######## vga_timing_gen ########
Figure 1. Zoomed window (vga_timing_gen).
Region (19, 32) to (49, 62) um. Cells in gray, sequential cells in the stronger gray; small squares are vias.
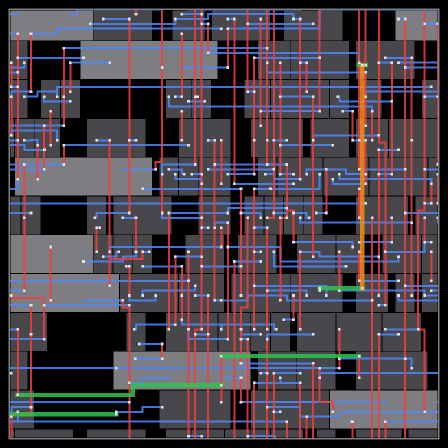

File: src/rtl/vga_timing_pkg.sv
`default_nettype none
// +----------------------------------------------------------------------+
// | vga_timing_pkg                                                       |
// | Shared coordinate type, 640x480@60 timing defaults, sync decode.     |
// | Revision: 1.0                                                        |
// +----------------------------------------------------------------------+
package vga_timing_pkg;

  typedef logic [9:0] coord_t;

  localparam int c_h_active = 640;
  localparam int c_h_fp     = 16;
  localparam int c_h_sync   = 96;
  localparam int c_h_bp     = 48;
  localparam int c_v_active = 480;
  localparam int c_v_fp     = 10;
  localparam int c_v_sync   = 2;
  localparam int c_v_bp     = 33;

  // One extra bit so start+width cannot wrap at the top of the coordinate range.
  function automatic logic sync_active(input coord_t pos, input coord_t start, input coord_t width);
    logic [10:0] stop;
    stop = {1'b0, start} + {1'b0, width};
    return ({1'b0, pos} >= {1'b0, start}) && ({1'b0, pos} < stop);
  endfunction

endpackage
`default_nettype wire

File: src/rtl/vga_axis_counter.sv
`default_nettype none
// +----------------------------------------------------------------------+
// | vga_axis_counter                                                     |
// | Wrapping 0..TOTAL-1 counter for one raster axis; resets to TOTAL-1.  |
// | Revision: 1.0                                                        |
// +----------------------------------------------------------------------+
module vga_axis_counter
  import vga_timing_pkg::*;
#(
  parameter int TOTAL = c_h_active + c_h_fp + c_h_sync + c_h_bp
) (
  input  logic       vga_clk,
  input  logic       rst_n,
  input  logic       enable,
  output logic [9:0] count,
  output logic       terminal
);

  localparam coord_t c_last = coord_t'(TOTAL - 1);

  assign terminal = (count == c_last);

  always_ff @(posedge vga_clk or negedge rst_n) begin
    if (!rst_n) begin
      count <= c_last;
    end else if (enable) begin
      count <= terminal ? '0 : count + 10'd1;
    end
  end

endmodule
`default_nettype wire

File: src/rtl/vga_timing_gen.sv
`default_nettype none
// +----------------------------------------------------------------------+
// | vga_timing_gen                                                       |
// | Raster timing: DrawX/DrawY, blank, active-low hs/vs, line/frame      |
// | strobes. Optional frame_cnt port under VGA_FRAME_CNT_EN.             |
// | Revision: 1.0                                                        |
// +----------------------------------------------------------------------+
module vga_timing_gen
  import vga_timing_pkg::*;
#(
  parameter int H_ACTIVE = c_h_active,
  parameter int H_FP     = c_h_fp,
  parameter int H_SYNC   = c_h_sync,
  parameter int H_BP     = c_h_bp,
  parameter int V_ACTIVE = c_v_active,
  parameter int V_FP     = c_v_fp,
  parameter int V_SYNC   = c_v_sync,
  parameter int V_BP     = c_v_bp
) (
  input  logic        vga_clk,
  input  logic        reset_n,
  output logic [9:0]  DrawX,
  output logic [9:0]  DrawY,
  output logic        blank,
  output logic        hs,
  output logic        vs,
  output logic        line_start,
  output logic        frame_start
`ifdef VGA_FRAME_CNT_EN
  ,
  output logic [15:0] frame_cnt
`endif
);

  localparam int     c_h_tot      = H_ACTIVE + H_FP + H_SYNC + H_BP;
  localparam int     c_v_tot      = V_ACTIVE + V_FP + V_SYNC + V_BP;
  localparam coord_t c_h_act      = coord_t'(H_ACTIVE);
  localparam coord_t c_v_act      = coord_t'(V_ACTIVE);
  localparam coord_t c_hs_start   = coord_t'(H_ACTIVE + H_FP);
  localparam coord_t c_hs_width   = coord_t'(H_SYNC);
  localparam coord_t c_vs_start   = coord_t'(V_ACTIVE + V_FP);
  localparam coord_t c_vs_width   = coord_t'(V_SYNC);

  if (c_h_tot > 1024) begin : g_h_tot_check
    $error("vga_timing_gen: horizontal total exceeds 1024");
  end
  if (c_v_tot > 1024) begin : g_v_tot_check
    $error("vga_timing_gen: vertical total exceeds 1024");
  end

  // Reset asserts asynchronously, releases two clocks later on a clean edge.
  logic [1:0] r_rst_sync;
  logic       w_rst_n;

  always_ff @(posedge vga_clk or negedge reset_n) begin
    if (!reset_n) begin
      r_rst_sync <= 2'b00;
    end else begin
      r_rst_sync <= {r_rst_sync[0], 1'b1};
    end
  end

  assign w_rst_n = r_rst_sync[1];

  logic [9:0] w_h_count;
  logic [9:0] w_v_count;
  logic       w_h_term;
  logic       w_v_term;

  vga_axis_counter #(.TOTAL(c_h_tot)) u_h_counter (
    .vga_clk  (vga_clk),
    .rst_n    (w_rst_n),
    .enable   (1'b1),
    .count    (w_h_count),
    .terminal (w_h_term)
  );

  vga_axis_counter #(.TOTAL(c_v_tot)) u_v_counter (
    .vga_clk  (vga_clk),
    .rst_n    (w_rst_n),
    .enable   (w_h_term),
    .count    (w_v_count),
    .terminal (w_v_term)
  );

  assign DrawX = w_h_count;
  assign DrawY = w_v_count;

  // Decoding the upcoming position keeps the registered flags aligned with DrawX/DrawY.
  coord_t w_h_next;
  coord_t w_v_next;

  always_comb begin
    w_h_next = w_h_term ? '0 : w_h_count + 10'd1;
    w_v_next = w_v_count;
    if (w_h_term) begin
      w_v_next = w_v_term ? '0 : w_v_count + 10'd1;
    end
  end

  logic r_blank;
  logic r_hs;
  logic r_vs;
  logic r_line_start;
  logic r_frame_start;

  always_ff @(posedge vga_clk or negedge w_rst_n) begin
    if (!w_rst_n) begin
      r_blank       <= 1'b0;
      r_hs          <= 1'b1;
      r_vs          <= 1'b1;
      r_line_start  <= 1'b0;
      r_frame_start <= 1'b0;
    end else begin
      r_blank       <= (w_h_next < c_h_act) && (w_v_next < c_v_act);
      r_hs          <= ~sync_active(w_h_next, c_hs_start, c_hs_width);
      r_vs          <= ~sync_active(w_v_next, c_vs_start, c_vs_width);
      r_line_start  <= (w_h_next == '0);
      r_frame_start <= (w_h_next == '0) && (w_v_next == '0);
    end
  end

  assign blank       = r_blank;
  assign hs          = r_hs;
  assign vs          = r_vs;
  assign line_start  = r_line_start;
  assign frame_start = r_frame_start;

`ifdef VGA_FRAME_CNT_EN
  logic [15:0] r_frame_cnt;

  always_ff @(posedge vga_clk or negedge w_rst_n) begin
    if (!w_rst_n) begin
      r_frame_cnt <= '0;
    end else if ((w_h_next == '0) && (w_v_next == '0)) begin
      r_frame_cnt <= r_frame_cnt + 16'd1;
    end
  end

  assign frame_cnt = r_frame_cnt;
`endif

endmodule
`default_nettype wire

File: config.mk
export PLATFORM = sky130hd
export DESIGN_NAME = vga_timing_gen
export DESIGN_NICKNAME = d
export VERILOG_FILES = /design/src/rtl/vga_timing_pkg.sv /design/src/rtl/vga_axis_counter.sv /design/src/rtl/vga_timing_gen.sv
export SDC_FILE = /design/constraint.sdc
export NUM_CORES = 1
export LEC_CHECK = 0
export ABC_AREA = 1
export CAP_MARGIN = 10
export CORE_UTILIZATION = 38
export CTS_CLUSTER_DIAMETER = 200
export DETAILED_ROUTE_END_ITERATION = 10
export GPL_TIMING_DRIVEN = 0
export PLACE_DENSITY = 0.56
export SYNTH_ARGS = -nofsm -noshare
export SYNTH_HDL_FRONTEND = slang
export SYNTH_SLANG_ARGS = --single-unit
File: constraint.sdc
create_clock -name vga_clk -period 1 [get_ports vga_clk]
set_input_delay 0.3 -clock vga_clk [delete_from_list [all_inputs] [get_ports vga_clk]]
set_output_delay 0.3 -clock vga_clk [all_outputs]
set_load 0.005 [all_outputs]
######## mmb_router ########
==> src/rtl/mmb_router.sv <==
`default_nettype none
// ============================================================================
// Module   : mmb_router
// Purpose  : Routes one burst-capable master to SLAVES slaves by address,
//            holding write bursts on one slave and keeping read return in order.
// Revision : 1.0 - initial release
// ============================================================================
module mmb_router #(
    parameter int AWIDTH  = 8,
    parameter int DWIDTH  = 8,
    parameter int BWIDTH  = 4,
    parameter int SLAVES  = 4,
    parameter int RDPENDS = 3
) (
    input  logic                          reset,
    input  logic                          clk,
    input  logic [AWIDTH-1:0]             s_addr,
    input  logic [BWIDTH-1:0]             s_bcnt,
    input  logic                          s_wreq,
    input  logic [DWIDTH-1:0]             s_wdat,
    input  logic                          s_rreq,
    output logic [DWIDTH-1:0]             s_rdat,
    output logic                          s_rval,
    output logic                          s_busy,
    output logic [SLAVES-1:0][AWIDTH-1:0] m_addr,
    output logic [SLAVES-1:0][BWIDTH-1:0] m_bcnt,
    output logic [SLAVES-1:0]             m_wreq,
    output logic [SLAVES-1:0][DWIDTH-1:0] m_wdat,
    output logic [SLAVES-1:0]             m_rreq,
    input  logic [SLAVES-1:0][DWIDTH-1:0] m_rdat,
    input  logic [SLAVES-1:0]             m_rval,
    input  logic [SLAVES-1:0]             m_busy
);
    localparam int SEL    = $clog2(SLAVES);
    localparam int LWIDTH = BWIDTH + 1;
    localparam int PWIDTH = BWIDTH + $clog2(RDPENDS) + 1;
    localparam int CWIDTH = $clog2(RDPENDS + 1);
    localparam int PTRW   = (RDPENDS > 1) ? $clog2(RDPENDS) : 1;
    localparam logic [CWIDTH-1:0] C_TFULL    = CWIDTH'(RDPENDS);
    localparam logic [PTRW-1:0]   C_PTR_LAST = PTRW'(RDPENDS - 1);

    typedef enum logic [0:0] {
        IDLE   = 1'b0,
        WBURST = 1'b1
    } wstate_t;

    wstate_t           r_state;
    wstate_t           w_state_nxt;
    logic [SEL-1:0]    r_wsel;
    logic [SEL-1:0]    w_wsel_nxt;
    logic [BWIDTH-1:0] r_wrem;
    logic [BWIDTH-1:0] w_wrem_nxt;

    logic [LWIDTH-1:0] r_fifo [RDPENDS];
    logic [PTRW-1:0]   r_wptr;
    logic [PTRW-1:0]   r_rptr;
    logic [CWIDTH-1:0] r_tcnt;
    logic [PWIDTH-1:0] r_pend;
    logic [SEL-1:0]    r_rd_sel;
    logic              r_rval;
    logic [DWIDTH-1:0] r_rdat;

    logic [SEL-1:0]    w_tsel;
    logic [SEL-1:0]    w_wtgt;
    logic [LWIDTH-1:0] w_len;
    logic [PWIDTH-1:0] w_pend_add;
    logic              w_rstall;
    logic              w_wacc;
    logic              w_racc;
    logic              w_rword;
    logic              w_pop;

    assign w_tsel = s_addr[AWIDTH-1 -: SEL];
    // Burst continuation words follow the latched slave, not the live address.
    assign w_wtgt = (r_state == WBURST) ? r_wsel : w_tsel;
    assign w_len  = LWIDTH'(s_bcnt) + LWIDTH'(1);

    assign w_rstall = (r_state == WBURST)
                    | (r_tcnt == C_TFULL)
                    | ((r_pend != '0) & (r_rd_sel != w_tsel));
    assign s_busy   = m_busy[w_wtgt] | (s_rreq & w_rstall);
    assign w_wacc   = s_wreq & ~s_busy;
    assign w_racc   = s_rreq & ~s_busy;

    // Words from any slave other than rd_sel, or with nothing pending, are dropped.
    assign w_rword    = m_rval[r_rd_sel] & (r_pend != '0);
    assign w_pop      = w_rword & (r_fifo[r_rptr] == LWIDTH'(1));
    assign w_pend_add = w_racc ? PWIDTH'(w_len) : '0;

    for (genvar j = 0; j < SLAVES; j++) begin : g_slave
        assign m_addr[j] = s_addr;
        assign m_bcnt[j] = s_bcnt;
        assign m_wdat[j] = s_wdat;
        assign m_wreq[j] = ~reset & s_wreq & (w_wtgt == SEL'(j));
        assign m_rreq[j] = ~reset & s_rreq & ~w_rstall & (w_tsel == SEL'(j));
    end

    always_comb begin
        w_state_nxt = r_state;
        w_wsel_nxt  = r_wsel;
        w_wrem_nxt  = r_wrem;
        case (r_state)
            IDLE: begin
                if (w_wacc && (s_bcnt != '0)) begin
                    w_state_nxt = WBURST;
                    w_wsel_nxt  = w_tsel;
                    w_wrem_nxt  = s_bcnt;
                end
            end
            WBURST: begin
                if (w_wacc) begin
                    w_wrem_nxt = r_wrem - BWIDTH'(1);
                    if (r_wrem == BWIDTH'(1)) begin
                        w_state_nxt = IDLE;
                    end
                end
            end
            default: w_state_nxt = IDLE;
        endcase
    end

    always_ff @(posedge clk) begin
        if (reset) begin
            r_state <= IDLE;
            r_wsel  <= '0;
            r_wrem  <= '0;
        end else begin
            r_state <= w_state_nxt;
            r_wsel  <= w_wsel_nxt;
            r_wrem  <= w_wrem_nxt;
        end
    end

    // Each FIFO entry holds the words still owed by one outstanding read.
    // Push and head-decrement never share an entry: pushes need a non-full
    // FIFO and word returns need a non-empty one.
    always_ff @(posedge clk) begin
        if (reset) begin
            for (int i = 0; i < RDPENDS; i++) begin
                r_fifo[i] <= '0;
            end
            r_wptr   <= '0;
            r_rptr   <= '0;
            r_tcnt   <= '0;
            r_pend   <= '0;
            r_rd_sel <= '0;
            r_rval   <= 1'b0;
            r_rdat   <= '0;
        end else begin
            if (w_racc) begin
                r_fifo[r_wptr] <= w_len;
                r_wptr         <= (r_wptr == C_PTR_LAST) ? '0 : r_wptr + PTRW'(1);
                r_rd_sel       <= w_tsel;
            end
            if (w_rword) begin
                if (w_pop) begin
                    r_rptr <= (r_rptr == C_PTR_LAST) ? '0 : r_rptr + PTRW'(1);
                end else begin
                    r_fifo[r_rptr] <= r_fifo[r_rptr] - LWIDTH'(1);
                end
                r_rdat <= m_rdat[r_rd_sel];
            end
            r_tcnt <= r_tcnt + CWIDTH'(w_racc) - CWIDTH'(w_pop);
            r_pend <= r_pend + w_pend_add - PWIDTH'(w_rword);
            r_rval <= w_rword;
        end
    end

    assign s_rdat = r_rdat;
    assign s_rval = r_rval;

endmodule
`default_nettype wire

==> config.mk <==
export PLATFORM = sky130hd
export DESIGN_NAME = mmb_router
export DESIGN_NICKNAME = d
export VERILOG_FILES = /design/src/rtl/mmb_router.sv
export SDC_FILE = /design/constraint.sdc
export NUM_CORES = 1
export LEC_CHECK = 0
export CORE_MARGIN = 8
export CORE_UTILIZATION = 44
export DETAILED_ROUTE_END_ITERATION = 7
export PLACE_DENSITY = 0.9
export SLEW_MARGIN = 20
export SYNTH_ARGS = -nofsm -noshare
export SYNTH_HDL_FRONTEND = slang
export SYNTH_SLANG_ARGS = --single-unit
==> constraint.sdc <==
create_clock -name clk -period 5.2 [get_ports clk]
set_input_delay 1.04 -clock clk [delete_from_list [all_inputs] [get_ports clk]]
set_output_delay 1.04 -clock clk [all_outputs]
set_load 0.1 [all_outputs]
######## arm_cpu_flat ########
<file path="config.mk">
export PLATFORM = sky130hd
export DESIGN_NAME = arm_cpu_flat
export DESIGN_NICKNAME = d
export VERILOG_FILES = /design/src/rtl/arm_cpu_if.sv /design/src/rtl/arm_cpu.sv /design/src/flat_wrapper.sv
export SDC_FILE = /design/constraint.sdc
export NUM_CORES = 1
export LEC_CHECK = 0
export CAP_MARGIN = 20
export CELL_PAD_IN_SITES_DETAIL_PLACEMENT = 0
export CELL_PAD_IN_SITES_GLOBAL_PLACEMENT = 1
export CORE_MARGIN = 2
export CORE_UTILIZATION = 39
export DETAILED_ROUTE_END_ITERATION = 10
export PLACE_DENSITY_LB_ADDON = 0.1
export SYNTH_ARGS = -nofsm -noshare
export SYNTH_HDL_FRONTEND = slang
export SYNTH_SLANG_ARGS = --single-unit
export TNS_END_PERCENT = 1
</file>
<file path="constraint.sdc">
create_clock -name CLOCK -period 25 [get_ports CLOCK]
set_input_delay 5 -clock CLOCK [delete_from_list [all_inputs] [get_ports CLOCK]]
set_output_delay 5 -clock CLOCK [all_outputs]
set_load 0.02 [all_outputs]
</file>
<file path="src/rtl/arm_cpu_if.sv">
// Purpose : bundles the core's fetch, register-file and data-memory signals.
// Latency : none, wires only.
// Backpressure: none. The memories and register file are combinational reads.
// Ports   : master = core side (drives PC, control, register indices, ALU result);
//           slave  = instruction memory / register file / data memory side.
interface arm_cpu_if;
    logic [31:0] INSTRUCTION;
    logic [63:0] PC;
    logic        CONTROL_REG2LOC;
    logic        CONTROL_REGWRITE;
    logic        CONTROL_MEMREAD;
    logic        CONTROL_MEMWRITE;
    logic        CONTROL_BRANCH;
    logic [4:0]  READ_REG_1;
    logic [4:0]  READ_REG_2;
    logic [4:0]  WRITE_REG;
    logic [63:0] REG_DATA1;
    logic [63:0] REG_DATA2;
    logic [63:0] ALU_Result_Out;
    logic [63:0] data_memory_out;
    logic [63:0] WRITE_REG_DATA;

    modport master (
        input  INSTRUCTION, REG_DATA1, REG_DATA2, data_memory_out,
        output PC, CONTROL_REG2LOC, CONTROL_REGWRITE, CONTROL_MEMREAD,
               CONTROL_MEMWRITE, CONTROL_BRANCH, READ_REG_1, READ_REG_2,
               WRITE_REG, ALU_Result_Out, WRITE_REG_DATA
    );

    modport slave (
        output INSTRUCTION, REG_DATA1, REG_DATA2, data_memory_out,
        input  PC, CONTROL_REG2LOC, CONTROL_REGWRITE, CONTROL_MEMREAD,
               CONTROL_MEMWRITE, CONTROL_BRANCH, READ_REG_1, READ_REG_2,
               WRITE_REG, ALU_Result_Out, WRITE_REG_DATA
    );
endinterface

</file>
<file path="src/rtl/arm_cpu.sv">
// Purpose : single-cycle LEGv8 core (PC, decoder, ALU, sign-extend, branch).
// Latency : decode/ALU combinational; PC advances once per CLOCK rising edge.
// Backpressure: none. One instruction retires every cycle.
// Ports   : CLOCK, RESET_N (async active-low); bus = arm_cpu_if.master.
module arm_cpu (
    input  logic        CLOCK,
    input logic         RESET_N,
    arm_cpu_if.master   bus
);
    localparam logic [10:0] OP_ADD  = 11'h458;
    localparam logic [10:0] OP_SUB  = 11'h658;
    localparam logic [10:0] OP_AND  = 11'h450;
    localparam logic [10:0] OP_ORR  = 11'h550;
    localparam logic [10:0] OP_LDUR = 11'h7C2;
    localparam logic [10:0] OP_STUR = 11'h7C0;
    localparam logic [7:0]  OP_CBZ  = 8'hB4;
    localparam logic [5:0]  OP_B    = 6'b000101;

    typedef enum logic [2:0] {
        ALU_ZERO,
        ALU_ADD,
        ALU_SUB,
        ALU_AND,
        ALU_ORR,
        ALU_PASSB
    } alu_op_e;

    logic [31:0] instr;
    logic [63:0] pc_q, pc_d;

    logic        reg2loc, regwrite, memread, memwrite, branch, mem_to_reg;
    logic        uncond;
    logic        use_imm;
    alu_op_e     alu_op;

    logic [63:0] imm9_sext;
    logic [63:0] cbz_off;
    logic [63:0] b_off;
    logic [63:0] alu_b;
    logic [63:0] alu_res;
    logic        alu_zero;

    assign instr = bus.INSTRUCTION;

    // Immediates: D-format offset is a byte offset, branch offsets are word offsets.
    assign imm9_sext = {{55{instr[20]}}, instr[20:12]};
    assign cbz_off   = {{43{instr[23]}}, instr[23:5], 2'b00};
    assign b_off     = {{36{instr[25]}}, instr[25:0], 2'b00};

    // Main decoder
    always_comb begin
        reg2loc    = 1'b0;
        regwrite   = 1'b0;
        memread    = 1'b0;
        memwrite   = 1'b0;
        branch     = 1'b0;
        mem_to_reg = 1'b0;
        uncond     = 1'b0;
        use_imm    = 1'b0;
        alu_op     = ALU_ZERO;
        if (instr[31:21] == OP_ADD) begin
            alu_op   = ALU_ADD;
            regwrite = 1'b1;
        end else if (instr[31:21] == OP_SUB) begin
            alu_op   = ALU_SUB;
            regwrite = 1'b1;
        end else if (instr[31:21] == OP_AND) begin
            alu_op   = ALU_AND;
            regwrite = 1'b1;
        end else if (instr[31:21] == OP_ORR) begin
            alu_op   = ALU_ORR;
            regwrite = 1'b1;
        end else if (instr[31:21] == OP_LDUR) begin
            alu_op     = ALU_ADD;
            use_imm    = 1'b1;
            memread    = 1'b1;
            mem_to_reg = 1'b1;
            regwrite   = 1'b1;
        end else if (instr[31:21] == OP_STUR) begin
            alu_op   = ALU_ADD;
            use_imm  = 1'b1;
            reg2loc  = 1'b1;
            memwrite = 1'b1;
        end else if (instr[31:24] == OP_CBZ) begin
            alu_op  = ALU_PASSB;
            reg2loc = 1'b1;
            branch  = 1'b1;
        end else if (instr[31:26] == OP_B) begin
            uncond = 1'b1;
        end
    end

    // ALU
    assign alu_b = use_imm ? imm9_sext : bus.REG_DATA2;

    always_comb begin
        alu_res = 64'd0;
        unique case (alu_op)
            ALU_ADD:   alu_res = bus.REG_DATA1 + alu_b;
            ALU_SUB:   alu_res = bus.REG_DATA1 - alu_b;
            ALU_AND:   alu_res = bus.REG_DATA1 & alu_b;
            ALU_ORR:   alu_res = bus.REG_DATA1 | alu_b;
            ALU_PASSB: alu_res = alu_b;
            default:   alu_res = 64'd0;
        endcase
    end

    assign alu_zero = (alu_res == 64'd0);

    // Next PC
    always_comb begin
        pc_d = pc_q + 64'd4;
        if (uncond)
            pc_d = pc_q + b_off;
        else if (branch && alu_zero)
            pc_d = pc_q + cbz_off;
    end

    always_ff @(posedge CLOCK or negedge RESET_N) begin
        if (!RESET_N)
            pc_q <= 64'd0;
        else
            pc_q <= pc_d;
    end

    // Outputs. Side-effecting enables are held low in reset, and writes to
    // X31 (XZR) are suppressed here so the register file need not special-case it.
    assign bus.PC               = pc_q;
    assign bus.CONTROL_REG2LOC  = reg2loc;
    assign bus.CONTROL_REGWRITE = RESET_N & regwrite & (instr[4:0] != 5'd31);
    assign bus.CONTROL_MEMREAD  = RESET_N & memread;
    assign bus.CONTROL_MEMWRITE = RESET_N & memwrite;
    assign bus.CONTROL_BRANCH   = RESET_N & branch;
    assign bus.READ_REG_1       = instr[9:5];
    assign bus.READ_REG_2       = reg2loc ? instr[4:0] : instr[20:16];
    assign bus.WRITE_REG        = instr[4:0];
    assign bus.ALU_Result_Out   = alu_res;
    assign bus.WRITE_REG_DATA   = mem_to_reg ? bus.data_memory_out : alu_res;
endmodule

</file>
<file path="src/flat_wrapper.sv">
// flat-port wrapper written by rule: the top's interface ports become plain ports
module arm_cpu_flat 
  (CLOCK, RESET_N, bus_INSTRUCTION, bus_REG_DATA1, bus_REG_DATA2, bus_data_memory_out, bus_PC, bus_CONTROL_REG2LOC, bus_CONTROL_REGWRITE, bus_CONTROL_MEMREAD, bus_CONTROL_MEMWRITE, bus_CONTROL_BRANCH, bus_READ_REG_1, bus_READ_REG_2, bus_WRITE_REG, bus_ALU_Result_Out, bus_WRITE_REG_DATA);
  arm_cpu_if bus_i ();
  input  logic CLOCK;
  input logic RESET_N;
  input wire logic [$bits(bus_i.INSTRUCTION)-1:0] bus_INSTRUCTION;
  input wire logic [$bits(bus_i.REG_DATA1)-1:0] bus_REG_DATA1;
  input wire logic [$bits(bus_i.REG_DATA2)-1:0] bus_REG_DATA2;
  input wire logic [$bits(bus_i.data_memory_out)-1:0] bus_data_memory_out;
  output wire logic [$bits(bus_i.PC)-1:0] bus_PC;
  output wire logic [$bits(bus_i.CONTROL_REG2LOC)-1:0] bus_CONTROL_REG2LOC;
  output wire logic [$bits(bus_i.CONTROL_REGWRITE)-1:0] bus_CONTROL_REGWRITE;
  output wire logic [$bits(bus_i.CONTROL_MEMREAD)-1:0] bus_CONTROL_MEMREAD;
  output wire logic [$bits(bus_i.CONTROL_MEMWRITE)-1:0] bus_CONTROL_MEMWRITE;
  output wire logic [$bits(bus_i.CONTROL_BRANCH)-1:0] bus_CONTROL_BRANCH;
  output wire logic [$bits(bus_i.READ_REG_1)-1:0] bus_READ_REG_1;
  output wire logic [$bits(bus_i.READ_REG_2)-1:0] bus_READ_REG_2;
  output wire logic [$bits(bus_i.WRITE_REG)-1:0] bus_WRITE_REG;
  output wire logic [$bits(bus_i.ALU_Result_Out)-1:0] bus_ALU_Result_Out;
  output wire logic [$bits(bus_i.WRITE_REG_DATA)-1:0] bus_WRITE_REG_DATA;
  assign bus_i.INSTRUCTION = bus_INSTRUCTION;
  assign bus_i.REG_DATA1 = bus_REG_DATA1;
  assign bus_i.REG_DATA2 = bus_REG_DATA2;
  assign bus_i.data_memory_out = bus_data_memory_out;
  assign bus_PC = bus_i.PC;
  assign bus_CONTROL_REG2LOC = bus_i.CONTROL_REG2LOC;
  assign bus_CONTROL_REGWRITE = bus_i.CONTROL_REGWRITE;
  assign bus_CONTROL_MEMREAD = bus_i.CONTROL_MEMREAD;
  assign bus_CONTROL_MEMWRITE = bus_i.CONTROL_MEMWRITE;
  assign bus_CONTROL_BRANCH = bus_i.CONTROL_BRANCH;
  assign bus_READ_REG_1 = bus_i.READ_REG_1;
  assign bus_READ_REG_2 = bus_i.READ_REG_2;
  assign bus_WRITE_REG = bus_i.WRITE_REG;
  assign bus_ALU_Result_Out = bus_i.ALU_Result_Out;
  assign bus_WRITE_REG_DATA = bus_i.WRITE_REG_DATA;
  arm_cpu u_core (.CLOCK(CLOCK), .RESET_N(RESET_N), .bus(bus_i));
endmodule
</file>
######## axi_lite_rd_arb ########
File: src/rtl/axi_lite_rd_arb.sv
// Two-master to one-slave AXI4-Lite read arbiter, one outstanding transaction.
// Define RD_ARB_ROUND_ROBIN_EN for round-robin ties; otherwise master 1 always wins.
module axi_lite_rd_arb (
  input  logic        aclk,
  input  logic        areset,
  // master 0 (instruction cache)
  input  logic        s0_arvalid,
  output logic        s0_arready,
  input  logic [31:0] s0_araddr,
  input  logic [2:0]  s0_arprot,
  output logic        s0_rvalid,
  input  logic        s0_rready,
  output logic [31:0] s0_rdata,
  output logic [1:0]  s0_rresp,
  // master 1 (data cache)
  input  logic        s1_arvalid,
  output logic        s1_arready,
  input  logic [31:0] s1_araddr,
  input  logic [2:0]  s1_arprot,
  output logic        s1_rvalid,
  input  logic        s1_rready,
  output logic [31:0] s1_rdata,
  output logic [1:0]  s1_rresp,
  // memory side
  output logic        m_arvalid,
  input  logic        m_arready,
  output logic [31:0] m_araddr,
  output logic [2:0]  m_arprot,
  input  logic        m_rvalid,
  output logic        m_rready,
  input  logic [31:0] m_rdata,
  input  logic [1:0]  m_rresp
);

`ifdef RD_ARB_ROUND_ROBIN_EN
  localparam bit RR_EN = 1'b1;
`else
  localparam bit RR_EN = 1'b0;
`endif

  typedef enum logic [1:0] {IDLE, ADDR, DATA} state_t;

  state_t      state;
  logic        grant;
  logic        last;
  logic        arvalid_q;
  logic [31:0] addr_q;
  logic [2:0]  prot_q;

  logic [1:0]  req;
  logic        win;
  logic        idle_ok;
  logic        in_data;
  logic        ar_hs;
  logic        r_hs;

  assign req = {s1_arvalid, s0_arvalid};

  // Tie-break only matters when both request; a lone requester always wins.
  always_comb begin
    win = req[1];
    if (&req)
      win = RR_EN ? ~last : 1'b1;
  end

  // arready is held low while reset is asserted even though state is already IDLE
  assign idle_ok    = areset && (state == IDLE);
  assign s0_arready = idle_ok && s0_arvalid && !win;
  assign s1_arready = idle_ok && s1_arvalid && win;
  assign ar_hs      = s0_arready || s1_arready;

  assign in_data   = (state == DATA);
  assign m_rready  = in_data && (grant ? s1_rready : s0_rready);
  assign s0_rvalid = in_data && !grant && m_rvalid;
  assign s1_rvalid = in_data && grant && m_rvalid;
  assign r_hs      = m_rvalid && m_rready;

  assign s0_rdata = m_rdata;
  assign s1_rdata = m_rdata;
  assign s0_rresp = m_rresp;
  assign s1_rresp = m_rresp;

  assign m_arvalid = arvalid_q;
  assign m_araddr  = addr_q;
  assign m_arprot  = prot_q;

  always_ff @(posedge aclk or negedge areset) begin
    if (!areset) begin
      state     <= IDLE;
      grant     <= 1'b0;
      last      <= 1'b1;
      arvalid_q <= 1'b0;
      addr_q    <= '0;
      prot_q    <= '0;
    end else begin
      case (state)
        IDLE: if (ar_hs) begin
          grant     <= win;
          addr_q    <= win ? s1_araddr : s0_araddr;
          prot_q    <= win ? s1_arprot : s0_arprot;
          arvalid_q <= 1'b1;
          state     <= ADDR;
        end
        ADDR: if (m_arready) begin
          arvalid_q <= 1'b0;
          state     <= DATA;
        end
        DATA: if (r_hs) begin
          last  <= grant;
          state <= IDLE;
        end
        default: begin
          arvalid_q <= 1'b0;
          state     <= IDLE;
        end
      endcase
    end
  end

endmodule

File: config.mk
export PLATFORM = sky130hd
export DESIGN_NAME = axi_lite_rd_arb
export DESIGN_NICKNAME = d
export VERILOG_FILES = /design/src/rtl/axi_lite_rd_arb.sv
export SDC_FILE = /design/constraint.sdc
export NUM_CORES = 1
export LEC_CHECK = 0
export CORE_MARGIN = 1.5
export CORE_UTILIZATION = 33
export DETAILED_ROUTE_END_ITERATION = 10
export GPL_TIMING_DRIVEN = 0
export PLACE_DENSITY = 0.83
export SKIP_CTS_REPAIR_TIMING = 1
export SLEW_MARGIN = 15
export SYNTH_ARGS = -nofsm -noshare
export SYNTH_HDL_FRONTEND = slang
export SYNTH_SLANG_ARGS = --single-unit
File: constraint.sdc
create_clock -name aclk -period 1.8 [get_ports aclk]
set_input_delay 0.36 -clock aclk [delete_from_list [all_inputs] [get_ports aclk]]
set_output_delay 0.36 -clock aclk [all_outputs]
set_load 0.01 [all_outputs]
Figure 2. Metal 1 (vga_timing_gen).
Drawn at 6 px/um. Supply wires on this layer in gray.
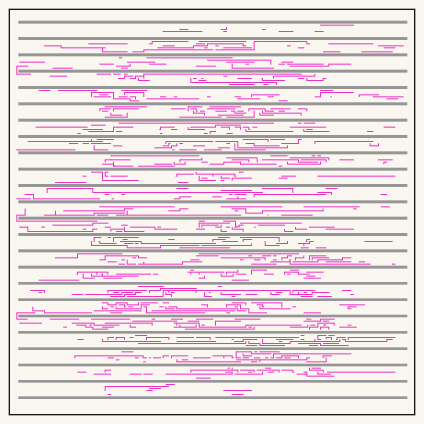
share of all routed wire: 48%
nets with wire on the layer: 275
longest straight run: 28.3 um

Notes on Figure 1 above:
[green] met3
[blue] met1
[orange] met4
[red] met2
cells with their middle in the window: 78
netlist names of flops here include: u_h_counter.count (6), u_v_counter.count (1)
sequential cells in the window: 7
most frequent: inv_1 (9), buf_6 (8), buf_4 (8)

==> results.py, vga_timing_gen <==
# Flow results
metrics = {
    "logic_synthesis": {
        "synthArstFlopShare": 1.000,
        "syn_avg_cell_area_um2": 7.239,
        "common_cells": "65 x nand2_1, 46 x inv_1, 25 x nor2_1",
        "synthesis.area_mm2": 0.001622,
        "flop_cell": "dfrtp_1",
        "yosysChipArea_mm2": 0.001622,
    },
    "detailed_routing": {
        "vias": 1664,
        "avgRoutedWirePerCell_um": 12.36,
    },
    "worst_setup_path": {
        "crit_fanout": 3,
        "crit_family": "simple AND/OR/NAND/NOR gates",
        "critPathLaunchType": "flip-flop",
    },
    "final_layout": {
        "nets": 306,
        "num-clock-buffers": 3,
        "inverters_excl_clock": 47,
        "final_layout_size_suffix_gt1_frac": 0.4767,
        "area_growth_pct": 56.02,
        "area_dominant_class": "logic gates",
        "clkCellAreaFrac": 0.01978,
    },
    "global_routing": {
        "grt_max_degree": 26,
    },
    "hold_path": {
        "hp-class": "in -> async",
    },
    "pwr": {
        "ir_drop_mv": 0.8951,
        "power_leader": "sequential cells",
        "power.leakage_uw": 0.001389,
    },
    "timing": {
        "hold_viol_final": 0,
        "finalSetupViolations": 49,
        "worst_slack_ps": -844.9,
        "timing.fmax_mhz": 542.0,
        "finClkSkew_ps": 2.974,
    },
    "placement": {
        "numPortBuffers": 26,
    },
    "floorplanning": {
        "fp_util": 0.3996,
        "design.core.area_mm2": 0.004058,
        "chipArea_mm2": 0.004533,
        "die-width_um": 67.33,
    },
    "run_status": {
        "violations": "negative setup slack",
        "outcome": "finished, violations left",
    },
    "clocking": {
        "cts-resized-gates": 146,
        "clock_latency_ps": 280,
        "postCtsSetupBuffers": 42,
        "cts_hold_buf": 0,
        "cts_buffer_depth": 2,
    },
}
vga_timing_gen: worst paths after layout:
check	start	endpoint	slack, ps	cells after the start
worst max-delay path	u_h_counter.count[0]	vs	-840	12
worst min-delay path	reset_n	r_rst_sync[0]	170	1
worst max register to register	u_h_counter.count[0]	vs	-840	12
worst min register to register	r_rst_sync[1]	u_h_counter.count[6]	260	0
max in group asynchronous	r_rst_sync[1]	u_v_counter.count[4]	340	0
min in group vga_clk	r_rst_sync[0]	r_rst_sync[1]	360	0
vga_timing_gen: cells by family (layout without fill, tap and decap cells):
family                     Yosys count  after routing  synth area share
other                                1              1          0.002313
and+or+nand+nor                    131            131            0.3750
DFF                                 27             27            0.4259
buffers and inverters               48            124            0.1196
AOI/OAI and AO/OA                   13             13           0.04861
adders and majority gates            3              3           0.02315
xor gates and xnor gates             1              1          0.005402
vga_timing_gen: metal layers:
metal  vias up  track usage  wire, um
li1        839            -         -
met1       791       0.2743      2094
met2        28       0.3300      2048
met3         6      0.04899       127
met4         0      0.04521        55
met5         -            0         0
vga_timing_gen: registers in the layout, indices dropped and copies added, names as in the netlist:
name               count
r_rst_sync             2
u_v_counter.count     10
line_start             1
blank                  1
frame_start            1
vs                     1
hs                     1
u_h_counter.count     10
Figure 3. Metal 1 (axi_lite_rd_arb).
Drawn at 4 px/um. Supply wires on this layer in gray.
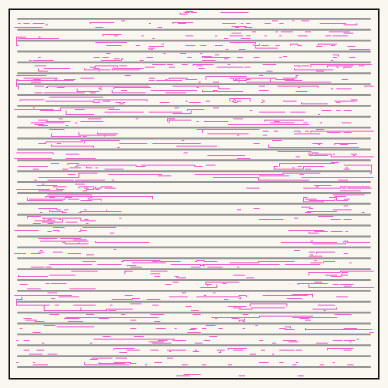
main direction: horizontal
wire length on this layer: 2590 um
share of all routed wire: 36%
longest straight run: 26.7 um

==> results.py, axi_lite_rd_arb <==
# Flow results
metrics = {
    "global_routing": {
        "grt_max_degree": 23,
        "antenna_found_initial": 0,
    },
    "final_layout": {
        "layout_top_cells": "180 x clkdlybuf4s50_1, 71 x buf_4, 42 x mux2_2",
        "buf_share": 0.5358,
        "final_common_cell": "clkdlybuf4s50_1",
        "inverters_excl_clock": 0,
        "diodes": 0,
        "nets": 516,
    },
    "clocking": {
        "h-tree-depth": 2,
        "cts.sinks": 39,
        "cts_tree": "done",
    },
    "pwr": {
        "p_int_uw": 3591,
        "p_sw_uw": 1468,
        "power_frac_seq": 0.317,
    },
    "timing": {
        "timing.fmax_mhz": 564.8,
        "relSlewSlack": 0.4525,
        "finClkSkew_ps": 12.41,
    },
    "worst_setup_path": {
        "end_kind": "primary output",
        "crit_type": "in -> out",
        "slowest_stage": "clkdlybuf4s50_1",
        "critPathLaunchType": "input port",
    },
    "detailed_routing": {
        "ant_nets": 0,
        "drt_iter0_drc": 30,
        "drc_errors": 0,
        "wl_um": 7169,
        "highest_layer": "met4",
    },
    "placement": {
        "dpl_cell_area_mm2": 0.004624,
    },
    "logic_synthesis": {
        "synth_cell_types": 20,
        "flop_cell": "dfrtp_1",
        "synth_warnings": 0,
    },
    "hold_path": {
        "hp-class": "reg -> reg",
    },
    "run_status": {
        "outcome": "completed",
    },
}
==> axi_lite_rd_arb: through the flow <==
step           setup WS (ps)  hold slack (ps)  setup TNS [ps]  instances    util
2_1_floorplan          318.0            64.41               0        203       -
3_3_place_gp           -1889            461.6          -92190        491  0.5986
3_5_place_dp          -603.4            347.5          -16590        492  0.6016
4_1_cts               -618.4            27.43           -5588        500  0.6162
5_1_grt                10.52            516.6               0        507  0.6294
6_report               29.40            501.4               0        507  0.6294
==> axi_lite_rd_arb: kinds of logic (layout without fill, tap and decap cells) <==
logic type | after synthesis | in the layout | share of synthesized area
buf+inv | 76 | 278 | 0.2375
mux | 71 | 71 | 0.3458
flops | 39 | 39 | 0.3736
simple gates | 11 | 11 | 0.02730
compound gates | 6 | 6 | 0.01580
==> axi_lite_rd_arb: state kept, by name, indices dropped and copies added (netlist names) <==
signal and flops:
m_araddr 32, m_arprot 3, state 2, grant 1, m_arvalid 1
==> axi_lite_rd_arb: power groups by stage <==
stage	Sequential (uW)	Combinational [uW]	Clock, uW
after CTS	1600	2750	760
after global placement	1580	2690	0
final	1600	2720	738
after global routing	1670	2870	798
after floorplan	1770	1140	0
after detailed placement	1610	2730	0
Figure 4. Zoomed window (arm_cpu_flat).
Region (91, 134) to (121, 164) um. Cells in gray, sequential cells in the stronger gray; small squares are vias.
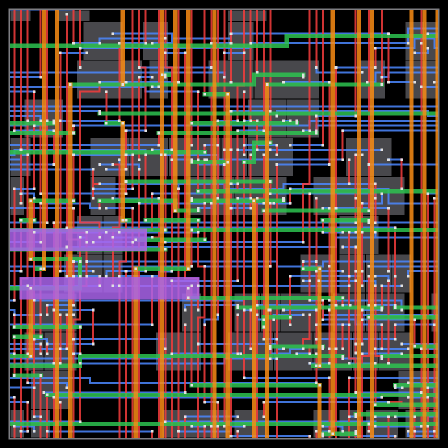
[red] met2
[blue] met1
[orange] met4
[purple] met5
[green] met3
most frequent: nand2_1 (9), a21oi_1 (6), nor2_1 (6)
sequential cells in the window: 0
cells with their middle in the window: 63

==> results.py, arm_cpu_flat <==
# Flow results
metrics = {
    "run_status": {
        "outcome": "completed",
    },
    "placement": {
        "dp_hpwl_um": 82330,
        "dp_worst_setup_slack_ps": 5874,
    },
    "worst_setup_path": {
        "worstRegToRegCells": 18,
        "reg2reg_slack_ps": 20290,
        "slowest_delay_ps": 780,
        "crit_fanout": 47,
        "worstPathArrival_ps": 14460,
        "cp-endpoint": "bus_WRITE_REG_DATA[62]",
        "critPathLaunch": "bus_INSTRUCTION[26]",
    },
    "clocking": {
        "clock_latency_ps": 360,
        "clk_pin_slew_ps": 60,
    },
    "pwr": {
        "pg_comb_uw": 543,
        "power.density_mw_per_mm2": 38.38,
    },
    "logic_synthesis": {
        "yosys-stat-cells": 2583,
        "synthesis.area_mm2": 0.01700,
        "synthArstFlopShare": 1.000,
        "syn_avg_cell_area_um2": 6.580,
        "common_cells": "305 x nand2_1, 260 x a21oi_1, 240 x nor2_1",
        "top_area_cell": "dfrtp_1",
    },
    "floorplanning": {
        "fp_util": 0.3945,
        "tap-cell-count": 585,
        "design.core.area_mm2": 0.04308,
    },
    "final_layout": {
        "num-multi-input-gates": 2271,
        "num-nonclk-buffers": 468,
        "seq_share": 0.07087,
        "logic_area_mm2": 0.01448,
        "num-clock-buffers": 10,
    },
    "timing": {
        "period_used_share": 0.7785,
        "rsz0062_at_grt": "no",
        "period_needed_ps": 19460,
        "timing.fmax_mhz": 51.38,
        "finClkSkew_ps": 9.612,
    },
    "detailed_routing": {
        "avgRoutedWirePerCell_um": 29.77,
    },
}
[arm_cpu_flat: logic make-up after synthesis]
group / Yosys count / synth area share
xor gates and xnor gates: 160 / 0.08246
buffers and inverters: 251 / 0.06250
DFF: 62 / 0.09129
other: 1 / 0.0002207
adders and majority gates: 98 / 0.07244
and+or+nand+nor: 1051 / 0.3105
AOI/OAI and AO/OA: 903 / 0.3437
muxes: 57 / 0.03696
[arm_cpu_flat: routing by layer]
| metal | track usage | vias to the layer above | wire (um) |
|---|---|---|---|
| met5 | 0 | - | 55 |
| met4 | 0.3017 | 8 | 8543 |
| met3 | 0.1190 | 482 | 14010 |
| met2 | 0.6626 | 2054 | 42550 |
| met1 | 0.5506 | 11170 | 38280 |
| li1 | - | 10350 | - |
[arm_cpu_flat: cell usage in the layout, fill, tap and decap left out, types with 56 or more instances in the layout]
cell / instances
inv_1: 69
o21ai_0: 185
nor2_1: 239
dfrtp_1: 62
nand4_1: 73
nand2_1: 304
clkdlybuf4s50_1: 433
ha_1: 92
nor3_1: 89
xnor2_1: 104
xor2_1: 56
a21oi_1: 259
Figure 5. Zoomed window (mmb_router).
Region (40, 62) to (70, 92) um. Cells in gray, sequential cells in the stronger gray; small squares are vias.
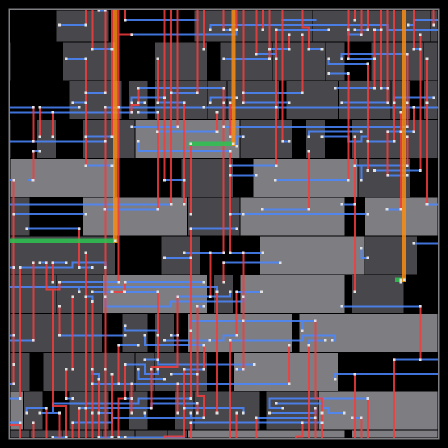
[green] met3
[blue] met1
[orange] met4
[red] met2
sequential cells in the window: 13
cells with their middle in the window: 58
most frequent: clkdlybuf4s50_1 (16), nor2_1 (11), dfxtp_1 (11)
netlist names of flops here include: s_rdat (6), r_fifo (2), r_rptr (2)

Figure 6. Selected gate families (mmb_router).
Drawn at 4 px/um.
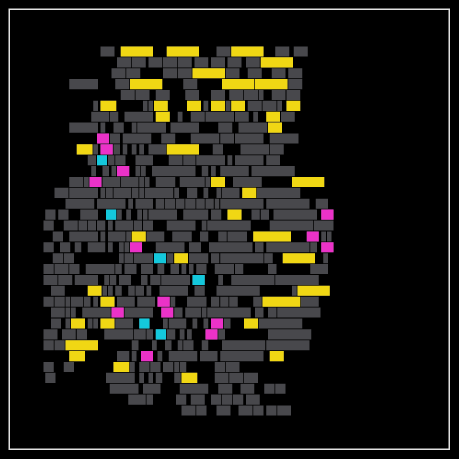
[magenta] XOR/XNOR gates | cells: 14
[cyan] AND-OR and OR-AND gates | cells: 6
[yellow] multiplexers | cells: 39

==> results.py, mmb_router <==
# Flow results
metrics = {
    "pwr": {
        "pg_seq_uw": 553,
        "clkPwrFrac": 0.163,
    },
    "final_layout": {
        "final_layout_size_suffix_gt1_frac": 0.1771,
        "diodes": 0,
        "area_growth_pct": 12.48,
        "top_register": "r_fifo",
    },
    "detailed_routing": {
        "via_per_inst": 5.454,
    },
    "worst_setup_path": {
        "reg2reg_slack_ps": 1040,
    },
    "global_routing": {
        "busiest_layer": "met2",
        "met2_usage": 0.2640,
    },
    "logic_synthesis": {
        "yosysChipArea_mm2": 0.003859,
        "top_area_cell": "dfxtp_1",
    },
    "run_status": {
        "outcome": "completed",
    },
    "clocking": {
        "root_buffer": "clkbuf_8",
        "postCtsSetupBuffers": 0,
    },
    "timing": {
        "period_used_share": 0.8749,
    },
    "floorplanning": {
        "fp_util": 0.4490,
        "die-width_um": 109.6,
    },
}
mmb_router: layout make-up:
cell class                      count  area share
Multi-Input combinational cell    213      0.4217
Clock buffer                        6     0.01672
Sequential cell                    53      0.2906
Tap cell                          108     0.03113
Clock inverter                      2    0.008936
Timing Repair Buffer               96      0.2041
Inverter                           31     0.02681
mmb_router: cells by family after synthesis:
| group | after synthesis |
|---|---|
| muxes | 39 |
| DFF | 53 |
| adders and majority gates | 20 |
| AOI/OAI and AO/OA | 50 |
| buffers and inverters | 124 |
| xor gates and xnor gates | 14 |
| and+or+nand+nor | 90 |
mmb_router: worst max path at each step:
stage,cells past startpoint,endpoint,from
after global placement,14,r_pend[6],s_addr[7]
final,14,r_pend[6],s_addr[7]
after CTS,14,r_pend[6],s_addr[7]
after floorplan,5,m_rreq[2],s_addr[6]
after global routing,14,r_pend[6],s_addr[7]
after detailed placement,14,r_pend[6],s_addr[7]
mmb_router: worst max-delay path, cell delays in order:
cell and delay, ps:
clkdlybuf4s50_1 610, mux2i_1 330, mux4_2 460, nor2_1 220, clkinv_1 110, or2_2 310, ha_1 280, inv_1 40
ha_1 330, a21o_1 170, a21oi_1 230, o21bai_1 100, a21oi_1 170, mux2_2 340

## Gallery

Track usage over the die.
picture 1
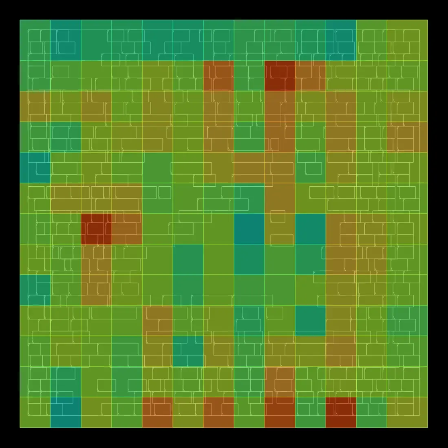
picture 2
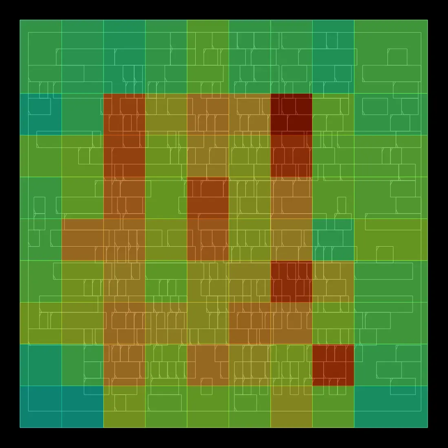
picture 3
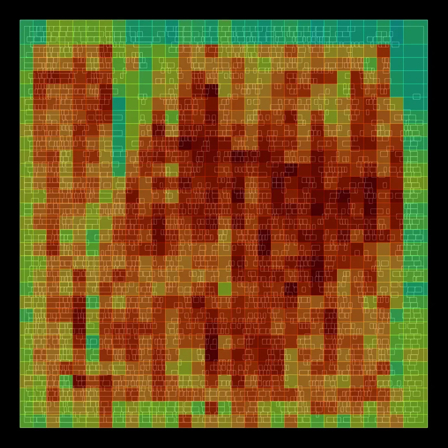
vga_timing_gen -> picture 2
arm_cpu_flat -> picture 3
axi_lite_rd_arb -> picture 1
- highest track usage: picture 3
- lowest utilization: picture 3


######## pow_5_pipe_sched ########
<file path="src/rtl/pow_5_pipe_sched.sv">
// Round-robin scheduler sharing one pipelined fifth-power datapath among N
// requesters. A tag pipeline mirrors the datapath so each result is steered
// back to the requester that issued it. A stalled result at the tail freezes
// the datapath and the tag pipeline together.
module pow_5_pipe_sched #(
  parameter int w   = 8,
  parameter int N   = 4,
  parameter int LAT = 5
) (
  input  logic           clk,
  input  logic           rst,
  input  logic [N-1:0]   req_vld,
  input  logic [N*w-1:0] req_arg,
  output logic [N-1:0]   req_rdy,
  output logic [N-1:0]   res_vld,
  output logic [w-1:0]   res,
  input  logic [N-1:0]   res_rdy,
  output logic           pipe_clk_en,
  output logic           pipe_arg_vld,
  output logic [w-1:0]   pipe_arg,
  input  logic           pipe_res_vld,
  input  logic [w-1:0]   pipe_res,
  output logic           busy,
  output logic           err
);
  localparam int IW = (N > 1) ? $clog2(N) : 1;

  // tag pipeline: stage LAT-1 lines up with the datapath's final stage
  logic [LAT-1:0]         vld_pipe;
  logic [LAT-1:0][IW-1:0] id_pipe;
  logic [IW-1:0]          ptr;

  logic          tail_vld;
  logic [IW-1:0] tail_id;
  logic          pipe_en;
  logic          win_found;
  logic [IW-1:0] win_id;
  logic          grant;
  logic [w-1:0]  arg_arr [N];

  // split the flat argument bus into one slot per requester
  for (genvar i = 0; i < N; i++) begin : g_arg
    assign arg_arr[i] = req_arg[i*w +: w];
  end

  assign tail_vld = vld_pipe[LAT-1];
  assign tail_id  = id_pipe[LAT-1];

  // only an unaccepted result at the tail can stall; other owners' ready is ignored
  assign pipe_en     = ~(tail_vld & ~res_rdy[tail_id]);
  assign pipe_clk_en = pipe_en;

  // first pending requester at or after ptr, wrapping modulo N
  always_comb begin
    int            idx;
    logic [IW-1:0] idx_v;
    win_found = 1'b0;
    win_id    = '0;
    idx       = 0;
    idx_v     = '0;
    for (int k = 0; k < N; k++) begin
      idx   = (int'(ptr) + k) % N;
      idx_v = IW'(idx);
      if (!win_found && req_vld[idx_v]) begin
        win_found = 1'b1;
        win_id    = idx_v;
      end
    end
  end

  assign grant        = pipe_en & ~rst & win_found;
  assign req_rdy      = grant ? (N'(1) << win_id) : '0;
  assign pipe_arg_vld = grant;
  assign pipe_arg     = grant ? arg_arr[win_id] : '0;

  assign res_vld = tail_vld ? (N'(1) << tail_id) : '0;
  assign res     = tail_vld ? pipe_res : '0;
  assign busy    = |vld_pipe;

  // advance tags in lockstep with the datapath; an idle cycle inserts a bubble
  always_ff @(posedge clk or posedge rst) begin
    if (rst) begin
      vld_pipe <= '0;
      id_pipe  <= '0;
    end else if (pipe_en) begin
      vld_pipe[0] <= grant;
      id_pipe[0]  <= grant ? win_id : '0;
      for (int i = 1; i < LAT; i++) begin
        vld_pipe[i] <= vld_pipe[i-1];
        id_pipe[i]  <= id_pipe[i-1];
      end
    end
  end

  // round-robin pointer moves just past the last winner
  always_ff @(posedge clk or posedge rst) begin
    if (rst)
      ptr <= '0;
    else if (grant)
      ptr <= (win_id == IW'(N-1)) ? '0 : win_id + 1'b1;
  end

  // sticky flag when the datapath's valid disagrees with our tag tail
  always_ff @(posedge clk or posedge rst) begin
    if (rst)
      err <= 1'b0;
    else if (pipe_res_vld != tail_vld)
      err <= 1'b1;
  end
endmodule

</file>
<file path="config.mk">
export PLATFORM = sky130hd
export DESIGN_NAME = pow_5_pipe_sched
export DESIGN_NICKNAME = d
export VERILOG_FILES = /design/src/rtl/pow_5_pipe_sched.sv
export SDC_FILE = /design/constraint.sdc
export NUM_CORES = 1
export LEC_CHECK = 0
export CORE_MARGIN = 5
export CORE_UTILIZATION = 36
export DETAILED_ROUTE_END_ITERATION = 10
export MAX_ROUTING_LAYER = met4
export PLACE_DENSITY_LB_ADDON = 0.12
export SLEW_MARGIN = 15
export SYNTH_ARGS = -nofsm -noshare
export SYNTH_HDL_FRONTEND = slang
export SYNTH_SLANG_ARGS = --single-unit
export TNS_END_PERCENT = 50
</file>
<file path="constraint.sdc">
create_clock -name clk -period 2.4 [get_ports clk]
set_input_delay 0.36 -clock clk [delete_from_list [all_inputs] [get_ports clk]]
set_output_delay 0.36 -clock clk [all_outputs]
set_load 0.02 [all_outputs]
</file>
######## ram_1r1w_fwd_init ########
<file path="config.mk">
export PLATFORM = sky130hd
export DESIGN_NAME = ram_1r1w_fwd_init
export DESIGN_NICKNAME = d
export VERILOG_FILES = /design/src/rtl/ram_1r1w_fwd_pkg.sv /design/src/rtl/gram_sdp.sv /design/src/rtl/ram_1r1w_fwd_match.sv /design/src/rtl/ram_1r1w_fwd_init.sv
export SDC_FILE = /design/constraint.sdc
export NUM_CORES = 1
export LEC_CHECK = 0
export CORE_ASPECT_RATIO = 1.2
export CORE_MARGIN = 4
export CORE_UTILIZATION = 35
export DETAILED_ROUTE_END_ITERATION = 8
export PLACE_DENSITY = 0.63
export SLEW_MARGIN = 20
export SYNTH_ARGS = -nofsm -noshare
export SYNTH_HDL_FRONTEND = slang
export SYNTH_SLANG_ARGS = --single-unit
</file>
<file path="constraint.sdc">
create_clock -name clk -period 3.15 [get_ports clk]
set_clock_uncertainty 0.15 [all_clocks]
set_input_delay 0.63 -clock clk [delete_from_list [all_inputs] [get_ports clk]]
set_output_delay 0.63 -clock clk [all_outputs]
set_load 0.005 [all_outputs]
</file>
<file path="src/rtl/ram_1r1w_fwd_pkg.sv">
`default_nettype none
// ============================================================================
// Package     : ram_1r1w_fwd_pkg
// Description : Shared types and parity helpers for ram_1r1w_fwd_init.
// Revision    : 1.0 - initial release
// ============================================================================
package ram_1r1w_fwd_pkg;

    // Sequencer states: clear every entry first, then serve accesses
    typedef enum logic [0:0] {
        INIT  = 1'b0,
        READY = 1'b1
    } state_e;

    // Widest data word the parity helper handles
    localparam int MAX_WIDTH = 256;
    localparam int MAX_PW    = 256;

    // Number of parity bits; the last segment takes the leftover bits
    function automatic int parity_width(input int width, input int bits_per_parity);
        return (width + bits_per_parity - 1) / bits_per_parity;
    endfunction

    // Even parity per segment; only the low parity_width() bits are meaningful
    function automatic logic [MAX_PW-1:0] calc_par(
        input logic [MAX_WIDTH-1:0] data,
        input int                   width,
        input int                   bits_per_parity
    );
        logic [MAX_PW-1:0] par;
        logic [7:0]        seg;
        logic [7:0]        idx;
        int                cnt;
        par = '0;
        seg = '0;
        cnt = 0;
        for (int i = 0; i < MAX_WIDTH; i++) begin
            idx = i[7:0];
            if (i < width) begin
                par[seg] = par[seg] ^ data[idx];
                cnt      = cnt + 1;
                if (cnt == bits_per_parity) begin
                    cnt = 0;
                    seg = seg + 8'd1;
                end
            end
        end
        return par;
    endfunction

endpackage
`default_nettype wire

</file>
<file path="src/rtl/gram_sdp.sv">
`default_nettype none
// ============================================================================
// Module      : gram_sdp
// Description : Simple dual-port RAM, registered output, read-before-write.
// Revision    : 1.0 - initial release
// ============================================================================
module gram_sdp #(
    parameter int ADDR_W = 4,
    parameter int DATA_W = 33
) (
    input  logic              clk,
    input  logic              rst_n,
    input  logic              we,
    input  logic [ADDR_W-1:0] waddr,
    input  logic [DATA_W-1:0] wdata,
    input  logic              re,
    input  logic [ADDR_W-1:0] raddr,
    output logic [DATA_W-1:0] rdata
);

    logic [DATA_W-1:0] mem [2**ADDR_W];
    logic [DATA_W-1:0] rdata_q, rdata_d;

    // Array write; contents are deliberately not reset
    always_ff @(posedge clk) begin
        if (we) begin
            mem[waddr] <= wdata;
        end
    end

    // Output register holds its value between reads
    always_comb begin
        rdata_d = rdata_q;
        if (re) begin
            rdata_d = mem[raddr];
        end
    end

    // Output register update
    always_ff @(posedge clk) begin
        if (!rst_n) begin
            rdata_q <= '0;
        end else begin
            rdata_q <= rdata_d;
        end
    end

    assign rdata = rdata_q;

endmodule
`default_nettype wire

</file>
<file path="src/rtl/ram_1r1w_fwd_match.sv">
`default_nettype none
// ============================================================================
// Module      : ram_1r1w_fwd_match
// Description : Recent-write history and youngest-match forwarding compare.
// Revision    : 1.0 - initial release
// ============================================================================
module ram_1r1w_fwd_match #(
    parameter int ADDR_W = 4,
    parameter int DATA_W = 36,
    parameter int HIST   = 2
) (
    input  logic              clk,
    input  logic              rst_n,
    input  logic              wr_en,
    input  logic [ADDR_W-1:0] wr_addr,
    input  logic [DATA_W-1:0] wr_data,
    input  logic [ADDR_W-1:0] rd_addr,
    output logic              hit,
    output logic [DATA_W-1:0] hit_data
);

    logic              hv_q [HIST];
    logic              hv_d [HIST];
    logic [ADDR_W-1:0] ha_q [HIST];
    logic [ADDR_W-1:0] ha_d [HIST];
    logic [DATA_W-1:0] hd_q [HIST];
    logic [DATA_W-1:0] hd_d [HIST];

    // Entry 0 takes the current write, older entries age by one slot
    always_comb begin
        hv_d[0] = wr_en;
        ha_d[0] = wr_addr;
        hd_d[0] = wr_data;
        for (int i = 1; i < HIST; i++) begin
            hv_d[i] = hv_q[i-1];
            ha_d[i] = ha_q[i-1];
            hd_d[i] = hd_q[i-1];
        end
    end

    // History registers
    always_ff @(posedge clk) begin
        if (!rst_n) begin
            for (int i = 0; i < HIST; i++) begin
                hv_q[i] <= 1'b0;
                ha_q[i] <= '0;
                hd_q[i] <= '0;
            end
        end else begin
            for (int i = 0; i < HIST; i++) begin
                hv_q[i] <= hv_d[i];
                ha_q[i] <= ha_d[i];
                hd_q[i] <= hd_d[i];
            end
        end
    end

    // Scan oldest to youngest so the youngest match overrides; the same-cycle write is youngest
    always_comb begin
        hit      = 1'b0;
        hit_data = '0;
        for (int i = HIST - 1; i >= 0; i--) begin
            if (hv_q[i] && (ha_q[i] == rd_addr)) begin
                hit      = 1'b1;
                hit_data = hd_q[i];
            end
        end
        if (wr_en && (wr_addr == rd_addr)) begin
            hit      = 1'b1;
            hit_data = wr_data;
        end
    end

endmodule
`default_nettype wire

</file>
<file path="src/rtl/ram_1r1w_fwd_init.sv">
`default_nettype none
// ============================================================================
// Module      : ram_1r1w_fwd_init
// Description : 1R1W RAM with clear-on-reset, write forwarding and parity.
// Revision    : 1.0 - initial release
// ============================================================================
module ram_1r1w_fwd_init
    import ram_1r1w_fwd_pkg::*;
#(
    parameter int               DEPTH           = 4,
    parameter int               WIDTH           = 32,
    parameter int               READ_LATENCY    = 2,
    parameter int               BYPASS          = 1,
    parameter int               INCLUDE_PARITY  = 1,
    parameter int               BITS_PER_PARITY = 32,
    parameter int               INIT_ON_RESET   = 1,
    parameter logic [WIDTH-1:0] INIT_VALUE      = '0
) (
    input  logic             clk,
    input  logic             rst_n,
    input  logic             we,
    input  logic [DEPTH-1:0] waddr,
    input  logic [WIDTH-1:0] din,
    input  logic             inj_perr,
    input  logic             re,
    input  logic [DEPTH-1:0] raddr,
    output logic [WIDTH-1:0] dout,
    output logic             dout_valid,
    output logic             perr,
    output logic [DEPTH-1:0] perr_addr,
    output logic             perr_sticky,
    output logic [7:0]       perr_cnt,
    input  logic             err_clr,
    output logic             init_done,
    output logic             acc_drop
);

    localparam int               PW          = parity_width(WIDTH, BITS_PER_PARITY);
    localparam int               SW          = WIDTH + PW;
    localparam logic [DEPTH-1:0] C_LAST_ADDR = '1;

    state_e           state_q, state_d;
    logic [DEPTH-1:0] init_addr_q, init_addr_d;
    logic             init_done_q, init_done_d;
    logic             acc_drop_q, acc_drop_d;

    logic              w_init_we, w_usr_we, w_usr_re, w_wr_en;
    logic [DEPTH-1:0]  w_wr_addr;
    logic [WIDTH-1:0]  w_wr_data;
    logic [MAX_WIDTH-1:0] w_wr_ext, w_chk_ext;
    logic [MAX_PW-1:0] w_wr_par_full, w_chk_par_full;
    logic [PW-1:0]     w_wr_par, w_chk_par;
    logic [SW-1:0]     w_wr_word, w_ram_rdata, w_hit_data, w_out_word;
    logic              w_hit, w_perr, w_unused_par;

    logic             rd_v_q, rd_v_d, rd_fwd_q, rd_fwd_d;
    logic [SW-1:0]    rd_fwd_data_q, rd_fwd_data_d;
    logic [DEPTH-1:0] rd_addr_q, rd_addr_d;

    logic             perr_sticky_q, perr_sticky_d;
    logic [7:0]       perr_cnt_q, perr_cnt_d;
    logic [DEPTH-1:0] perr_addr_q, perr_addr_d;

    // Clear sequencer: one INIT_VALUE write per cycle, then READY forever
    always_comb begin
        state_d     = state_q;
        init_addr_d = init_addr_q;
        init_done_d = init_done_q;
        case (state_q)
            INIT: begin
                if (INIT_ON_RESET == 0) begin
                    state_d     = READY;
                    init_done_d = 1'b1;
                end else begin
                    init_addr_d = init_addr_q + DEPTH'(1);
                    if (init_addr_q == C_LAST_ADDR) begin
                        state_d     = READY;
                        init_done_d = 1'b1;
                    end
                end
            end
            READY:   state_d = READY;
            default: state_d = INIT;
        endcase
    end

    // User accesses only count once the clear is done; early attempts are flagged
    always_comb begin
        w_init_we  = (state_q == INIT) && (INIT_ON_RESET != 0);
        w_usr_we   = we & init_done_q;
        w_usr_re   = re & init_done_q;
        acc_drop_d = acc_drop_q | (~init_done_q & (we | re));
    end

    // Write port: sequencer or user data, stored together with its parity
    always_comb begin
        w_wr_en       = w_init_we | w_usr_we;
        w_wr_addr     = w_init_we ? init_addr_q : waddr;
        w_wr_data     = w_init_we ? INIT_VALUE : din;
        w_wr_ext      = '0;
        w_wr_ext[WIDTH-1:0] = w_wr_data;
        w_wr_par_full = calc_par(w_wr_ext, WIDTH, BITS_PER_PARITY);
        w_wr_par      = w_wr_par_full[PW-1:0];
        if (INCLUDE_PARITY == 0) begin
            w_wr_par = '0;
        end else if (w_usr_we && inj_perr) begin
            w_wr_par[0] = ~w_wr_par[0];
        end
        w_wr_word = {w_wr_par, w_wr_data};
    end

    gram_sdp #(
        .ADDR_W (DEPTH),
        .DATA_W (SW)
    ) u_gram (
        .clk   (clk),
        .rst_n (rst_n),
        .we    (w_wr_en),
        .waddr (w_wr_addr),
        .wdata (w_wr_word),
        .re    (w_usr_re),
        .raddr (raddr),
        .rdata (w_ram_rdata)
    );

    ram_1r1w_fwd_match #(
        .ADDR_W (DEPTH),
        .DATA_W (SW),
        .HIST   (READ_LATENCY)
    ) u_match (
        .clk      (clk),
        .rst_n    (rst_n),
        .wr_en    (w_wr_en),
        .wr_addr  (w_wr_addr),
        .wr_data  (w_wr_word),
        .rd_addr  (raddr),
        .hit      (w_hit),
        .hit_data (w_hit_data)
    );

    // First read stage: decide forwarding at accept time, hold between reads
    always_comb begin
        rd_v_d        = w_usr_re;
        rd_fwd_d      = rd_fwd_q;
        rd_fwd_data_d = rd_fwd_data_q;
        rd_addr_d     = rd_addr_q;
        if (w_usr_re) begin
            rd_fwd_d      = (BYPASS != 0) ? w_hit : 1'b0;
            rd_fwd_data_d = w_hit_data;
            rd_addr_d     = raddr;
        end
    end

    // Sequencer, access flag and first read stage registers
    always_ff @(posedge clk) begin
        if (!rst_n) begin
            state_q       <= INIT;
            init_addr_q   <= '0;
            init_done_q   <= 1'b0;
            acc_drop_q    <= 1'b0;
            rd_v_q        <= 1'b0;
            rd_fwd_q      <= 1'b0;
            rd_fwd_data_q <= '0;
            rd_addr_q     <= '0;
        end else begin
            state_q       <= state_d;
            init_addr_q   <= init_addr_d;
            init_done_q   <= init_done_d;
            acc_drop_q    <= acc_drop_d;
            rd_v_q        <= rd_v_d;
            rd_fwd_q      <= rd_fwd_d;
            rd_fwd_data_q <= rd_fwd_data_d;
            rd_addr_q     <= rd_addr_d;
        end
    end

    logic [SW-1:0]    w_word [READ_LATENCY];
    logic             w_vld  [READ_LATENCY];
    logic [DEPTH-1:0] w_addr [READ_LATENCY];

    assign w_word[0] = rd_fwd_q ? rd_fwd_data_q : w_ram_rdata;
    assign w_vld[0]  = rd_v_q;
    assign w_addr[0] = rd_addr_q;

    for (genvar k = 1; k < READ_LATENCY; k++) begin : g_stage
        logic [SW-1:0]    word_q, word_d;
        logic             vld_q, vld_d;
        logic [DEPTH-1:0] addr_q, addr_d;

        // Extra latency stage; word only advances with a valid beat
        always_comb begin
            vld_d  = w_vld[k-1];
            word_d = word_q;
            addr_d = addr_q;
            if (w_vld[k-1]) begin
                word_d = w_word[k-1];
                addr_d = w_addr[k-1];
            end
        end

        // Stage registers
        always_ff @(posedge clk) begin
            if (!rst_n) begin
                vld_q  <= 1'b0;
                word_q <= '0;
                addr_q <= '0;
            end else begin
                vld_q  <= vld_d;
                word_q <= word_d;
                addr_q <= addr_d;
            end
        end

        assign w_word[k] = word_q;
        assign w_vld[k]  = vld_q;
        assign w_addr[k] = addr_q;
    end

    // Output check: recompute parity over the data and compare with the stored bits
    always_comb begin
        w_out_word = w_word[READ_LATENCY-1];
        w_chk_ext  = '0;
        w_chk_ext[WIDTH-1:0] = w_out_word[WIDTH-1:0];
        w_chk_par_full = calc_par(w_chk_ext, WIDTH, BITS_PER_PARITY);
        w_chk_par  = w_chk_par_full[PW-1:0];
        w_perr     = (INCLUDE_PARITY != 0) && w_vld[READ_LATENCY-1] &&
                     (w_chk_par != w_out_word[SW-1:WIDTH]);
    end

    assign w_unused_par = ^w_wr_par_full[MAX_PW-1:PW] ^ ^w_chk_par_full[MAX_PW-1:PW];

    // Error capture: a new error takes priority over a same-cycle clear
    always_comb begin
        perr_sticky_d = perr_sticky_q;
        perr_cnt_d    = perr_cnt_q;
        perr_addr_d   = perr_addr_q;
        if (w_perr) begin
            perr_sticky_d = 1'b1;
            if (err_clr) begin
                perr_cnt_d = 8'd1;
            end else if (perr_cnt_q != 8'hFF) begin
                perr_cnt_d = perr_cnt_q + 8'd1;
            end
            if (!perr_sticky_q || err_clr) begin
                perr_addr_d = w_addr[READ_LATENCY-1];
            end
        end else if (err_clr) begin
            perr_sticky_d = 1'b0;
            perr_cnt_d    = 8'd0;
            perr_addr_d   = '0;
        end
    end

    // Error capture registers
    always_ff @(posedge clk) begin
        if (!rst_n) begin
            perr_sticky_q <= 1'b0;
            perr_cnt_q    <= 8'd0;
            perr_addr_q   <= '0;
        end else begin
            perr_sticky_q <= perr_sticky_d;
            perr_cnt_q    <= perr_cnt_d;
            perr_addr_q   <= perr_addr_d;
        end
    end

    assign dout        = w_out_word[WIDTH-1:0];
    assign dout_valid  = w_vld[READ_LATENCY-1];
    assign perr        = w_perr;
    assign perr_addr   = perr_addr_q;
    assign perr_sticky = perr_sticky_q;
    assign perr_cnt    = perr_cnt_q;
    assign init_done   = init_done_q;
    assign acc_drop    = acc_drop_q;

endmodule
`default_nettype wire
</file>
######## apb_master_bridge ########
**src/rtl/apb_master_pkg.sv**
```systemverilog
// apb_master_pkg: shared FSM states, response record and default sizes for the APB master bridge.
package apb_master_pkg;
  localparam int ADDR_W         = 32;
  localparam int DATA_W         = 32;
  localparam int TIMEOUT_CYCLES = 16;
  typedef enum logic [1:0] {IDLE, SETUP, ACCESS} state_t;
  typedef struct packed {
    logic [DATA_W-1:0] rdata;
    logic              error;
    logic              timeout;
  } rsp_t;
endpackage

```
**src/rtl/apb_master_timeout.sv**
```systemverilog
// apb_master_timeout: counts PREADY=0 cycles in ACCESS and flags when the wait limit is reached.
module apb_master_timeout
  import apb_master_pkg::*;
#(
  parameter int LIMIT = TIMEOUT_CYCLES
) (
  input  logic clk,
  input  logic rst,
  input  logic start,
  input  logic wait_cycle,
  output logic expired
);
  logic [7:0] r_cnt;
  always_ff @(posedge clk)
    if (rst || start) r_cnt <= '0;
    else if (wait_cycle) r_cnt <= r_cnt + 8'd1;
  assign expired = r_cnt == 8'(LIMIT);
endmodule

```
**src/rtl/apb_master_bridge.sv**
```systemverilog
// apb_master_bridge: valid/ready command stream to APB master with a one-entry response slot.
// Optional ACCESS wait timeout is compiled in with APB_MASTER_TIMEOUT_EN.
module apb_master_bridge
  import apb_master_pkg::*;
#(
  parameter int ADDR_W         = apb_master_pkg::ADDR_W,
  parameter int DATA_W         = apb_master_pkg::DATA_W,
  parameter int TIMEOUT_CYCLES = apb_master_pkg::TIMEOUT_CYCLES
) (
  input  logic              PCLK,
  input  logic              PRESET,
  input  logic              cmd_valid,
  output logic              cmd_ready,
  input  logic              cmd_write,
  input  logic [ADDR_W-1:0] cmd_addr,
  input  logic [DATA_W-1:0] cmd_wdata,
  output logic              rsp_valid,
  input  logic              rsp_ready,
  output logic [DATA_W-1:0] rsp_rdata,
  output logic              rsp_error,
  output logic              rsp_timeout,
  output logic [ADDR_W-1:0] PADDR,
  output logic              PWRITE,
  output logic              PSEL,
  output logic              PENABLE,
  output logic [DATA_W-1:0] PWDATA,
  input  logic [DATA_W-1:0] PRDATA,
  input  logic              PREADY,
  input  logic              PSLVERROR
);
  state_t            r_state, w_next;
  rsp_t              r_rsp;
  logic              r_rsp_valid, r_psel, r_penable, r_pwrite;
  logic [ADDR_W-1:0] r_paddr;
  logic [DATA_W-1:0] r_pwdata;
  logic              w_done, w_abort, w_accept;
  assign w_done = r_state == ACCESS && PREADY;
`ifdef APB_MASTER_TIMEOUT_EN
  logic w_expired;
  apb_master_timeout #(.LIMIT(TIMEOUT_CYCLES)) u_timeout (
    .clk       (PCLK),
    .rst       (PRESET),
    .start     (r_state == SETUP),
    .wait_cycle(r_state == ACCESS && !PREADY),
    .expired   (w_expired)
  );
  assign w_abort = r_state == ACCESS && !PREADY && w_expired;
`else
  logic [7:0] w_unused_timeout;
  assign w_unused_timeout = 8'(TIMEOUT_CYCLES);
  assign w_abort = 1'b0;
`endif
  // abort only happens with PREADY=0, so w_done already keeps cmd_ready low then
  assign cmd_ready = !PRESET && (!r_rsp_valid || rsp_ready) && (r_state == IDLE || w_done);
  assign w_accept  = cmd_valid && cmd_ready;
  always_ff @(posedge PCLK)
    r_state <= PRESET ? IDLE : w_next;
  always_comb begin
    w_next = r_state;
    w_next = w_accept ? SETUP : r_state == SETUP ? ACCESS : (w_done || w_abort) ? IDLE : r_state;
  end
  always_ff @(posedge PCLK)
    if (PRESET) begin
      r_psel      <= 1'b0;
      r_penable   <= 1'b0;
      r_pwrite    <= 1'b0;
      r_paddr     <= '0;
      r_pwdata    <= '0;
      r_rsp_valid <= 1'b0;
      r_rsp       <= '0;
    end else begin
      r_psel    <= w_next != IDLE;
      r_penable <= w_next == ACCESS;
      if (w_accept) begin
        r_paddr  <= cmd_addr;
        r_pwrite <= cmd_write;
        r_pwdata <= cmd_write ? cmd_wdata : '0;
      end
      if (w_done || w_abort) begin
        r_rsp_valid <= 1'b1;
        r_rsp       <= w_abort ? '{rdata: '0, error: 1'b1, timeout: 1'b1}
                               : '{rdata: r_pwrite ? '0 : PRDATA, error: PSLVERROR, timeout: 1'b0};
      end else if (rsp_ready) r_rsp_valid <= 1'b0;
    end
  assign PSEL        = r_psel;
  assign PENABLE     = r_penable;
  assign PWRITE      = r_pwrite;
  assign PADDR       = r_paddr;
  assign PWDATA      = r_pwdata;
  assign rsp_valid   = r_rsp_valid;
  assign rsp_rdata   = r_rsp.rdata;
  assign rsp_error   = r_rsp.error;
  assign rsp_timeout = r_rsp.timeout;
endmodule

```
**config.mk**
```make
export PLATFORM = sky130hd
export DESIGN_NAME = apb_master_bridge
export DESIGN_NICKNAME = d
export VERILOG_FILES = /design/src/rtl/apb_master_pkg.sv /design/src/rtl/apb_master_timeout.sv /design/src/rtl/apb_master_bridge.sv
export SDC_FILE = /design/constraint.sdc
export NUM_CORES = 1
export LEC_CHECK = 0
export ABC_CLOCK_PERIOD_IN_PS = 2400
export CAP_MARGIN = 20
export CORE_MARGIN = 8
export CORE_UTILIZATION = 43
export CTS_BUF_LIST = sky130_fd_sc_hd__clkbuf_16
export DETAILED_ROUTE_END_ITERATION = 8
export PLACE_DENSITY = 0.85
export SYNTH_ARGS = -nofsm -noshare
export SYNTH_HDL_FRONTEND = slang
export SYNTH_SLANG_ARGS = --single-unit
```
**constraint.sdc**
```tcl
create_clock -name PCLK -period 2.4 [get_ports PCLK]
set_clock_uncertainty 0.1 [all_clocks]
set_input_delay 0.72 -clock PCLK [delete_from_list [all_inputs] [get_ports PCLK]]
set_output_delay 0.72 -clock PCLK [all_outputs]
set_load 0.05 [all_outputs]
```
######## error_channel ########
<file path="config.mk">
export PLATFORM = sky130hd
export DESIGN_NAME = error_channel
export DESIGN_NICKNAME = d
export VERILOG_FILES = /design/src/rtl/chan_pkg.sv /design/src/rtl/lfsr16.sv /design/src/rtl/error_channel.sv
export SDC_FILE = /design/constraint.sdc
export NUM_CORES = 1
export LEC_CHECK = 0
export ABC_CLOCK_PERIOD_IN_PS = 4200
export CORE_MARGIN = 5
export CORE_UTILIZATION = 35
export DETAILED_ROUTE_END_ITERATION = 12
export SYNTH_ARGS = -nofsm -noshare
export SYNTH_HDL_FRONTEND = slang
export SYNTH_SLANG_ARGS = --single-unit
</file>
<file path="constraint.sdc">
create_clock -name clk -period 4.2 [get_ports clk]
set_input_delay 0.63 -clock clk [delete_from_list [all_inputs] [get_ports clk]]
set_output_delay 0.63 -clock clk [all_outputs]
set_load 0.02 [all_outputs]
</file>
<file path="src/rtl/chan_pkg.sv">
// Shared definitions for the error-injection channel: mode encoding and LFSR feedback taps.
package chan_pkg;

    typedef enum logic [1:0] {
        MODE_CLEAN    = 2'd0,
        MODE_PERIODIC = 2'd1,
        MODE_BURST    = 2'd2,
        MODE_RANDOM   = 2'd3
    } mode_e;

    // Right-shifting Galois form of x^16+x^14+x^13+x^11+1
    localparam logic [15:0] LFSR_TAPS = 16'hB400;

endpackage

</file>
<file path="src/rtl/lfsr16.sv">
// 16-bit Galois LFSR that steps once per asserted advance; state is the pre-step value.
module lfsr16
    import chan_pkg::*;
#(
    parameter logic [15:0] SEED = 16'hACE1
) (
    input  logic        clk,
    input  logic        rst,
    input  logic        advance,
    output logic [15:0] state
);

    always_ff @(posedge clk or negedge rst) begin
        if (!rst)
            state <= SEED;
        else if (advance)
            state <= {1'b0, state[15:1]} ^ (state[0] ? LFSR_TAPS : 16'h0000);
    end

endmodule

</file>
<file path="src/rtl/error_channel.sv">
// Channel model: registers each accepted symbol with a mode-selected error mask applied,
// and keeps saturating symbol / flipped-bit statistics.
module error_channel
    import chan_pkg::*;
#(
    parameter int unsigned W      = 2,
    parameter int unsigned PERIOD = 8,
    parameter int unsigned BURST  = 2,
    parameter int unsigned CNT_W  = 16,
    parameter logic [15:0] SEED   = 16'hACE1
) (
    input  logic             clk,
    input  logic             rst,
    input  logic             valid_i,
    input  logic [W-1:0]     d_i,
    input  logic [1:0]       mode_i,
    input  logic [7:0]       thresh_i,
    input  logic             clr_stats_i,
    output logic             valid_o,
    output logic [W-1:0]     d_o,
    output logic [W-1:0]     clean_o,
    output logic [W-1:0]     err_mask_o,
    output logic [CNT_W-1:0] sym_ct_o,
    output logic [CNT_W-1:0] bit_err_ct_o
);

    localparam int PH_W = $clog2(PERIOD);
    localparam int PC_W = $clog2(W + 1);

    logic [PH_W-1:0]  phase;
    logic [15:0]      lfsr;
    logic [W-1:0]     mask;
    logic [PC_W-1:0]  pop;
    logic [CNT_W:0]   sym_nx, err_nx;
    mode_e            mode;

    assign mode = mode_e'(mode_i);

    // The LFSR steps on every accepted symbol regardless of mode, so switching
    // modes never disturbs the random sequence position.
    lfsr16 #(.SEED(SEED)) u_lfsr (
        .clk     (clk),
        .rst     (rst),
        .advance (valid_i),
        .state   (lfsr)
    );

    always_comb begin
        mask = '0;
        case (mode)
            MODE_PERIODIC: if (phase == '0)         mask[W-1] = 1'b1;
            MODE_BURST:    if (32'(phase) < BURST)  mask[W-1] = 1'b1;
            MODE_RANDOM:   if (lfsr[7:0] < thresh_i)
                               mask = W'(1) << (32'(lfsr[15:8]) % W);
            default: ;
        endcase
    end

    always_comb begin
        pop = '0;
        for (int i = 0; i < int'(W); i++)
            pop = pop + PC_W'(mask[i]);
    end

    assign sym_nx = {1'b0, sym_ct_o} + (CNT_W+1)'(1);
    assign err_nx = {1'b0, bit_err_ct_o} + (CNT_W+1)'(pop);

    always_ff @(posedge clk or negedge rst) begin
        if (!rst) begin
            phase <= '0;
        end else if (valid_i) begin
            phase <= (phase == PH_W'(PERIOD - 1)) ? '0 : phase + PH_W'(1);
        end
    end

    // Data outputs hold their last value across idle cycles; only valid_o drops.
    always_ff @(posedge clk or negedge rst) begin
        if (!rst) begin
            valid_o    <= 1'b0;
            d_o        <= '0;
            clean_o    <= '0;
            err_mask_o <= '0;
        end else begin
            valid_o <= valid_i;
            if (valid_i) begin
                d_o        <= d_i ^ mask;
                clean_o    <= d_i;
                err_mask_o <= mask;
            end
        end
    end

    always_ff @(posedge clk or negedge rst) begin
        if (!rst) begin
            sym_ct_o     <= '0;
            bit_err_ct_o <= '0;
        end else if (clr_stats_i) begin
            sym_ct_o     <= '0;
            bit_err_ct_o <= '0;
        end else if (valid_i) begin
            sym_ct_o     <= sym_nx[CNT_W] ? '1 : sym_nx[CNT_W-1:0];
            bit_err_ct_o <= err_nx[CNT_W] ? '1 : err_nx[CNT_W-1:0];
        end
    end

endmodule

</file>
Figure 7. Selected gate families (ram_1r1w_fwd_init).
Drawn at 1.5 px/um.
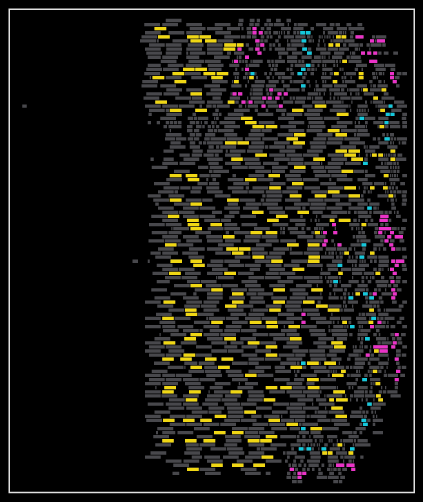
[magenta] XOR/XNOR gates | cells: 79
[yellow] multiplexers | cells: 213
[cyan] AND-OR and OR-AND gates | cells: 38 | where: a vertical strip on the right

==> results.py, ram_1r1w_fwd_init <==
# Flow results
metrics = {
    "clocking": {
        "postCtsSetupBuffers": 2,
    },
    "final_layout": {
        "final_layout_size_suffix_gt1_frac": 0.2441,
        "fill_cells": 7077,
        "final_common_cell": "edfxtp_1",
        "fin_cells": 2978,
    },
    "detailed_routing": {
        "via_per_inst": 5.191,
        "vias": 15460,
    },
    "logic_synthesis": {
        "yosysChipArea_mm2": 0.02860,
        "synthArstFlopShare": 0,
        "top_cell_area_share": 0.5543,
        "synth_cell_types": 46,
    },
    "run_status": {
        "outcome": "completed",
    },
    "worst_setup_path": {
        "reg2reg_slack_ps": 490,
    },
    "timing": {
        "holdWs_ps": 301.3,
    },
    "placement": {
        "place.gp.congestion": 0.7826,
    },
}
## ram_1r1w_fwd_init: state kept, by name, indices dropped and copies added, names as in the netlist
signal	cells
acc_drop	1
dout_valid	1
g_stage.addr_q	4
g_stage.vld_d	1
g_stage.word_q	33
init_addr_q	4
init_done	1
perr_addr	4
perr_cnt	8
perr_sticky	1
rd_addr_q	4
rd_fwd_data_q	33
rd_fwd_q	1
state_q	1
u_gram.mem	528
u_gram.rdata	33
u_match.ha_q	8
u_match.hd_q	66
u_match.hv_q	2
## ram_1r1w_fwd_init: report_power, final
| part | internal [uW] | leakage [uW] | switching (uW) |
|---|---|---|---|
| sequential | 10400 | 0.00641 | 40.9 |
| combinational | 580 | 0.00357 | 622 |
| clock | 4760 | 0.00110 | 3490 |
## ram_1r1w_fwd_init: logic make-up after synthesis
group,share of synthesized area
flops,0.6985
simple gates,0.05765
mux,0.1470
compound gates,0.04597
buf+inv,0.02454
xor+xnor,0.02550
fa+ha+maj,0.0008747
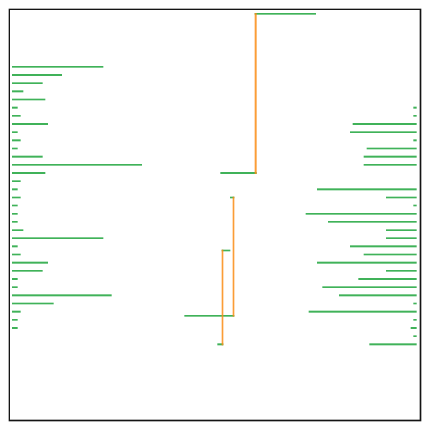
Figure 8: pow_5_pipe_sched, signal wires by layer.
Drawn at 6 px/um. Only two layers are drawn.
[orange] met4 | wire length: 61.9 um
[green] met3 | wire length: 378 um

Figure 9. Metal 1 (pow_5_pipe_sched).
Drawn at 6 px/um. Supply wires on this layer in gray.
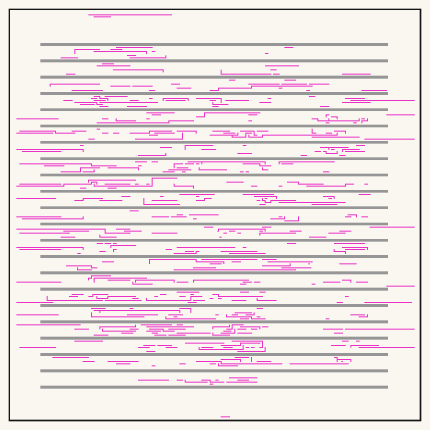
nets with wire on the layer: 231
wire length on this layer: 1450 um
longest straight run: 20.2 um
main direction: horizontal
share of all routed wire: 40%

==> results.py, pow_5_pipe_sched <==
# Flow results
metrics = {
    "run_status": {
        "outcome": "completed",
    },
    "timing": {
        "worst_slack_ps": 93.79,
        "finalSetupViolations": 0,
        "holdWs_ps": 396.3,
        "worst-slew-pin-transition_ps": 264.4,
        "final_max_slew_viol_count": 0,
    },
    "final_layout": {
        "logic_area_um2": 782.0,
        "num-multi-input-gates": 89,
    },
    "logic_synthesis": {
        "mux_area_frac": 0.2413,
        "synth_nets": 178,
        "synthCells": 123,
        "logic_family": "multiplexers",
        "synth-xor-area-share": 0.007157,
        "ys_top_cells_by_area": "dfrtp_1 37%, mux2i_1 13%, mux2_2 11%",
        "top_cell": "dfrtp_1",
        "synth_warnings": 0,
        "ys_sh_simple": 0.1626,
    },
    "pwr": {
        "p_sw_uw": 921.9,
        "power.leakage_uw": 0.001049,
        "power_frac_seq": 0.239,
    },
    "detailed_routing": {
        "vias": 1273,
        "dr.pass1.iters": 4,
    },
    "worst_setup_path": {
        "end_kind": "primary output",
        "crit_fanout": 9,
        "slowest_stage": "dfrtp_1",
        "slowest_delay_ps": 430,
    },
    "clocking": {
        "cts_tree": "done",
    },
    "flow_run": {
        "cap_violations": 0,
    },
    "floorplanning": {
        "tap-cell-count": 46,
        "fp_util": 0.3696,
        "row_count": 21,
        "fp.dieH_um": 68.30,
    },
    "global_routing": {
        "grt-ovfl-total": 0,
    },
    "placement": {
        "dp_worst_setup_slack_ps": -589.7,
    },
}
==> pow_5_pipe_sched: registers in the layout (all words and copies together), names as in the netlist <==
register	cells
id_pipe	8
vld_pipe	5
ptr	2
tail_id	2
err	1
==> pow_5_pipe_sched: critical path: cells and delay by family (launching register included) <==
family                 cells  cell delay [ps]
and+or+nand+nor            2              340
muxes                      1              370
AOI/OAI and AO/OA          2              330
DFF                        1              430
buffers and inverters      1              160
==> pow_5_pipe_sched: path summary, 6_finish.rpt <==
kind,from,end,slack [ps],cells past startpoint
min reg2reg,err,err,470,1
min,rst,err,400,3
max reg2reg,tail_id[0],ptr[1],610,5
max in group asynchronous,rst,ptr[1],1800,3
max,tail_id[0],pipe_arg[6],90,6
min in group clk,err,err,470,1
==> pow_5_pipe_sched: routing by layer <==
layer	share of wire	GRT usage	wire length, um	vias up
met5	0	-	0	-
met4	0.017	0.05955	61	0
met3	0.11	0.04762	378	6
met2	0.47	0.2768	1699	67
met1	0.40	0.1788	1449	585
li1	-	-	-	615
==> pow_5_pipe_sched: power by group through the flow <==
stage	clock network, uW	logic [uW]	registers [uW]
global placement	0	1330	522
global route	207	1640	552
floorplan	0	877	505
CTS	191	1390	531
detailed placement	0	1360	532
finish	187	1520	535
Figure 10. Selected gate families (error_channel).
Drawn at 4 px/um.
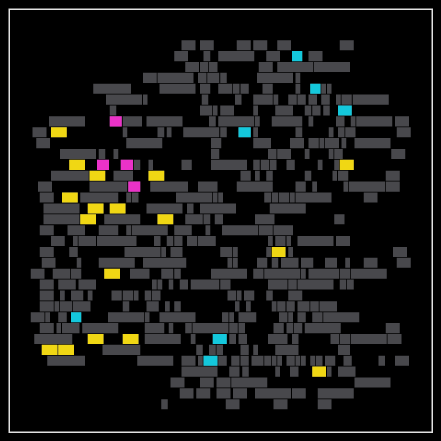
[yellow] multiplexers | cells: 17
[magenta] XOR/XNOR gates | cells: 4
[cyan] AND-OR and OR-AND gates | cells: 7

Figure 11. Track usage over the die (error_channel).
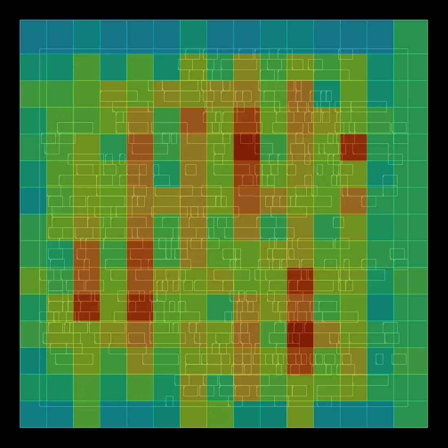
final design utilization: 0.4574
Top Usage Layer GRT: met2
met1 usage: 0.1862
met2 global-route usage: 0.2108
WL/cell: 15.02 um

==> results.py, error_channel <==
# Flow results
metrics = {
    "flow_run": {
        "warnings": 27,
    },
    "floorplanning": {
        "die-width_um": 105.4,
    },
    "global_routing": {
        "use_met3": 0.02567,
        "first_global_vias": 2554,
    },
    "worst_setup_path": {
        "worstRegToRegCells": 14,
        "r2r-end": "bit_err_ct_o[14]",
        "critPathLaunchType": "input port",
        "slowest_stage": "clkdlybuf4s50_1",
    },
    "logic_synthesis": {
        "yosys-stat-cells": 316,
        "yosysChipArea_mm2": 0.003183,
        "synth_cell_types": 57,
        "ys_sh_aoi": 0.1667,
        "synth_seq_share": 0.4591,
    },
    "run_status": {
        "outcome": "completed",
    },
    "timing": {
        "period_used_share": 0.9146,
        "relSlewSlack": 0.6082,
        "rsz0062_at_grt": "no",
    },
    "pwr": {
        "clkPwrFrac": 0.310,
    },
    "final_layout": {
        "area_dominant_class": "logic gates",
        "area_growth_pct": 26.53,
    },
    "detailed_routing": {
        "via_per_inst": 5.342,
    },
    "clocking": {
        "cts_inserted_buffers": 9,
        "cts-resized-gates": 0,
    },
}
## error_channel: cells in the mapped netlist (3+ instances only)
cell type | instances | area share
mux2_2 | 14 | 0.050
nor2_1 | 39 | 0.046
nand2_1 | 13 | 0.015
a311oi_1 | 3 | 0.0083
o21ai_0 | 13 | 0.020
nand4_1 | 6 | 0.012
nand3_1 | 8 | 0.013
a31oi_1 | 11 | 0.022
inv_1 | 18 | 0.021
dfrtp_1 | 50 | 0.39
a21oi_1 | 17 | 0.027
xnor2_1 | 3 | 0.0083
and4_1 | 4 | 0.011
ha_1 | 12 | 0.047
nor2b_1 | 3 | 0.0059
dfstp_2 | 8 | 0.066
and2_1 | 3 | 0.0059
a211oi_1 | 13 | 0.031
nand3_2 | 4 | 0.013
nor3_1 | 6 | 0.0094
mux2i_1 | 3 | 0.0094
clkbuf_1 | 10 | 0.012
a41o_1 | 3 | 0.0094
and3_1 | 9 | 0.018
## error_channel: registers in the layout, indices dropped and copies added (netlist names)
signal,flops
bit_err_ct_o,16
clean_o,2
d_o,2
err_mask_o,2
phase,3
sym_ct_o,16
u_lfsr.state,16
valid_o,1
Figure 12. Signal wires by layer (apb_master_bridge).
Drawn at 3 px/um. Only two layers are drawn.
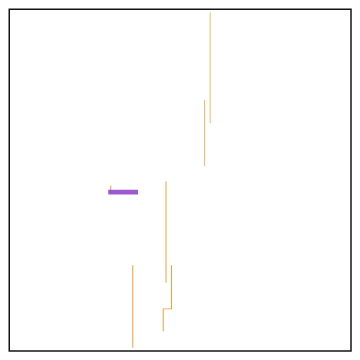
[purple] met5 | wire length: 8.30 um
[orange] met4 | wire length: 146 um

==> results.py, apb_master_bridge <==
# Flow results
metrics = {
    "flow_run": {
        "cap_violations": 0,
    },
    "worst_setup_path": {
        "worstPathArrival_ps": 1510,
    },
    "logic_synthesis": {
        "top_cell_area_share": 0.5052,
        "yosys-stat-cells": 413,
        "synth_cell_types": 21,
        "synthCells": 413,
        "top_area_cell": "dfxtp_1",
        "syn_avg_cell_area_um2": 9.882,
        "synth_nets": 516,
    },
    "floorplanning": {
        "chipArea_mm2": 0.01287,
        "die-width_um": 113.4,
        "row_count": 35,
        "tap-cell-count": 129,
    },
    "final_layout": {
        "fill_cells": 701,
        "num-multi-input-gates": 275,
        "diodes": 0,
        "clkCellAreaFrac": 0.04156,
    },
    "timing": {
        "finalSetupViolations": 0,
    },
    "run_status": {
        "outcome": "completed",
    },
    "detailed_routing": {
        "ant_nets": 0,
    },
    "pwr": {
        "ir_drop_mv": 0.3446,
    },
    "clocking": {
        "clk_pin_slew_ps": 70,
        "cts-resized-gates": 5,
    },
}
==> apb_master_bridge: logic make-up after synthesis <==
kind of cell           after synthesis  share of synthesized area
and+or+nand+nor                    171                     0.2327
DFF                                103                     0.5052
muxes                               65                     0.1695
AOI/OAI and AO/OA                   38                    0.04782
buffers and inverters               35                    0.04384
other                                1                  0.0009188
==> apb_master_bridge: per-layer routing <==
metal / wire length [um] / vias up / part of all wire
met2: 5634 / 136 / 0.47
met4: 145 / 2 / 0.012
li1: - / 1762 / -
met5: 8 / - / 0.00067
met3: 1424 / 12 / 0.12
met1: 4717 / 1609 / 0.40
==> apb_master_bridge: power breakdown <==
group	switching, uW	internal, uW	total, uW
sequential	47.8	1800	1850
clock	632	706	1340
combinational	544	446	990
==> apb_master_bridge: how the worst min path moves through the flow <==
stage	cells after the start	start	slack (ps)	endpoint
4_1_cts	2	rsp_rdata[6]	350	rsp_rdata[6]
6_report	2	rsp_rdata[6]	350	rsp_rdata[6]
3_3_place_gp	2	rsp_rdata[20]	340	rsp_rdata[20]
3_5_place_dp	2	rsp_rdata[6]	340	rsp_rdata[6]
2_1_floorplan	1	r_state[0]	350	PENABLE
5_1_grt	2	rsp_rdata[22]	370	rsp_rdata[22]

######## i8080_rx_ctrl ########
Figure 13. Zoomed window (i8080_rx_ctrl).
Region (37, 40) to (67, 70) um. Cells in gray, sequential cells in the stronger gray; small squares are vias.
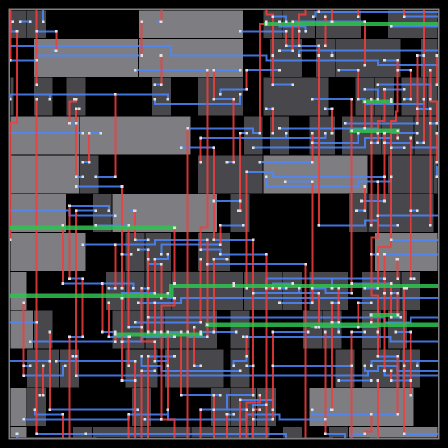

===== config.mk =====
export PLATFORM = sky130hd
export DESIGN_NAME = i8080_rx_ctrl
export DESIGN_NICKNAME = d
export VERILOG_FILES = /design/src/rtl/i8080_rx_ctrl.sv
export SDC_FILE = /design/constraint.sdc
export NUM_CORES = 1
export LEC_CHECK = 0
export ABC_AREA = 1
export CAP_MARGIN = 10
export CORE_ASPECT_RATIO = 0.75
export CORE_MARGIN = 2
export CORE_UTILIZATION = 48
export DETAILED_ROUTE_END_ITERATION = 10
export GPL_TIMING_DRIVEN = 0
export PLACE_DENSITY = 0.65
export SLEW_MARGIN = 20
export SYNTH_ARGS = -nofsm -noshare
export SYNTH_HDL_FRONTEND = slang
export SYNTH_SLANG_ARGS = --single-unit

===== constraint.sdc =====
create_clock -name CLK -period 1.6 [get_ports CLK]
set_input_delay 0.16 -clock CLK [delete_from_list [all_inputs] [get_ports CLK]]
set_output_delay 0.16 -clock CLK [all_outputs]
set_load 0.02 [all_outputs]

===== src/rtl/i8080_rx_ctrl.sv =====
// -----------------------------------------------------------------------------
// i8080_rx_ctrl
//
// Front end of the display path. The host MCU drives an asynchronous 8-bit
// i8080 write bus. This block oversamples that bus on the system clock,
// decodes a small command set and forwards RAMWR pixel bytes into the 8-bit
// write port of the display FIFO. It also owns the LCD backlight (enable plus
// 8-bit PWM brightness) and flags frame start, frame done and FIFO overflow.
//
// Ports:
//   CLK          system clock, the only clock
//   RST          synchronous active-high reset
//   I80_nCS      host chip select, active low, asynchronous
//   I80_nWR      host write strobe, active low, data valid on its rising edge
//   I80_DC       data/command select (0 = command, 1 = data)
//   I80_D[7:0]   host data bus
//   FIFO_FULL    display FIFO full flag
//   FIFO_WE      FIFO write enable, one cycle per accepted pixel byte
//   FIFO_DI[7:0] FIFO write data
//   FRAME_START  one-cycle pulse on each RAMWR (0x2C) command
//   FRAME_DONE   one-cycle pulse on the byte that completes a frame
//   OVF          sticky flag, a pixel byte was dropped on a full FIFO
//   LCD_BL       backlight PWM output
//
// Optional feature macro: I80_AUTO_STOP_EN
//   defined   : after the last byte of a frame the block returns to IDLE and
//               ignores pixel data until the next 0x2C or 0x3C.
//   undefined : the byte counter wraps and pixel data keeps streaming into
//               the next frame without a new command.
// -----------------------------------------------------------------------------

`default_nettype none

module i8080_rx_ctrl #(
  parameter int SYNC_STAGES   = 2,
  parameter int H_RES         = 800,
  parameter int V_RES         = 480,
  parameter int BYTES_PER_PIX = 2
) (
  input  logic       CLK,
  input  logic       RST,
  input  logic       I80_nCS,
  input  logic       I80_nWR,
  input  logic       I80_DC,
  input  logic [7:0] I80_D,
  input  logic       FIFO_FULL,
  output logic       FIFO_WE,
  output logic [7:0] FIFO_DI,
  output logic       FRAME_START,
  output logic       FRAME_DONE,
  output logic       OVF,
  output logic       LCD_BL
);

  // Bytes in one full frame and the counter width needed to hold it.
  localparam int TC    = H_RES * V_RES * BYTES_PER_PIX;
  localparam int CNT_W = $clog2(TC + 1);
  localparam logic [CNT_W-1:0] TC_LAST = CNT_W'(TC - 1);

  // Command opcodes understood by this block.
  localparam logic [7:0] CMD_RAMWR  = 8'h2C;
  localparam logic [7:0] CMD_RAMWRC = 8'h3C;
  localparam logic [7:0] CMD_BRIGHT = 8'h51;
  localparam logic [7:0] CMD_DISPON = 8'h29;
  localparam logic [7:0] CMD_DISPOF = 8'h28;

  typedef enum logic [1:0] {
    IDLE     = 2'd0,
    RAMWR    = 2'd1,
    PARAM_BL = 2'd2
  } state_t;

  // ---------------------------------------------------------------------------
  // Input synchronizer
  // ---------------------------------------------------------------------------
  // Index 0 is the first flop, SYNC_STAGES-1 the last. nCS and nWR reset to
  // their idle (high) level so no false strobe appears as reset releases.
  logic [SYNC_STAGES-1:0] ncs_sync;
  logic [SYNC_STAGES-1:0] nwr_sync;
  logic [SYNC_STAGES-1:0] dc_sync;
  logic [7:0]             d_sync [SYNC_STAGES];

  always_ff @(posedge CLK) begin
    if (RST) begin
      ncs_sync <= '1;
      nwr_sync <= '1;
      dc_sync  <= '0;
      for (int i = 0; i < SYNC_STAGES; i++) begin
        d_sync[i] <= 8'h00;
      end
    end else begin
      ncs_sync  <= {ncs_sync[SYNC_STAGES-2:0], I80_nCS};
      nwr_sync  <= {nwr_sync[SYNC_STAGES-2:0], I80_nWR};
      dc_sync   <= {dc_sync[SYNC_STAGES-2:0], I80_DC};
      d_sync[0] <= I80_D;
      for (int i = 1; i < SYNC_STAGES; i++) begin
        d_sync[i] <= d_sync[i-1];
      end
    end
  end

  // ---------------------------------------------------------------------------
  // Write strobe detection
  // ---------------------------------------------------------------------------
  // nwr_prev extends the nWR chain by one flop so the rising edge is seen
  // between two stable stages. DC and D are captured from the same stage as
  // the edge, which keeps them aligned with the strobe that qualifies them.
  logic       nwr_prev;
  logic       wr_stb;
  logic       stb_dc;
  logic [7:0] stb_d;

  always_ff @(posedge CLK) begin
    if (RST) begin
      nwr_prev <= 1'b1;
      wr_stb   <= 1'b0;
      stb_dc   <= 1'b0;
      stb_d    <= 8'h00;
    end else begin
      nwr_prev <= nwr_sync[SYNC_STAGES-1];
      wr_stb   <= nwr_sync[SYNC_STAGES-1] & ~nwr_prev & ~ncs_sync[SYNC_STAGES-1];
      stb_dc   <= dc_sync[SYNC_STAGES-1];
      stb_d    <= d_sync[SYNC_STAGES-1];
    end
  end

  // ---------------------------------------------------------------------------
  // Command / data decoder registers
  // ---------------------------------------------------------------------------
  state_t           state, state_next;
  logic [CNT_W-1:0] byte_cnt, byte_cnt_next;
  logic             bl_en, bl_en_next;
  logic [7:0]       duty, duty_next;
  logic             ovf_next;
  logic             fifo_we_next;
  logic [7:0]       fifo_di_next;
  logic             frame_start_next;
  logic             frame_done_next;

  // All decoder state and the FIFO-side outputs are registered together, so
  // a reset on the cycle a strobe is being processed suppresses the write.
  always_ff @(posedge CLK) begin
    if (RST) begin
      state       <= IDLE;
      byte_cnt    <= '0;
      bl_en       <= 1'b0;
      duty        <= 8'hFF;
      OVF         <= 1'b0;
      FIFO_WE     <= 1'b0;
      FIFO_DI     <= 8'h00;
      FRAME_START <= 1'b0;
      FRAME_DONE  <= 1'b0;
    end else begin
      state       <= state_next;
      byte_cnt    <= byte_cnt_next;
      bl_en       <= bl_en_next;
      duty        <= duty_next;
      OVF         <= ovf_next;
      FIFO_WE     <= fifo_we_next;
      FIFO_DI     <= fifo_di_next;
      FRAME_START <= frame_start_next;
      FRAME_DONE  <= frame_done_next;
    end
  end

  // Next-state and output decode. Commands are honoured in every state; data
  // bytes mean different things depending on which command preceded them.
  // A pixel byte always advances the counter, even when it is dropped on a
  // full FIFO, so the host's idea of frame position stays correct.
  always_comb begin
    state_next       = state;
    byte_cnt_next    = byte_cnt;
    bl_en_next       = bl_en;
    duty_next        = duty;
    ovf_next         = OVF;
    fifo_we_next     = 1'b0;
    fifo_di_next     = FIFO_DI;
    frame_start_next = 1'b0;
    frame_done_next  = 1'b0;

    if (wr_stb) begin
      if (!stb_dc) begin
        case (stb_d)
          CMD_RAMWR: begin
            state_next       = RAMWR;
            byte_cnt_next    = '0;
            ovf_next         = 1'b0;
            frame_start_next = 1'b1;
          end
          CMD_RAMWRC: begin
            state_next = RAMWR;
          end
          CMD_BRIGHT: begin
            state_next = PARAM_BL;
          end
          CMD_DISPON: begin
            bl_en_next = 1'b1;
            state_next = IDLE;
          end
          CMD_DISPOF: begin
            bl_en_next = 1'b0;
            state_next = IDLE;
          end
          default: begin
            state_next = IDLE;
          end
        endcase
      end else begin
        case (state)
          PARAM_BL: begin
            duty_next  = stb_d;
            state_next = IDLE;
          end
          RAMWR: begin
            if (!FIFO_FULL) begin
              fifo_we_next = 1'b1;
              fifo_di_next = stb_d;
            end else begin
              ovf_next = 1'b1;
            end
            // The counter wraps at the frame boundary in both build modes so
            // a later 0x3C resumes cleanly at the start of the next frame.
            if (byte_cnt == TC_LAST) begin
              byte_cnt_next   = '0;
              frame_done_next = 1'b1;
`ifdef I80_AUTO_STOP_EN
              state_next      = IDLE;
`else
              state_next      = RAMWR;
`endif
            end else begin
              byte_cnt_next = byte_cnt + 1'b1;
            end
          end
          default: begin
          end
        endcase
      end
    end
  end

  // ---------------------------------------------------------------------------
  // Backlight PWM
  // ---------------------------------------------------------------------------
  // Free-running 8-bit counter. duty=0xFF is treated as fully on rather than
  // 255/256 so the maximum brightness has no ripple; duty=0 is fully off.
  logic [7:0] pwm_cnt;

  always_ff @(posedge CLK) begin
    if (RST) begin
      pwm_cnt <= 8'h00;
      LCD_BL  <= 1'b0;
    end else begin
      pwm_cnt <= pwm_cnt + 8'd1;
      LCD_BL  <= bl_en & ((pwm_cnt < duty) | (duty == 8'hFF));
    end
  end

endmodule

`default_nettype wire


######## clap_event_detector ########
$ cat config.mk
export PLATFORM = sky130hd
export DESIGN_NAME = clap_event_detector
export DESIGN_NICKNAME = d
export VERILOG_FILES = /design/src/rtl/clap_pkg.sv /design/src/rtl/clap_sat_counter.sv /design/src/rtl/clap_event_detector.sv
export SDC_FILE = /design/constraint.sdc
export NUM_CORES = 1
export LEC_CHECK = 0
export ABC_AREA = 1
export CORE_MARGIN = 3
export CORE_UTILIZATION = 49
export CTS_CLUSTER_DIAMETER = 150
export DETAILED_ROUTE_END_ITERATION = 16
export PLACE_DENSITY = 0.86
export SLEW_MARGIN = 10
export SYNTH_ARGS = -nofsm -noshare
export SYNTH_HDL_FRONTEND = slang
export SYNTH_SLANG_ARGS = --single-unit
$ cat constraint.sdc
create_clock -name clock -period 2 [get_ports clock]
set_input_delay 0.5 -clock clock [delete_from_list [all_inputs] [get_ports clock]]
set_output_delay 0.5 -clock clock [all_outputs]
set_load 0.005 [all_outputs]
$ cat src/rtl/clap_pkg.sv
// -----------------------------------------------------------------------------
// clap_pkg
// Shared definitions for the clap detection chain: the detector state
// encoding, a ceil(log2) helper for sizing counters, and the default
// threshold/duration constants that the energy stage and the light controller
// also build against.
// -----------------------------------------------------------------------------
package clap_pkg;

    typedef enum logic [2:0] {
        IDLE   = 3'd0,
        HIGH   = 3'd1,
        LOW    = 3'd2,
        GAP    = 3'd3,
        REJECT = 3'd4,
        EMIT   = 3'd5
    } clap_state_t;

    // Number of bits needed to hold the values 0 .. n-1 (at least one bit).
    function automatic int clogb2(input longint n);
        longint v;
        int     r;
        v = n - 1;
        r = 0;
        while (v > 0) begin
            r = r + 1;
            v = v >> 1;
        end
        if (r < 1) r = 1;
        return r;
    endfunction

    localparam int     DEFAULT_ENERGY_WIDTH    = 34;
    localparam int     DEFAULT_SUC_CLAPS_WIDTH = 16;
    localparam longint DEFAULT_K_H             = 128;
    localparam longint DEFAULT_K_L             = 32;
    localparam int     DEFAULT_N_H             = 64;
    localparam int     DEFAULT_N_L             = 12;
    localparam int     DEFAULT_N_D             = 12;
    localparam int     DEFAULT_MAX_CLAPS       = 4;

endpackage

$ cat src/rtl/clap_sat_counter.sv
// -----------------------------------------------------------------------------
// clap_sat_counter
// Up-counter that saturates at MAX. clear and inc may be asserted together,
// which loads the value 1 (start of a new run in a single cycle).
//
// Ports:
//   clock  in   system clock
//   reset  in   asynchronous active-high reset, value returns to 0
//   clear  in   restart the count from 0
//   inc    in   add one (ignored when already at MAX)
//   value  out  current count
//   at_max out  value equals MAX
// -----------------------------------------------------------------------------
module clap_sat_counter #(
    parameter int     WIDTH = 8,
    parameter longint MAX   = 255
) (
    input  logic             clock,
    input  logic             reset,
    input  logic             clear,
    input  logic             inc,
    output logic [WIDTH-1:0] value,
    output logic             at_max
);

    localparam logic [WIDTH-1:0] MAX_V = WIDTH'(MAX);

    logic [WIDTH-1:0] base;
    logic [WIDTH-1:0] value_next;

    always_comb begin
        base       = clear ? '0 : value;
        value_next = base;
        if (inc && (base != MAX_V)) begin
            value_next = base + WIDTH'(1);
        end
    end

    always_ff @(posedge clock or posedge reset) begin
        if (reset) begin
            value <= '0;
        end else begin
            value <= value_next;
        end
    end

    assign at_max = (value == MAX_V);

endmodule

$ cat src/rtl/clap_event_detector.sv
// -----------------------------------------------------------------------------
// clap_event_detector
// Classifies bursts in the per-window energy stream as claps (hysteresis
// between K_H and K_L, at most N_H loud samples, N_L quiet samples to
// confirm), counts successive claps until N_D quiet samples or MAX_CLAPS,
// then offers the count on a valid/ready stream. Over-long or interrupted
// bursts are dropped without touching the running clap count.
//
// Optional feature macro: CLAP_STATS_EN adds the reject_count port and its
// saturating counter; without it the FSM behaves identically.
//
// Ports:
//   clock            in   system clock
//   reset            in   asynchronous active-high reset
//   energy_data      in   unsigned window energy
//   energy_valid     in   energy sample offered
//   energy_ready     out  sample accepted this cycle when valid (0 in EMIT)
//   suc_claps_data   out  successive clap count, held while valid
//   suc_claps_valid  out  count offered
//   suc_claps_ready  in   downstream takes the count
//   reject_count     out  rejected bursts, saturating (CLAP_STATS_EN only)
// -----------------------------------------------------------------------------
module clap_event_detector
    import clap_pkg::*;
#(
    parameter int     ENERGY_WIDTH    = DEFAULT_ENERGY_WIDTH,
    parameter int     SUC_CLAPS_WIDTH = DEFAULT_SUC_CLAPS_WIDTH,
    parameter longint K_H             = DEFAULT_K_H,
    parameter longint K_L             = DEFAULT_K_L,
    parameter int     N_H             = DEFAULT_N_H,
    parameter int     N_L             = DEFAULT_N_L,
    parameter int     N_D             = DEFAULT_N_D,
    parameter int     MAX_CLAPS       = DEFAULT_MAX_CLAPS
) (
    input  logic                       clock,
    input  logic                       reset,
    input  logic [ENERGY_WIDTH-1:0]    energy_data,
    input  logic                       energy_valid,
    output logic                       energy_ready,
    output logic [SUC_CLAPS_WIDTH-1:0] suc_claps_data,
    output logic                       suc_claps_valid,
    input  logic                       suc_claps_ready
`ifdef CLAP_STATS_EN
    ,
    output logic [15:0]                reject_count
`endif
);

    // hcnt runs 0 .. N_H+1, the others 0 .. their limit.
    localparam int HW = clogb2(longint'(N_H) + 2);
    localparam int LW = clogb2(longint'(N_L) + 1);
    localparam int GW = clogb2(longint'(N_D) + 1);

    localparam logic [ENERGY_WIDTH-1:0]    KH_T  = ENERGY_WIDTH'(K_H);
    localparam logic [ENERGY_WIDTH-1:0]    KL_T  = ENERGY_WIDTH'(K_L);
    localparam logic [HW-1:0]              NH_V  = HW'(N_H);
    localparam logic [LW-1:0]              NL_M1 = LW'(N_L - 1);
    localparam logic [GW-1:0]              ND_M1 = GW'(N_D - 1);
    localparam logic [SUC_CLAPS_WIDTH-1:0] MC_M1 = SUC_CLAPS_WIDTH'(MAX_CLAPS - 1);

    clap_state_t state, state_next;

    logic accept;
    logic loud;
    logic not_quiet;
    logic confirm;

    logic hcnt_clr, hcnt_inc;
    logic lcnt_clr, lcnt_inc;
    logic gcnt_clr, gcnt_inc;
    logic claps_clr, claps_inc;
    logic rej_inc;

    logic [HW-1:0]              hcnt;
    logic [LW-1:0]              lcnt;
    logic [GW-1:0]              gcnt;
    logic [SUC_CLAPS_WIDTH-1:0] claps;
    logic [SUC_CLAPS_WIDTH-1:0] claps_next;

    logic hcnt_at_max_unused;
    logic lcnt_at_max_unused;
    logic gcnt_at_max_unused;
    logic claps_at_max_unused;

    assign accept    = energy_valid & energy_ready;
    assign loud      = (energy_data >= KH_T);
    assign not_quiet = (energy_data >= KL_T);

    clap_sat_counter #(.WIDTH(HW), .MAX(longint'(N_H) + 1)) u_hcnt (
        .clock  (clock),
        .reset  (reset),
        .clear  (hcnt_clr),
        .inc    (hcnt_inc),
        .value  (hcnt),
        .at_max (hcnt_at_max_unused)
    );

    clap_sat_counter #(.WIDTH(LW), .MAX(longint'(N_L))) u_lcnt (
        .clock  (clock),
        .reset  (reset),
        .clear  (lcnt_clr),
        .inc    (lcnt_inc),
        .value  (lcnt),
        .at_max (lcnt_at_max_unused)
    );

    clap_sat_counter #(.WIDTH(GW), .MAX(longint'(N_D))) u_gcnt (
        .clock  (clock),
        .reset  (reset),
        .clear  (gcnt_clr),
        .inc    (gcnt_inc),
        .value  (gcnt),
        .at_max (gcnt_at_max_unused)
    );

    clap_sat_counter #(.WIDTH(SUC_CLAPS_WIDTH), .MAX(longint'(MAX_CLAPS))) u_claps (
        .clock  (clock),
        .reset  (reset),
        .clear  (claps_clr),
        .inc    (claps_inc),
        .value  (claps),
        .at_max (claps_at_max_unused)
    );

`ifdef CLAP_STATS_EN
    logic rej_at_max_unused;

    clap_sat_counter #(.WIDTH(16), .MAX(longint'(16'hFFFF))) u_reject (
        .clock  (clock),
        .reset  (reset),
        .clear  (1'b0),
        .inc    (rej_inc),
        .value  (reject_count),
        .at_max (rej_at_max_unused)
    );
`else
    logic rej_inc_unused;
    assign rej_inc_unused = rej_inc;
`endif

    // Next state and counter controls; every counter action is tied to an
    // accepted sample except the claps clear on the output handshake.
    always_comb begin
        state_next = state;
        hcnt_clr   = 1'b0;
        hcnt_inc   = 1'b0;
        lcnt_clr   = 1'b0;
        lcnt_inc   = 1'b0;
        gcnt_clr   = 1'b0;
        gcnt_inc   = 1'b0;
        claps_clr  = 1'b0;
        claps_inc  = 1'b0;
        rej_inc    = 1'b0;
        confirm    = 1'b0;

        case (state)
            IDLE: begin
                if (accept && loud) begin
                    state_next = HIGH;
                    hcnt_clr   = 1'b1;
                    hcnt_inc   = 1'b1;
                end
            end

            HIGH: begin
                if (accept) begin
                    if (not_quiet) begin
                        hcnt_inc = 1'b1;
                        // The incremented count would exceed N_H.
                        if (hcnt >= NH_V) begin
                            state_next = REJECT;
                            rej_inc    = 1'b1;
                        end
                    end else begin
                        lcnt_clr   = 1'b1;
                        lcnt_inc   = 1'b1;
                        state_next = LOW;
                        if (N_L == 1) begin
                            confirm = 1'b1;
                        end
                    end
                end
            end

            LOW: begin
                if (accept) begin
                    if (not_quiet) begin
                        state_next = REJECT;
                        rej_inc    = 1'b1;
                    end else begin
                        lcnt_inc = 1'b1;
                        if (lcnt >= NL_M1) begin
                            confirm = 1'b1;
                        end
                    end
                end
            end

            GAP: begin
                if (accept) begin
                    if (loud) begin
                        state_next = HIGH;
                        hcnt_clr   = 1'b1;
                        hcnt_inc   = 1'b1;
                    end else begin
                        gcnt_inc = 1'b1;
                        if (gcnt >= ND_M1) begin
                            state_next = EMIT;
                        end
                    end
                end
            end

            REJECT: begin
                if (accept && !not_quiet) begin
                    if (claps != '0) begin
                        state_next = GAP;
                        gcnt_clr   = 1'b1;
                    end else begin
                        state_next = IDLE;
                    end
                end
            end

            EMIT: begin
                if (suc_claps_ready) begin
                    state_next = IDLE;
                    claps_clr  = 1'b1;
                end
            end

            default: begin
                state_next = IDLE;
            end
        endcase

        // A confirmed clap either hits the cap (emit immediately) or opens
        // a new gap window.
        if (confirm) begin
            claps_inc = 1'b1;
            if (claps == MC_M1) begin
                state_next = EMIT;
            end else begin
                state_next = GAP;
                gcnt_clr   = 1'b1;
            end
        end
    end

    always_comb begin
        claps_next = claps_clr ? '0 : claps;
        if (claps_inc) begin
            claps_next = claps_next + SUC_CLAPS_WIDTH'(1);
        end
    end

    // Outputs are derived from the next state so they line up with the
    // state register and stay registered.
    always_ff @(posedge clock or posedge reset) begin
        if (reset) begin
            state           <= IDLE;
            energy_ready    <= 1'b0;
            suc_claps_valid <= 1'b0;
            suc_claps_data  <= '0;
        end else begin
            state           <= state_next;
            energy_ready    <= (state_next != EMIT);
            suc_claps_valid <= (state_next == EMIT);
            suc_claps_data  <= (state_next == EMIT) ? claps_next : '0;
        end
    end

endmodule

Figure 14. Zoomed window (clap_event_detector).
Region (29, 47) to (59, 77) um. Cells in gray, sequential cells in the stronger gray; small squares are vias.
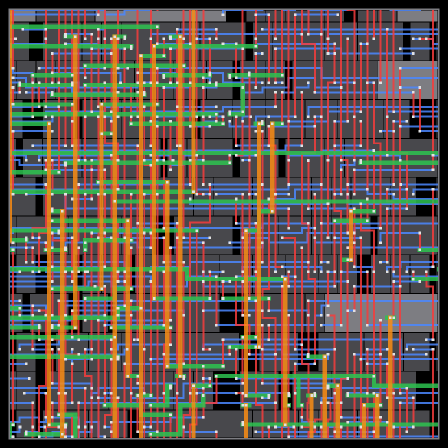
[red] met2
[blue] met1
[green] met3
[orange] met4
sequential cells in the window: 1
netlist names of flops here include: u_claps.value (1)
cells with their middle in the window: 111
most frequent: nand2_1 (25), buf_4 (18), nand2_2 (7)

==> results.py, clap_event_detector <==
# Flow results
metrics = {
    "run_status": {
        "outcome": "finished, violations left",
        "violations": "negative setup slack",
    },
    "worst_setup_path": {
        "crit_path_frequent_cell": "nand2_1",
        "cp_cell_sequence": "buf_2 -> inv_1 -> nand2_1 -> nor2_2 -> nand2_1 -> nor2_1 -> nand2_1 -> buf_4 -> buf_4 -> nand2_2 -> nand4_1 -> nand4_4 -> nand2_8 -> a21oi_1",
        "crit_type": "in -> reg",
        "crit_fanout": 5,
        "crit_family": "simple AND/OR/NAND/NOR gates",
        "slowest_stage": "nand4_4",
        "critical_path_depth": 14,
    },
    "final_layout": {
        "num-nonclk-buffers": 159,
        "layout_top_cells": "115 x nand2_1, 94 x buf_4, 52 x dfrtp_1",
        "seq_area_mm2": 0.001301,
        "diodes": 1,
        "buf_share": 0.2422,
        "comb_area_frac": 0.4174,
    },
    "detailed_routing": {
        "ant_nets": 0,
    },
    "clocking": {
        "root_buffer": "clkbuf_8",
        "cts_hold_buf": 0,
    },
    "logic_synthesis": {
        "ys_top_cells_by_area": "dfrtp_1 39%, nand2_1 16%, inv_1 8.5%",
        "synth_cell_types": 38,
        "synthesis.area_mm2": 0.003354,
    },
    "global_routing": {
        "grt-ovfl-total": 0,
        "antenna_found_initial": 0,
    },
    "floorplanning": {
        "row_count": 29,
        "design.core.area_mm2": 0.006495,
    },
    "timing": {
        "finalSetupViolations": 46,
        "worst_slack_ps": -347.3,
        "fin_setup_tns_ps": -9048,
    },
    "pwr": {
        "power.leakage_uw": 0.002901,
    },
}
clap_event_detector: repair_timing:
| action | CTS | global route |
|---|---|---|
| cloned | 1 | 2 |
| setup endpoints to repair | 50 | 49 |
| gates resized | 135 | 135 |
| setup buffers | 17 | 18 |
| pin swaps | 50 | 63 |
clap_event_detector: routing by layer:
| metal | vias up | GRT usage | share of wire |
|---|---|---|---|
| met5 | - | 0 | 0 |
| met4 | 0 | 0.1319 | 0.092 |
| met3 | 170 | 0.05121 | 0.10 |
| met2 | 402 | 0.4939 | 0.47 |
| met1 | 2094 | 0.3388 | 0.34 |
| li1 | 1802 | - | - |
clap_event_detector: path summary, 6_finish.rpt:
check	slack, ps	startpoint	end
worst min-delay path	550	reset	suc_claps_data[7]
min in group clock	630	u_lcnt.value[3]	u_lcnt.value[3]
max in group asynchronous	1210	reset	u_lcnt.value[2]
worst max-delay path	-350	energy_data[30]	suc_claps_data[4]
worst min register to register	630	u_lcnt.value[3]	u_lcnt.value[3]
worst max register to register	-300	state[1]	u_claps.value[2]
clap_event_detector: where the power goes:
group	internal, uW	leakage [uW]	total (uW)	switching [uW]
combinational	436	0.00214	991	556
clock	379	0.0000558	757	378
sequential	1110	0.000705	1180	74.9
Figure 15. Track usage over the die (i8080_rx_ctrl).
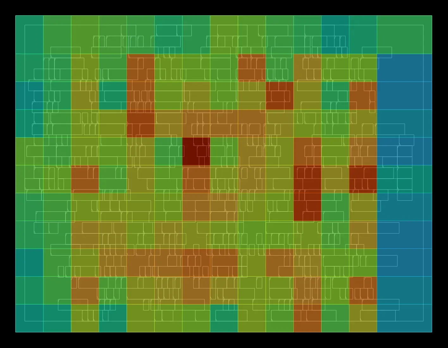
WL/cell: 12.20 um
Top Usage Layer GRT: met1
met2 global-route usage: 0.2735
met1 usage: 0.2960

Notes on Figure 13 above:
[green] met3
[red] met2
[blue] met1
most frequent: inv_1 (13), nand2_1 (12), dfxtp_1 (11)
sequential cells in the window: 12
netlist names of flops here include: stb_d (4), duty (3), pwm_cnt (2)
cells with their middle in the window: 78

==> results.py, i8080_rx_ctrl <==
# Flow results
metrics = {
    "hold_path": {
        "hp-class": "in -> reg",
    },
    "logic_synthesis": {
        "common_cells": "85 x dfxtp_1, 83 x nor2_1, 82 x nand2_1",
        "top_cell_area_share": 0.4789,
        "edf_count": 0,
        "logic_family": "simple AND/OR/NAND/NOR gates",
        "synthAdderAreaFrac": 0.03169,
    },
    "final_layout": {
        "final_layout_size_suffix_gt1_frac": 0.1267,
        "largest_reg_flops": 20,
        "reg_top3": "byte_cnt x20, d_sync x16",
        "layout_top_cells": "81 x nand2_1, 79 x nor2_1, 74 x dfxtp_1",
        "final_common_cell": "nand2_1",
    },
    "worst_setup_path": {
        "cp_cell_sequence": "clkdlybuf4s50_1",
        "reg2reg_slack_ps": 130,
        "cp-endpoint": "OVF",
    },
    "pwr": {
        "power.leakage_uw": 0.001822,
    },
    "timing": {
        "period_used_share": 0.9520,
        "finClkSkew_ps": 10.02,
    },
    "run_status": {
        "outcome": "completed",
    },
    "detailed_routing": {
        "wl_met2_um": 2981,
        "via_per_inst": 4.805,
        "vias": 2912,
    },
    "global_routing": {
        "antenna_found_initial": 0,
    },
    "flow_run": {
        "warnings": 26,
    },
    "floorplanning": {
        "fp.dieH_um": 78.52,
    },
}
[i8080_rx_ctrl: stage by stage]
step	setup slack [ps]	power [uW]	area, um^2
after detailed placement	-132.5	2355	3930
after CTS	13.26	3853	4165
after global routing	5.266	3960	4212
final	76.77	3797	4212
after global placement	-75.37	2352	3930
after floorplan	164.8	2294	3553
[i8080_rx_ctrl: power breakdown]
| part | leakage [uW] | switching, uW | total, uW | internal (uW) |
|---|---|---|---|---|
| clock | 0.000101 | 877 | 1490 | 614 |
| sequential | 0.000697 | 20.3 | 2170 | 2150 |
| combinational | 0.00102 | 76.0 | 134 | 58.3 |
| total | 0.00182 | 973 | 3800 | 2820 |
[i8080_rx_ctrl: area by class of cell]
class	instances	area, um^2
buffer	12	75.07
clock buffer	9	123.9
clock inverter	7	73.82
fill	663	3052
inverter	77	289.0
multi-input combinational	287	1533
sequential	85	1718
tap	101	126.4
timing repair buffer	28	272.8
[i8080_rx_ctrl: timing repair]
action	CTS	global route
setup buffers	1	2
resized	7	17
setup endpoints to repair	21	22
pin swaps	2	1

## Gallery

Selected gate families.
image #1
Drawn at 6 px/um.
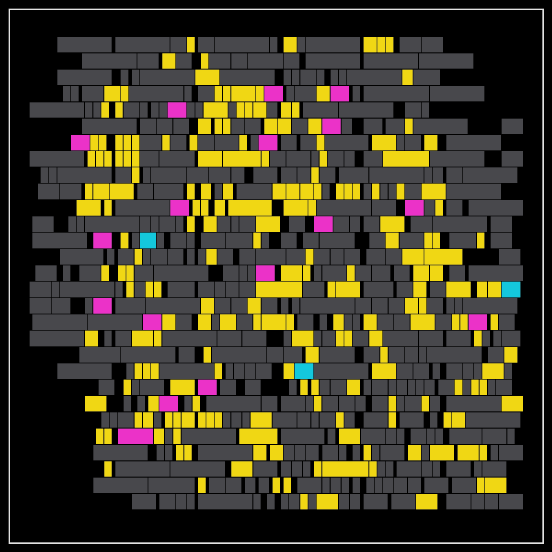
image #2
Drawn at 4 px/um.
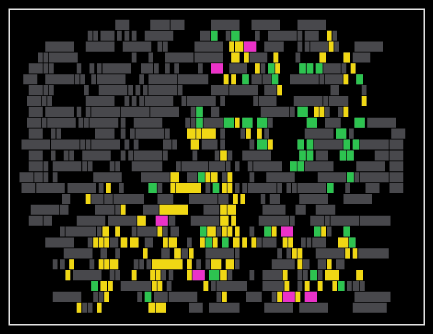
image #2: i8080_rx_ctrl
image #1: clap_event_detector



==> gallery <==
Signal wires by layer.
panel A
Drawn at 6 px/um. Only two layers are drawn.
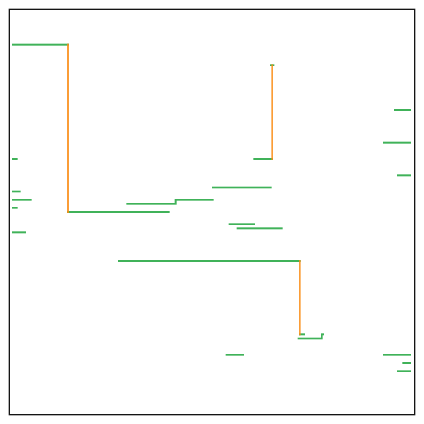
panel B
Drawn at 3 px/um. Only two layers are drawn.
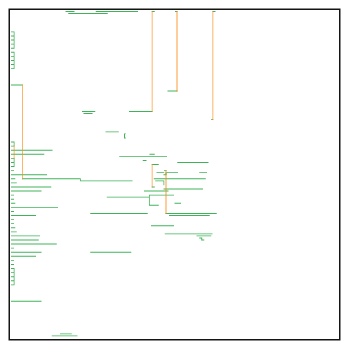
panel C
Drawn at 4 px/um. Only two layers are drawn.
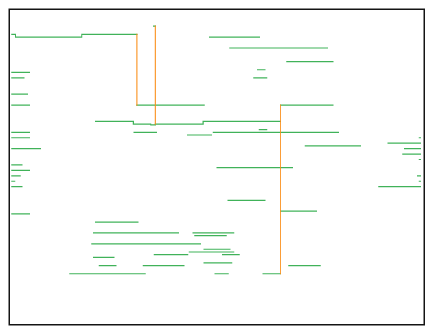
panel D
Drawn at 4 px/um. Only two layers are drawn.
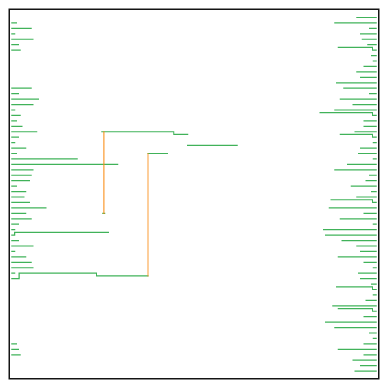
panel E
Drawn at 2 px/um. Only two layers are drawn.
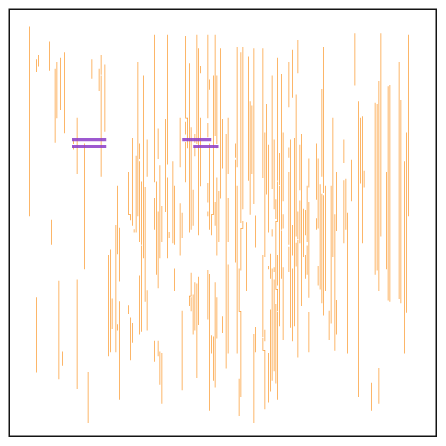
panel F
Drawn at 4 px/um. Only two layers are drawn.
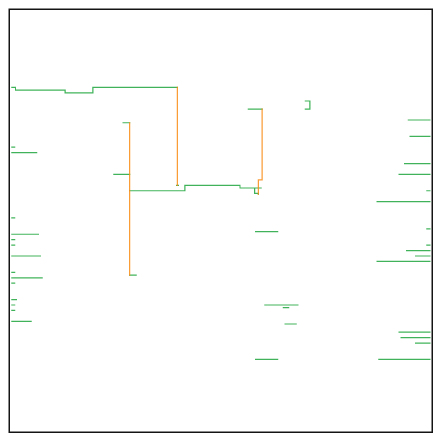
| picture | from |
|---|---|
| panel B | mmb_router |
| panel D | axi_lite_rd_arb |
| panel A | vga_timing_gen |
| panel F | error_channel |
| panel C | i8080_rx_ctrl |
| panel E | arm_cpu_flat |


==> notes/layouts.md <==
Pictures saved along the way, in no particular order.

Zoomed window.
Plate I
Region (31, 49) to (61, 79) um. Cells in gray, sequential cells in the stronger gray; small squares are vias.
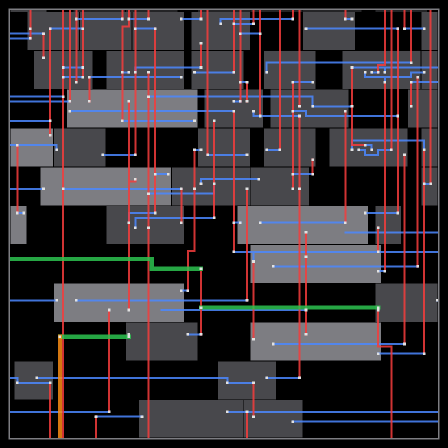
Plate II
Region (38, 59) to (68, 89) um. Cells in gray, sequential cells in the stronger gray; small squares are vias.
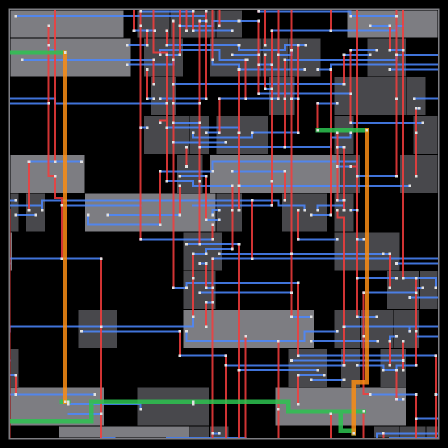
Plate III
Region (19, 33) to (49, 63) um. Cells in gray, sequential cells in the stronger gray; small squares are vias.
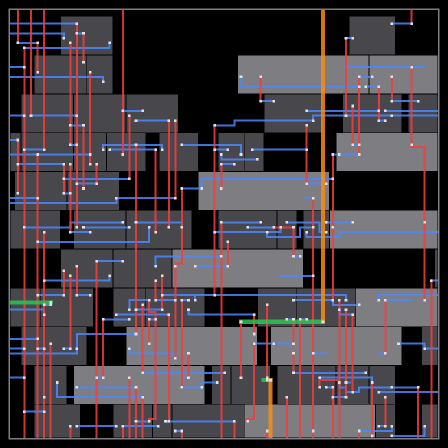
Plate IV
Region (119, 210) to (149, 240) um. Cells in gray, sequential cells in the stronger gray; small squares are vias.
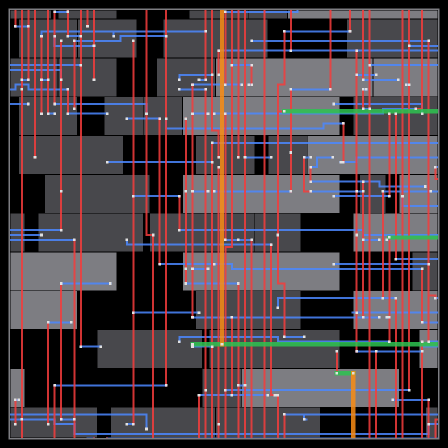
Plate V
Region (42, 64) to (72, 94) um. Cells in gray, sequential cells in the stronger gray; small squares are vias.
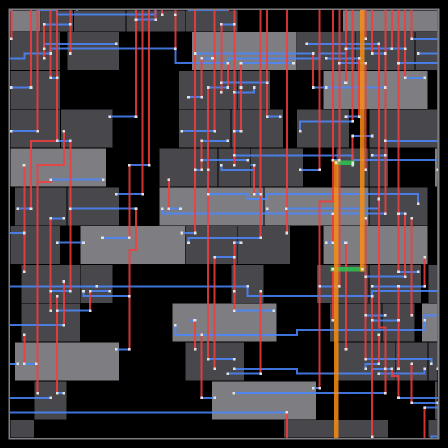
axi_lite_rd_arb is Plate I.
pow_5_pipe_sched is Plate III.
apb_master_bridge is Plate V.
error_channel is Plate II.
ram_1r1w_fwd_init is Plate IV.

Power is estimated from default activity; no workload was simulated.
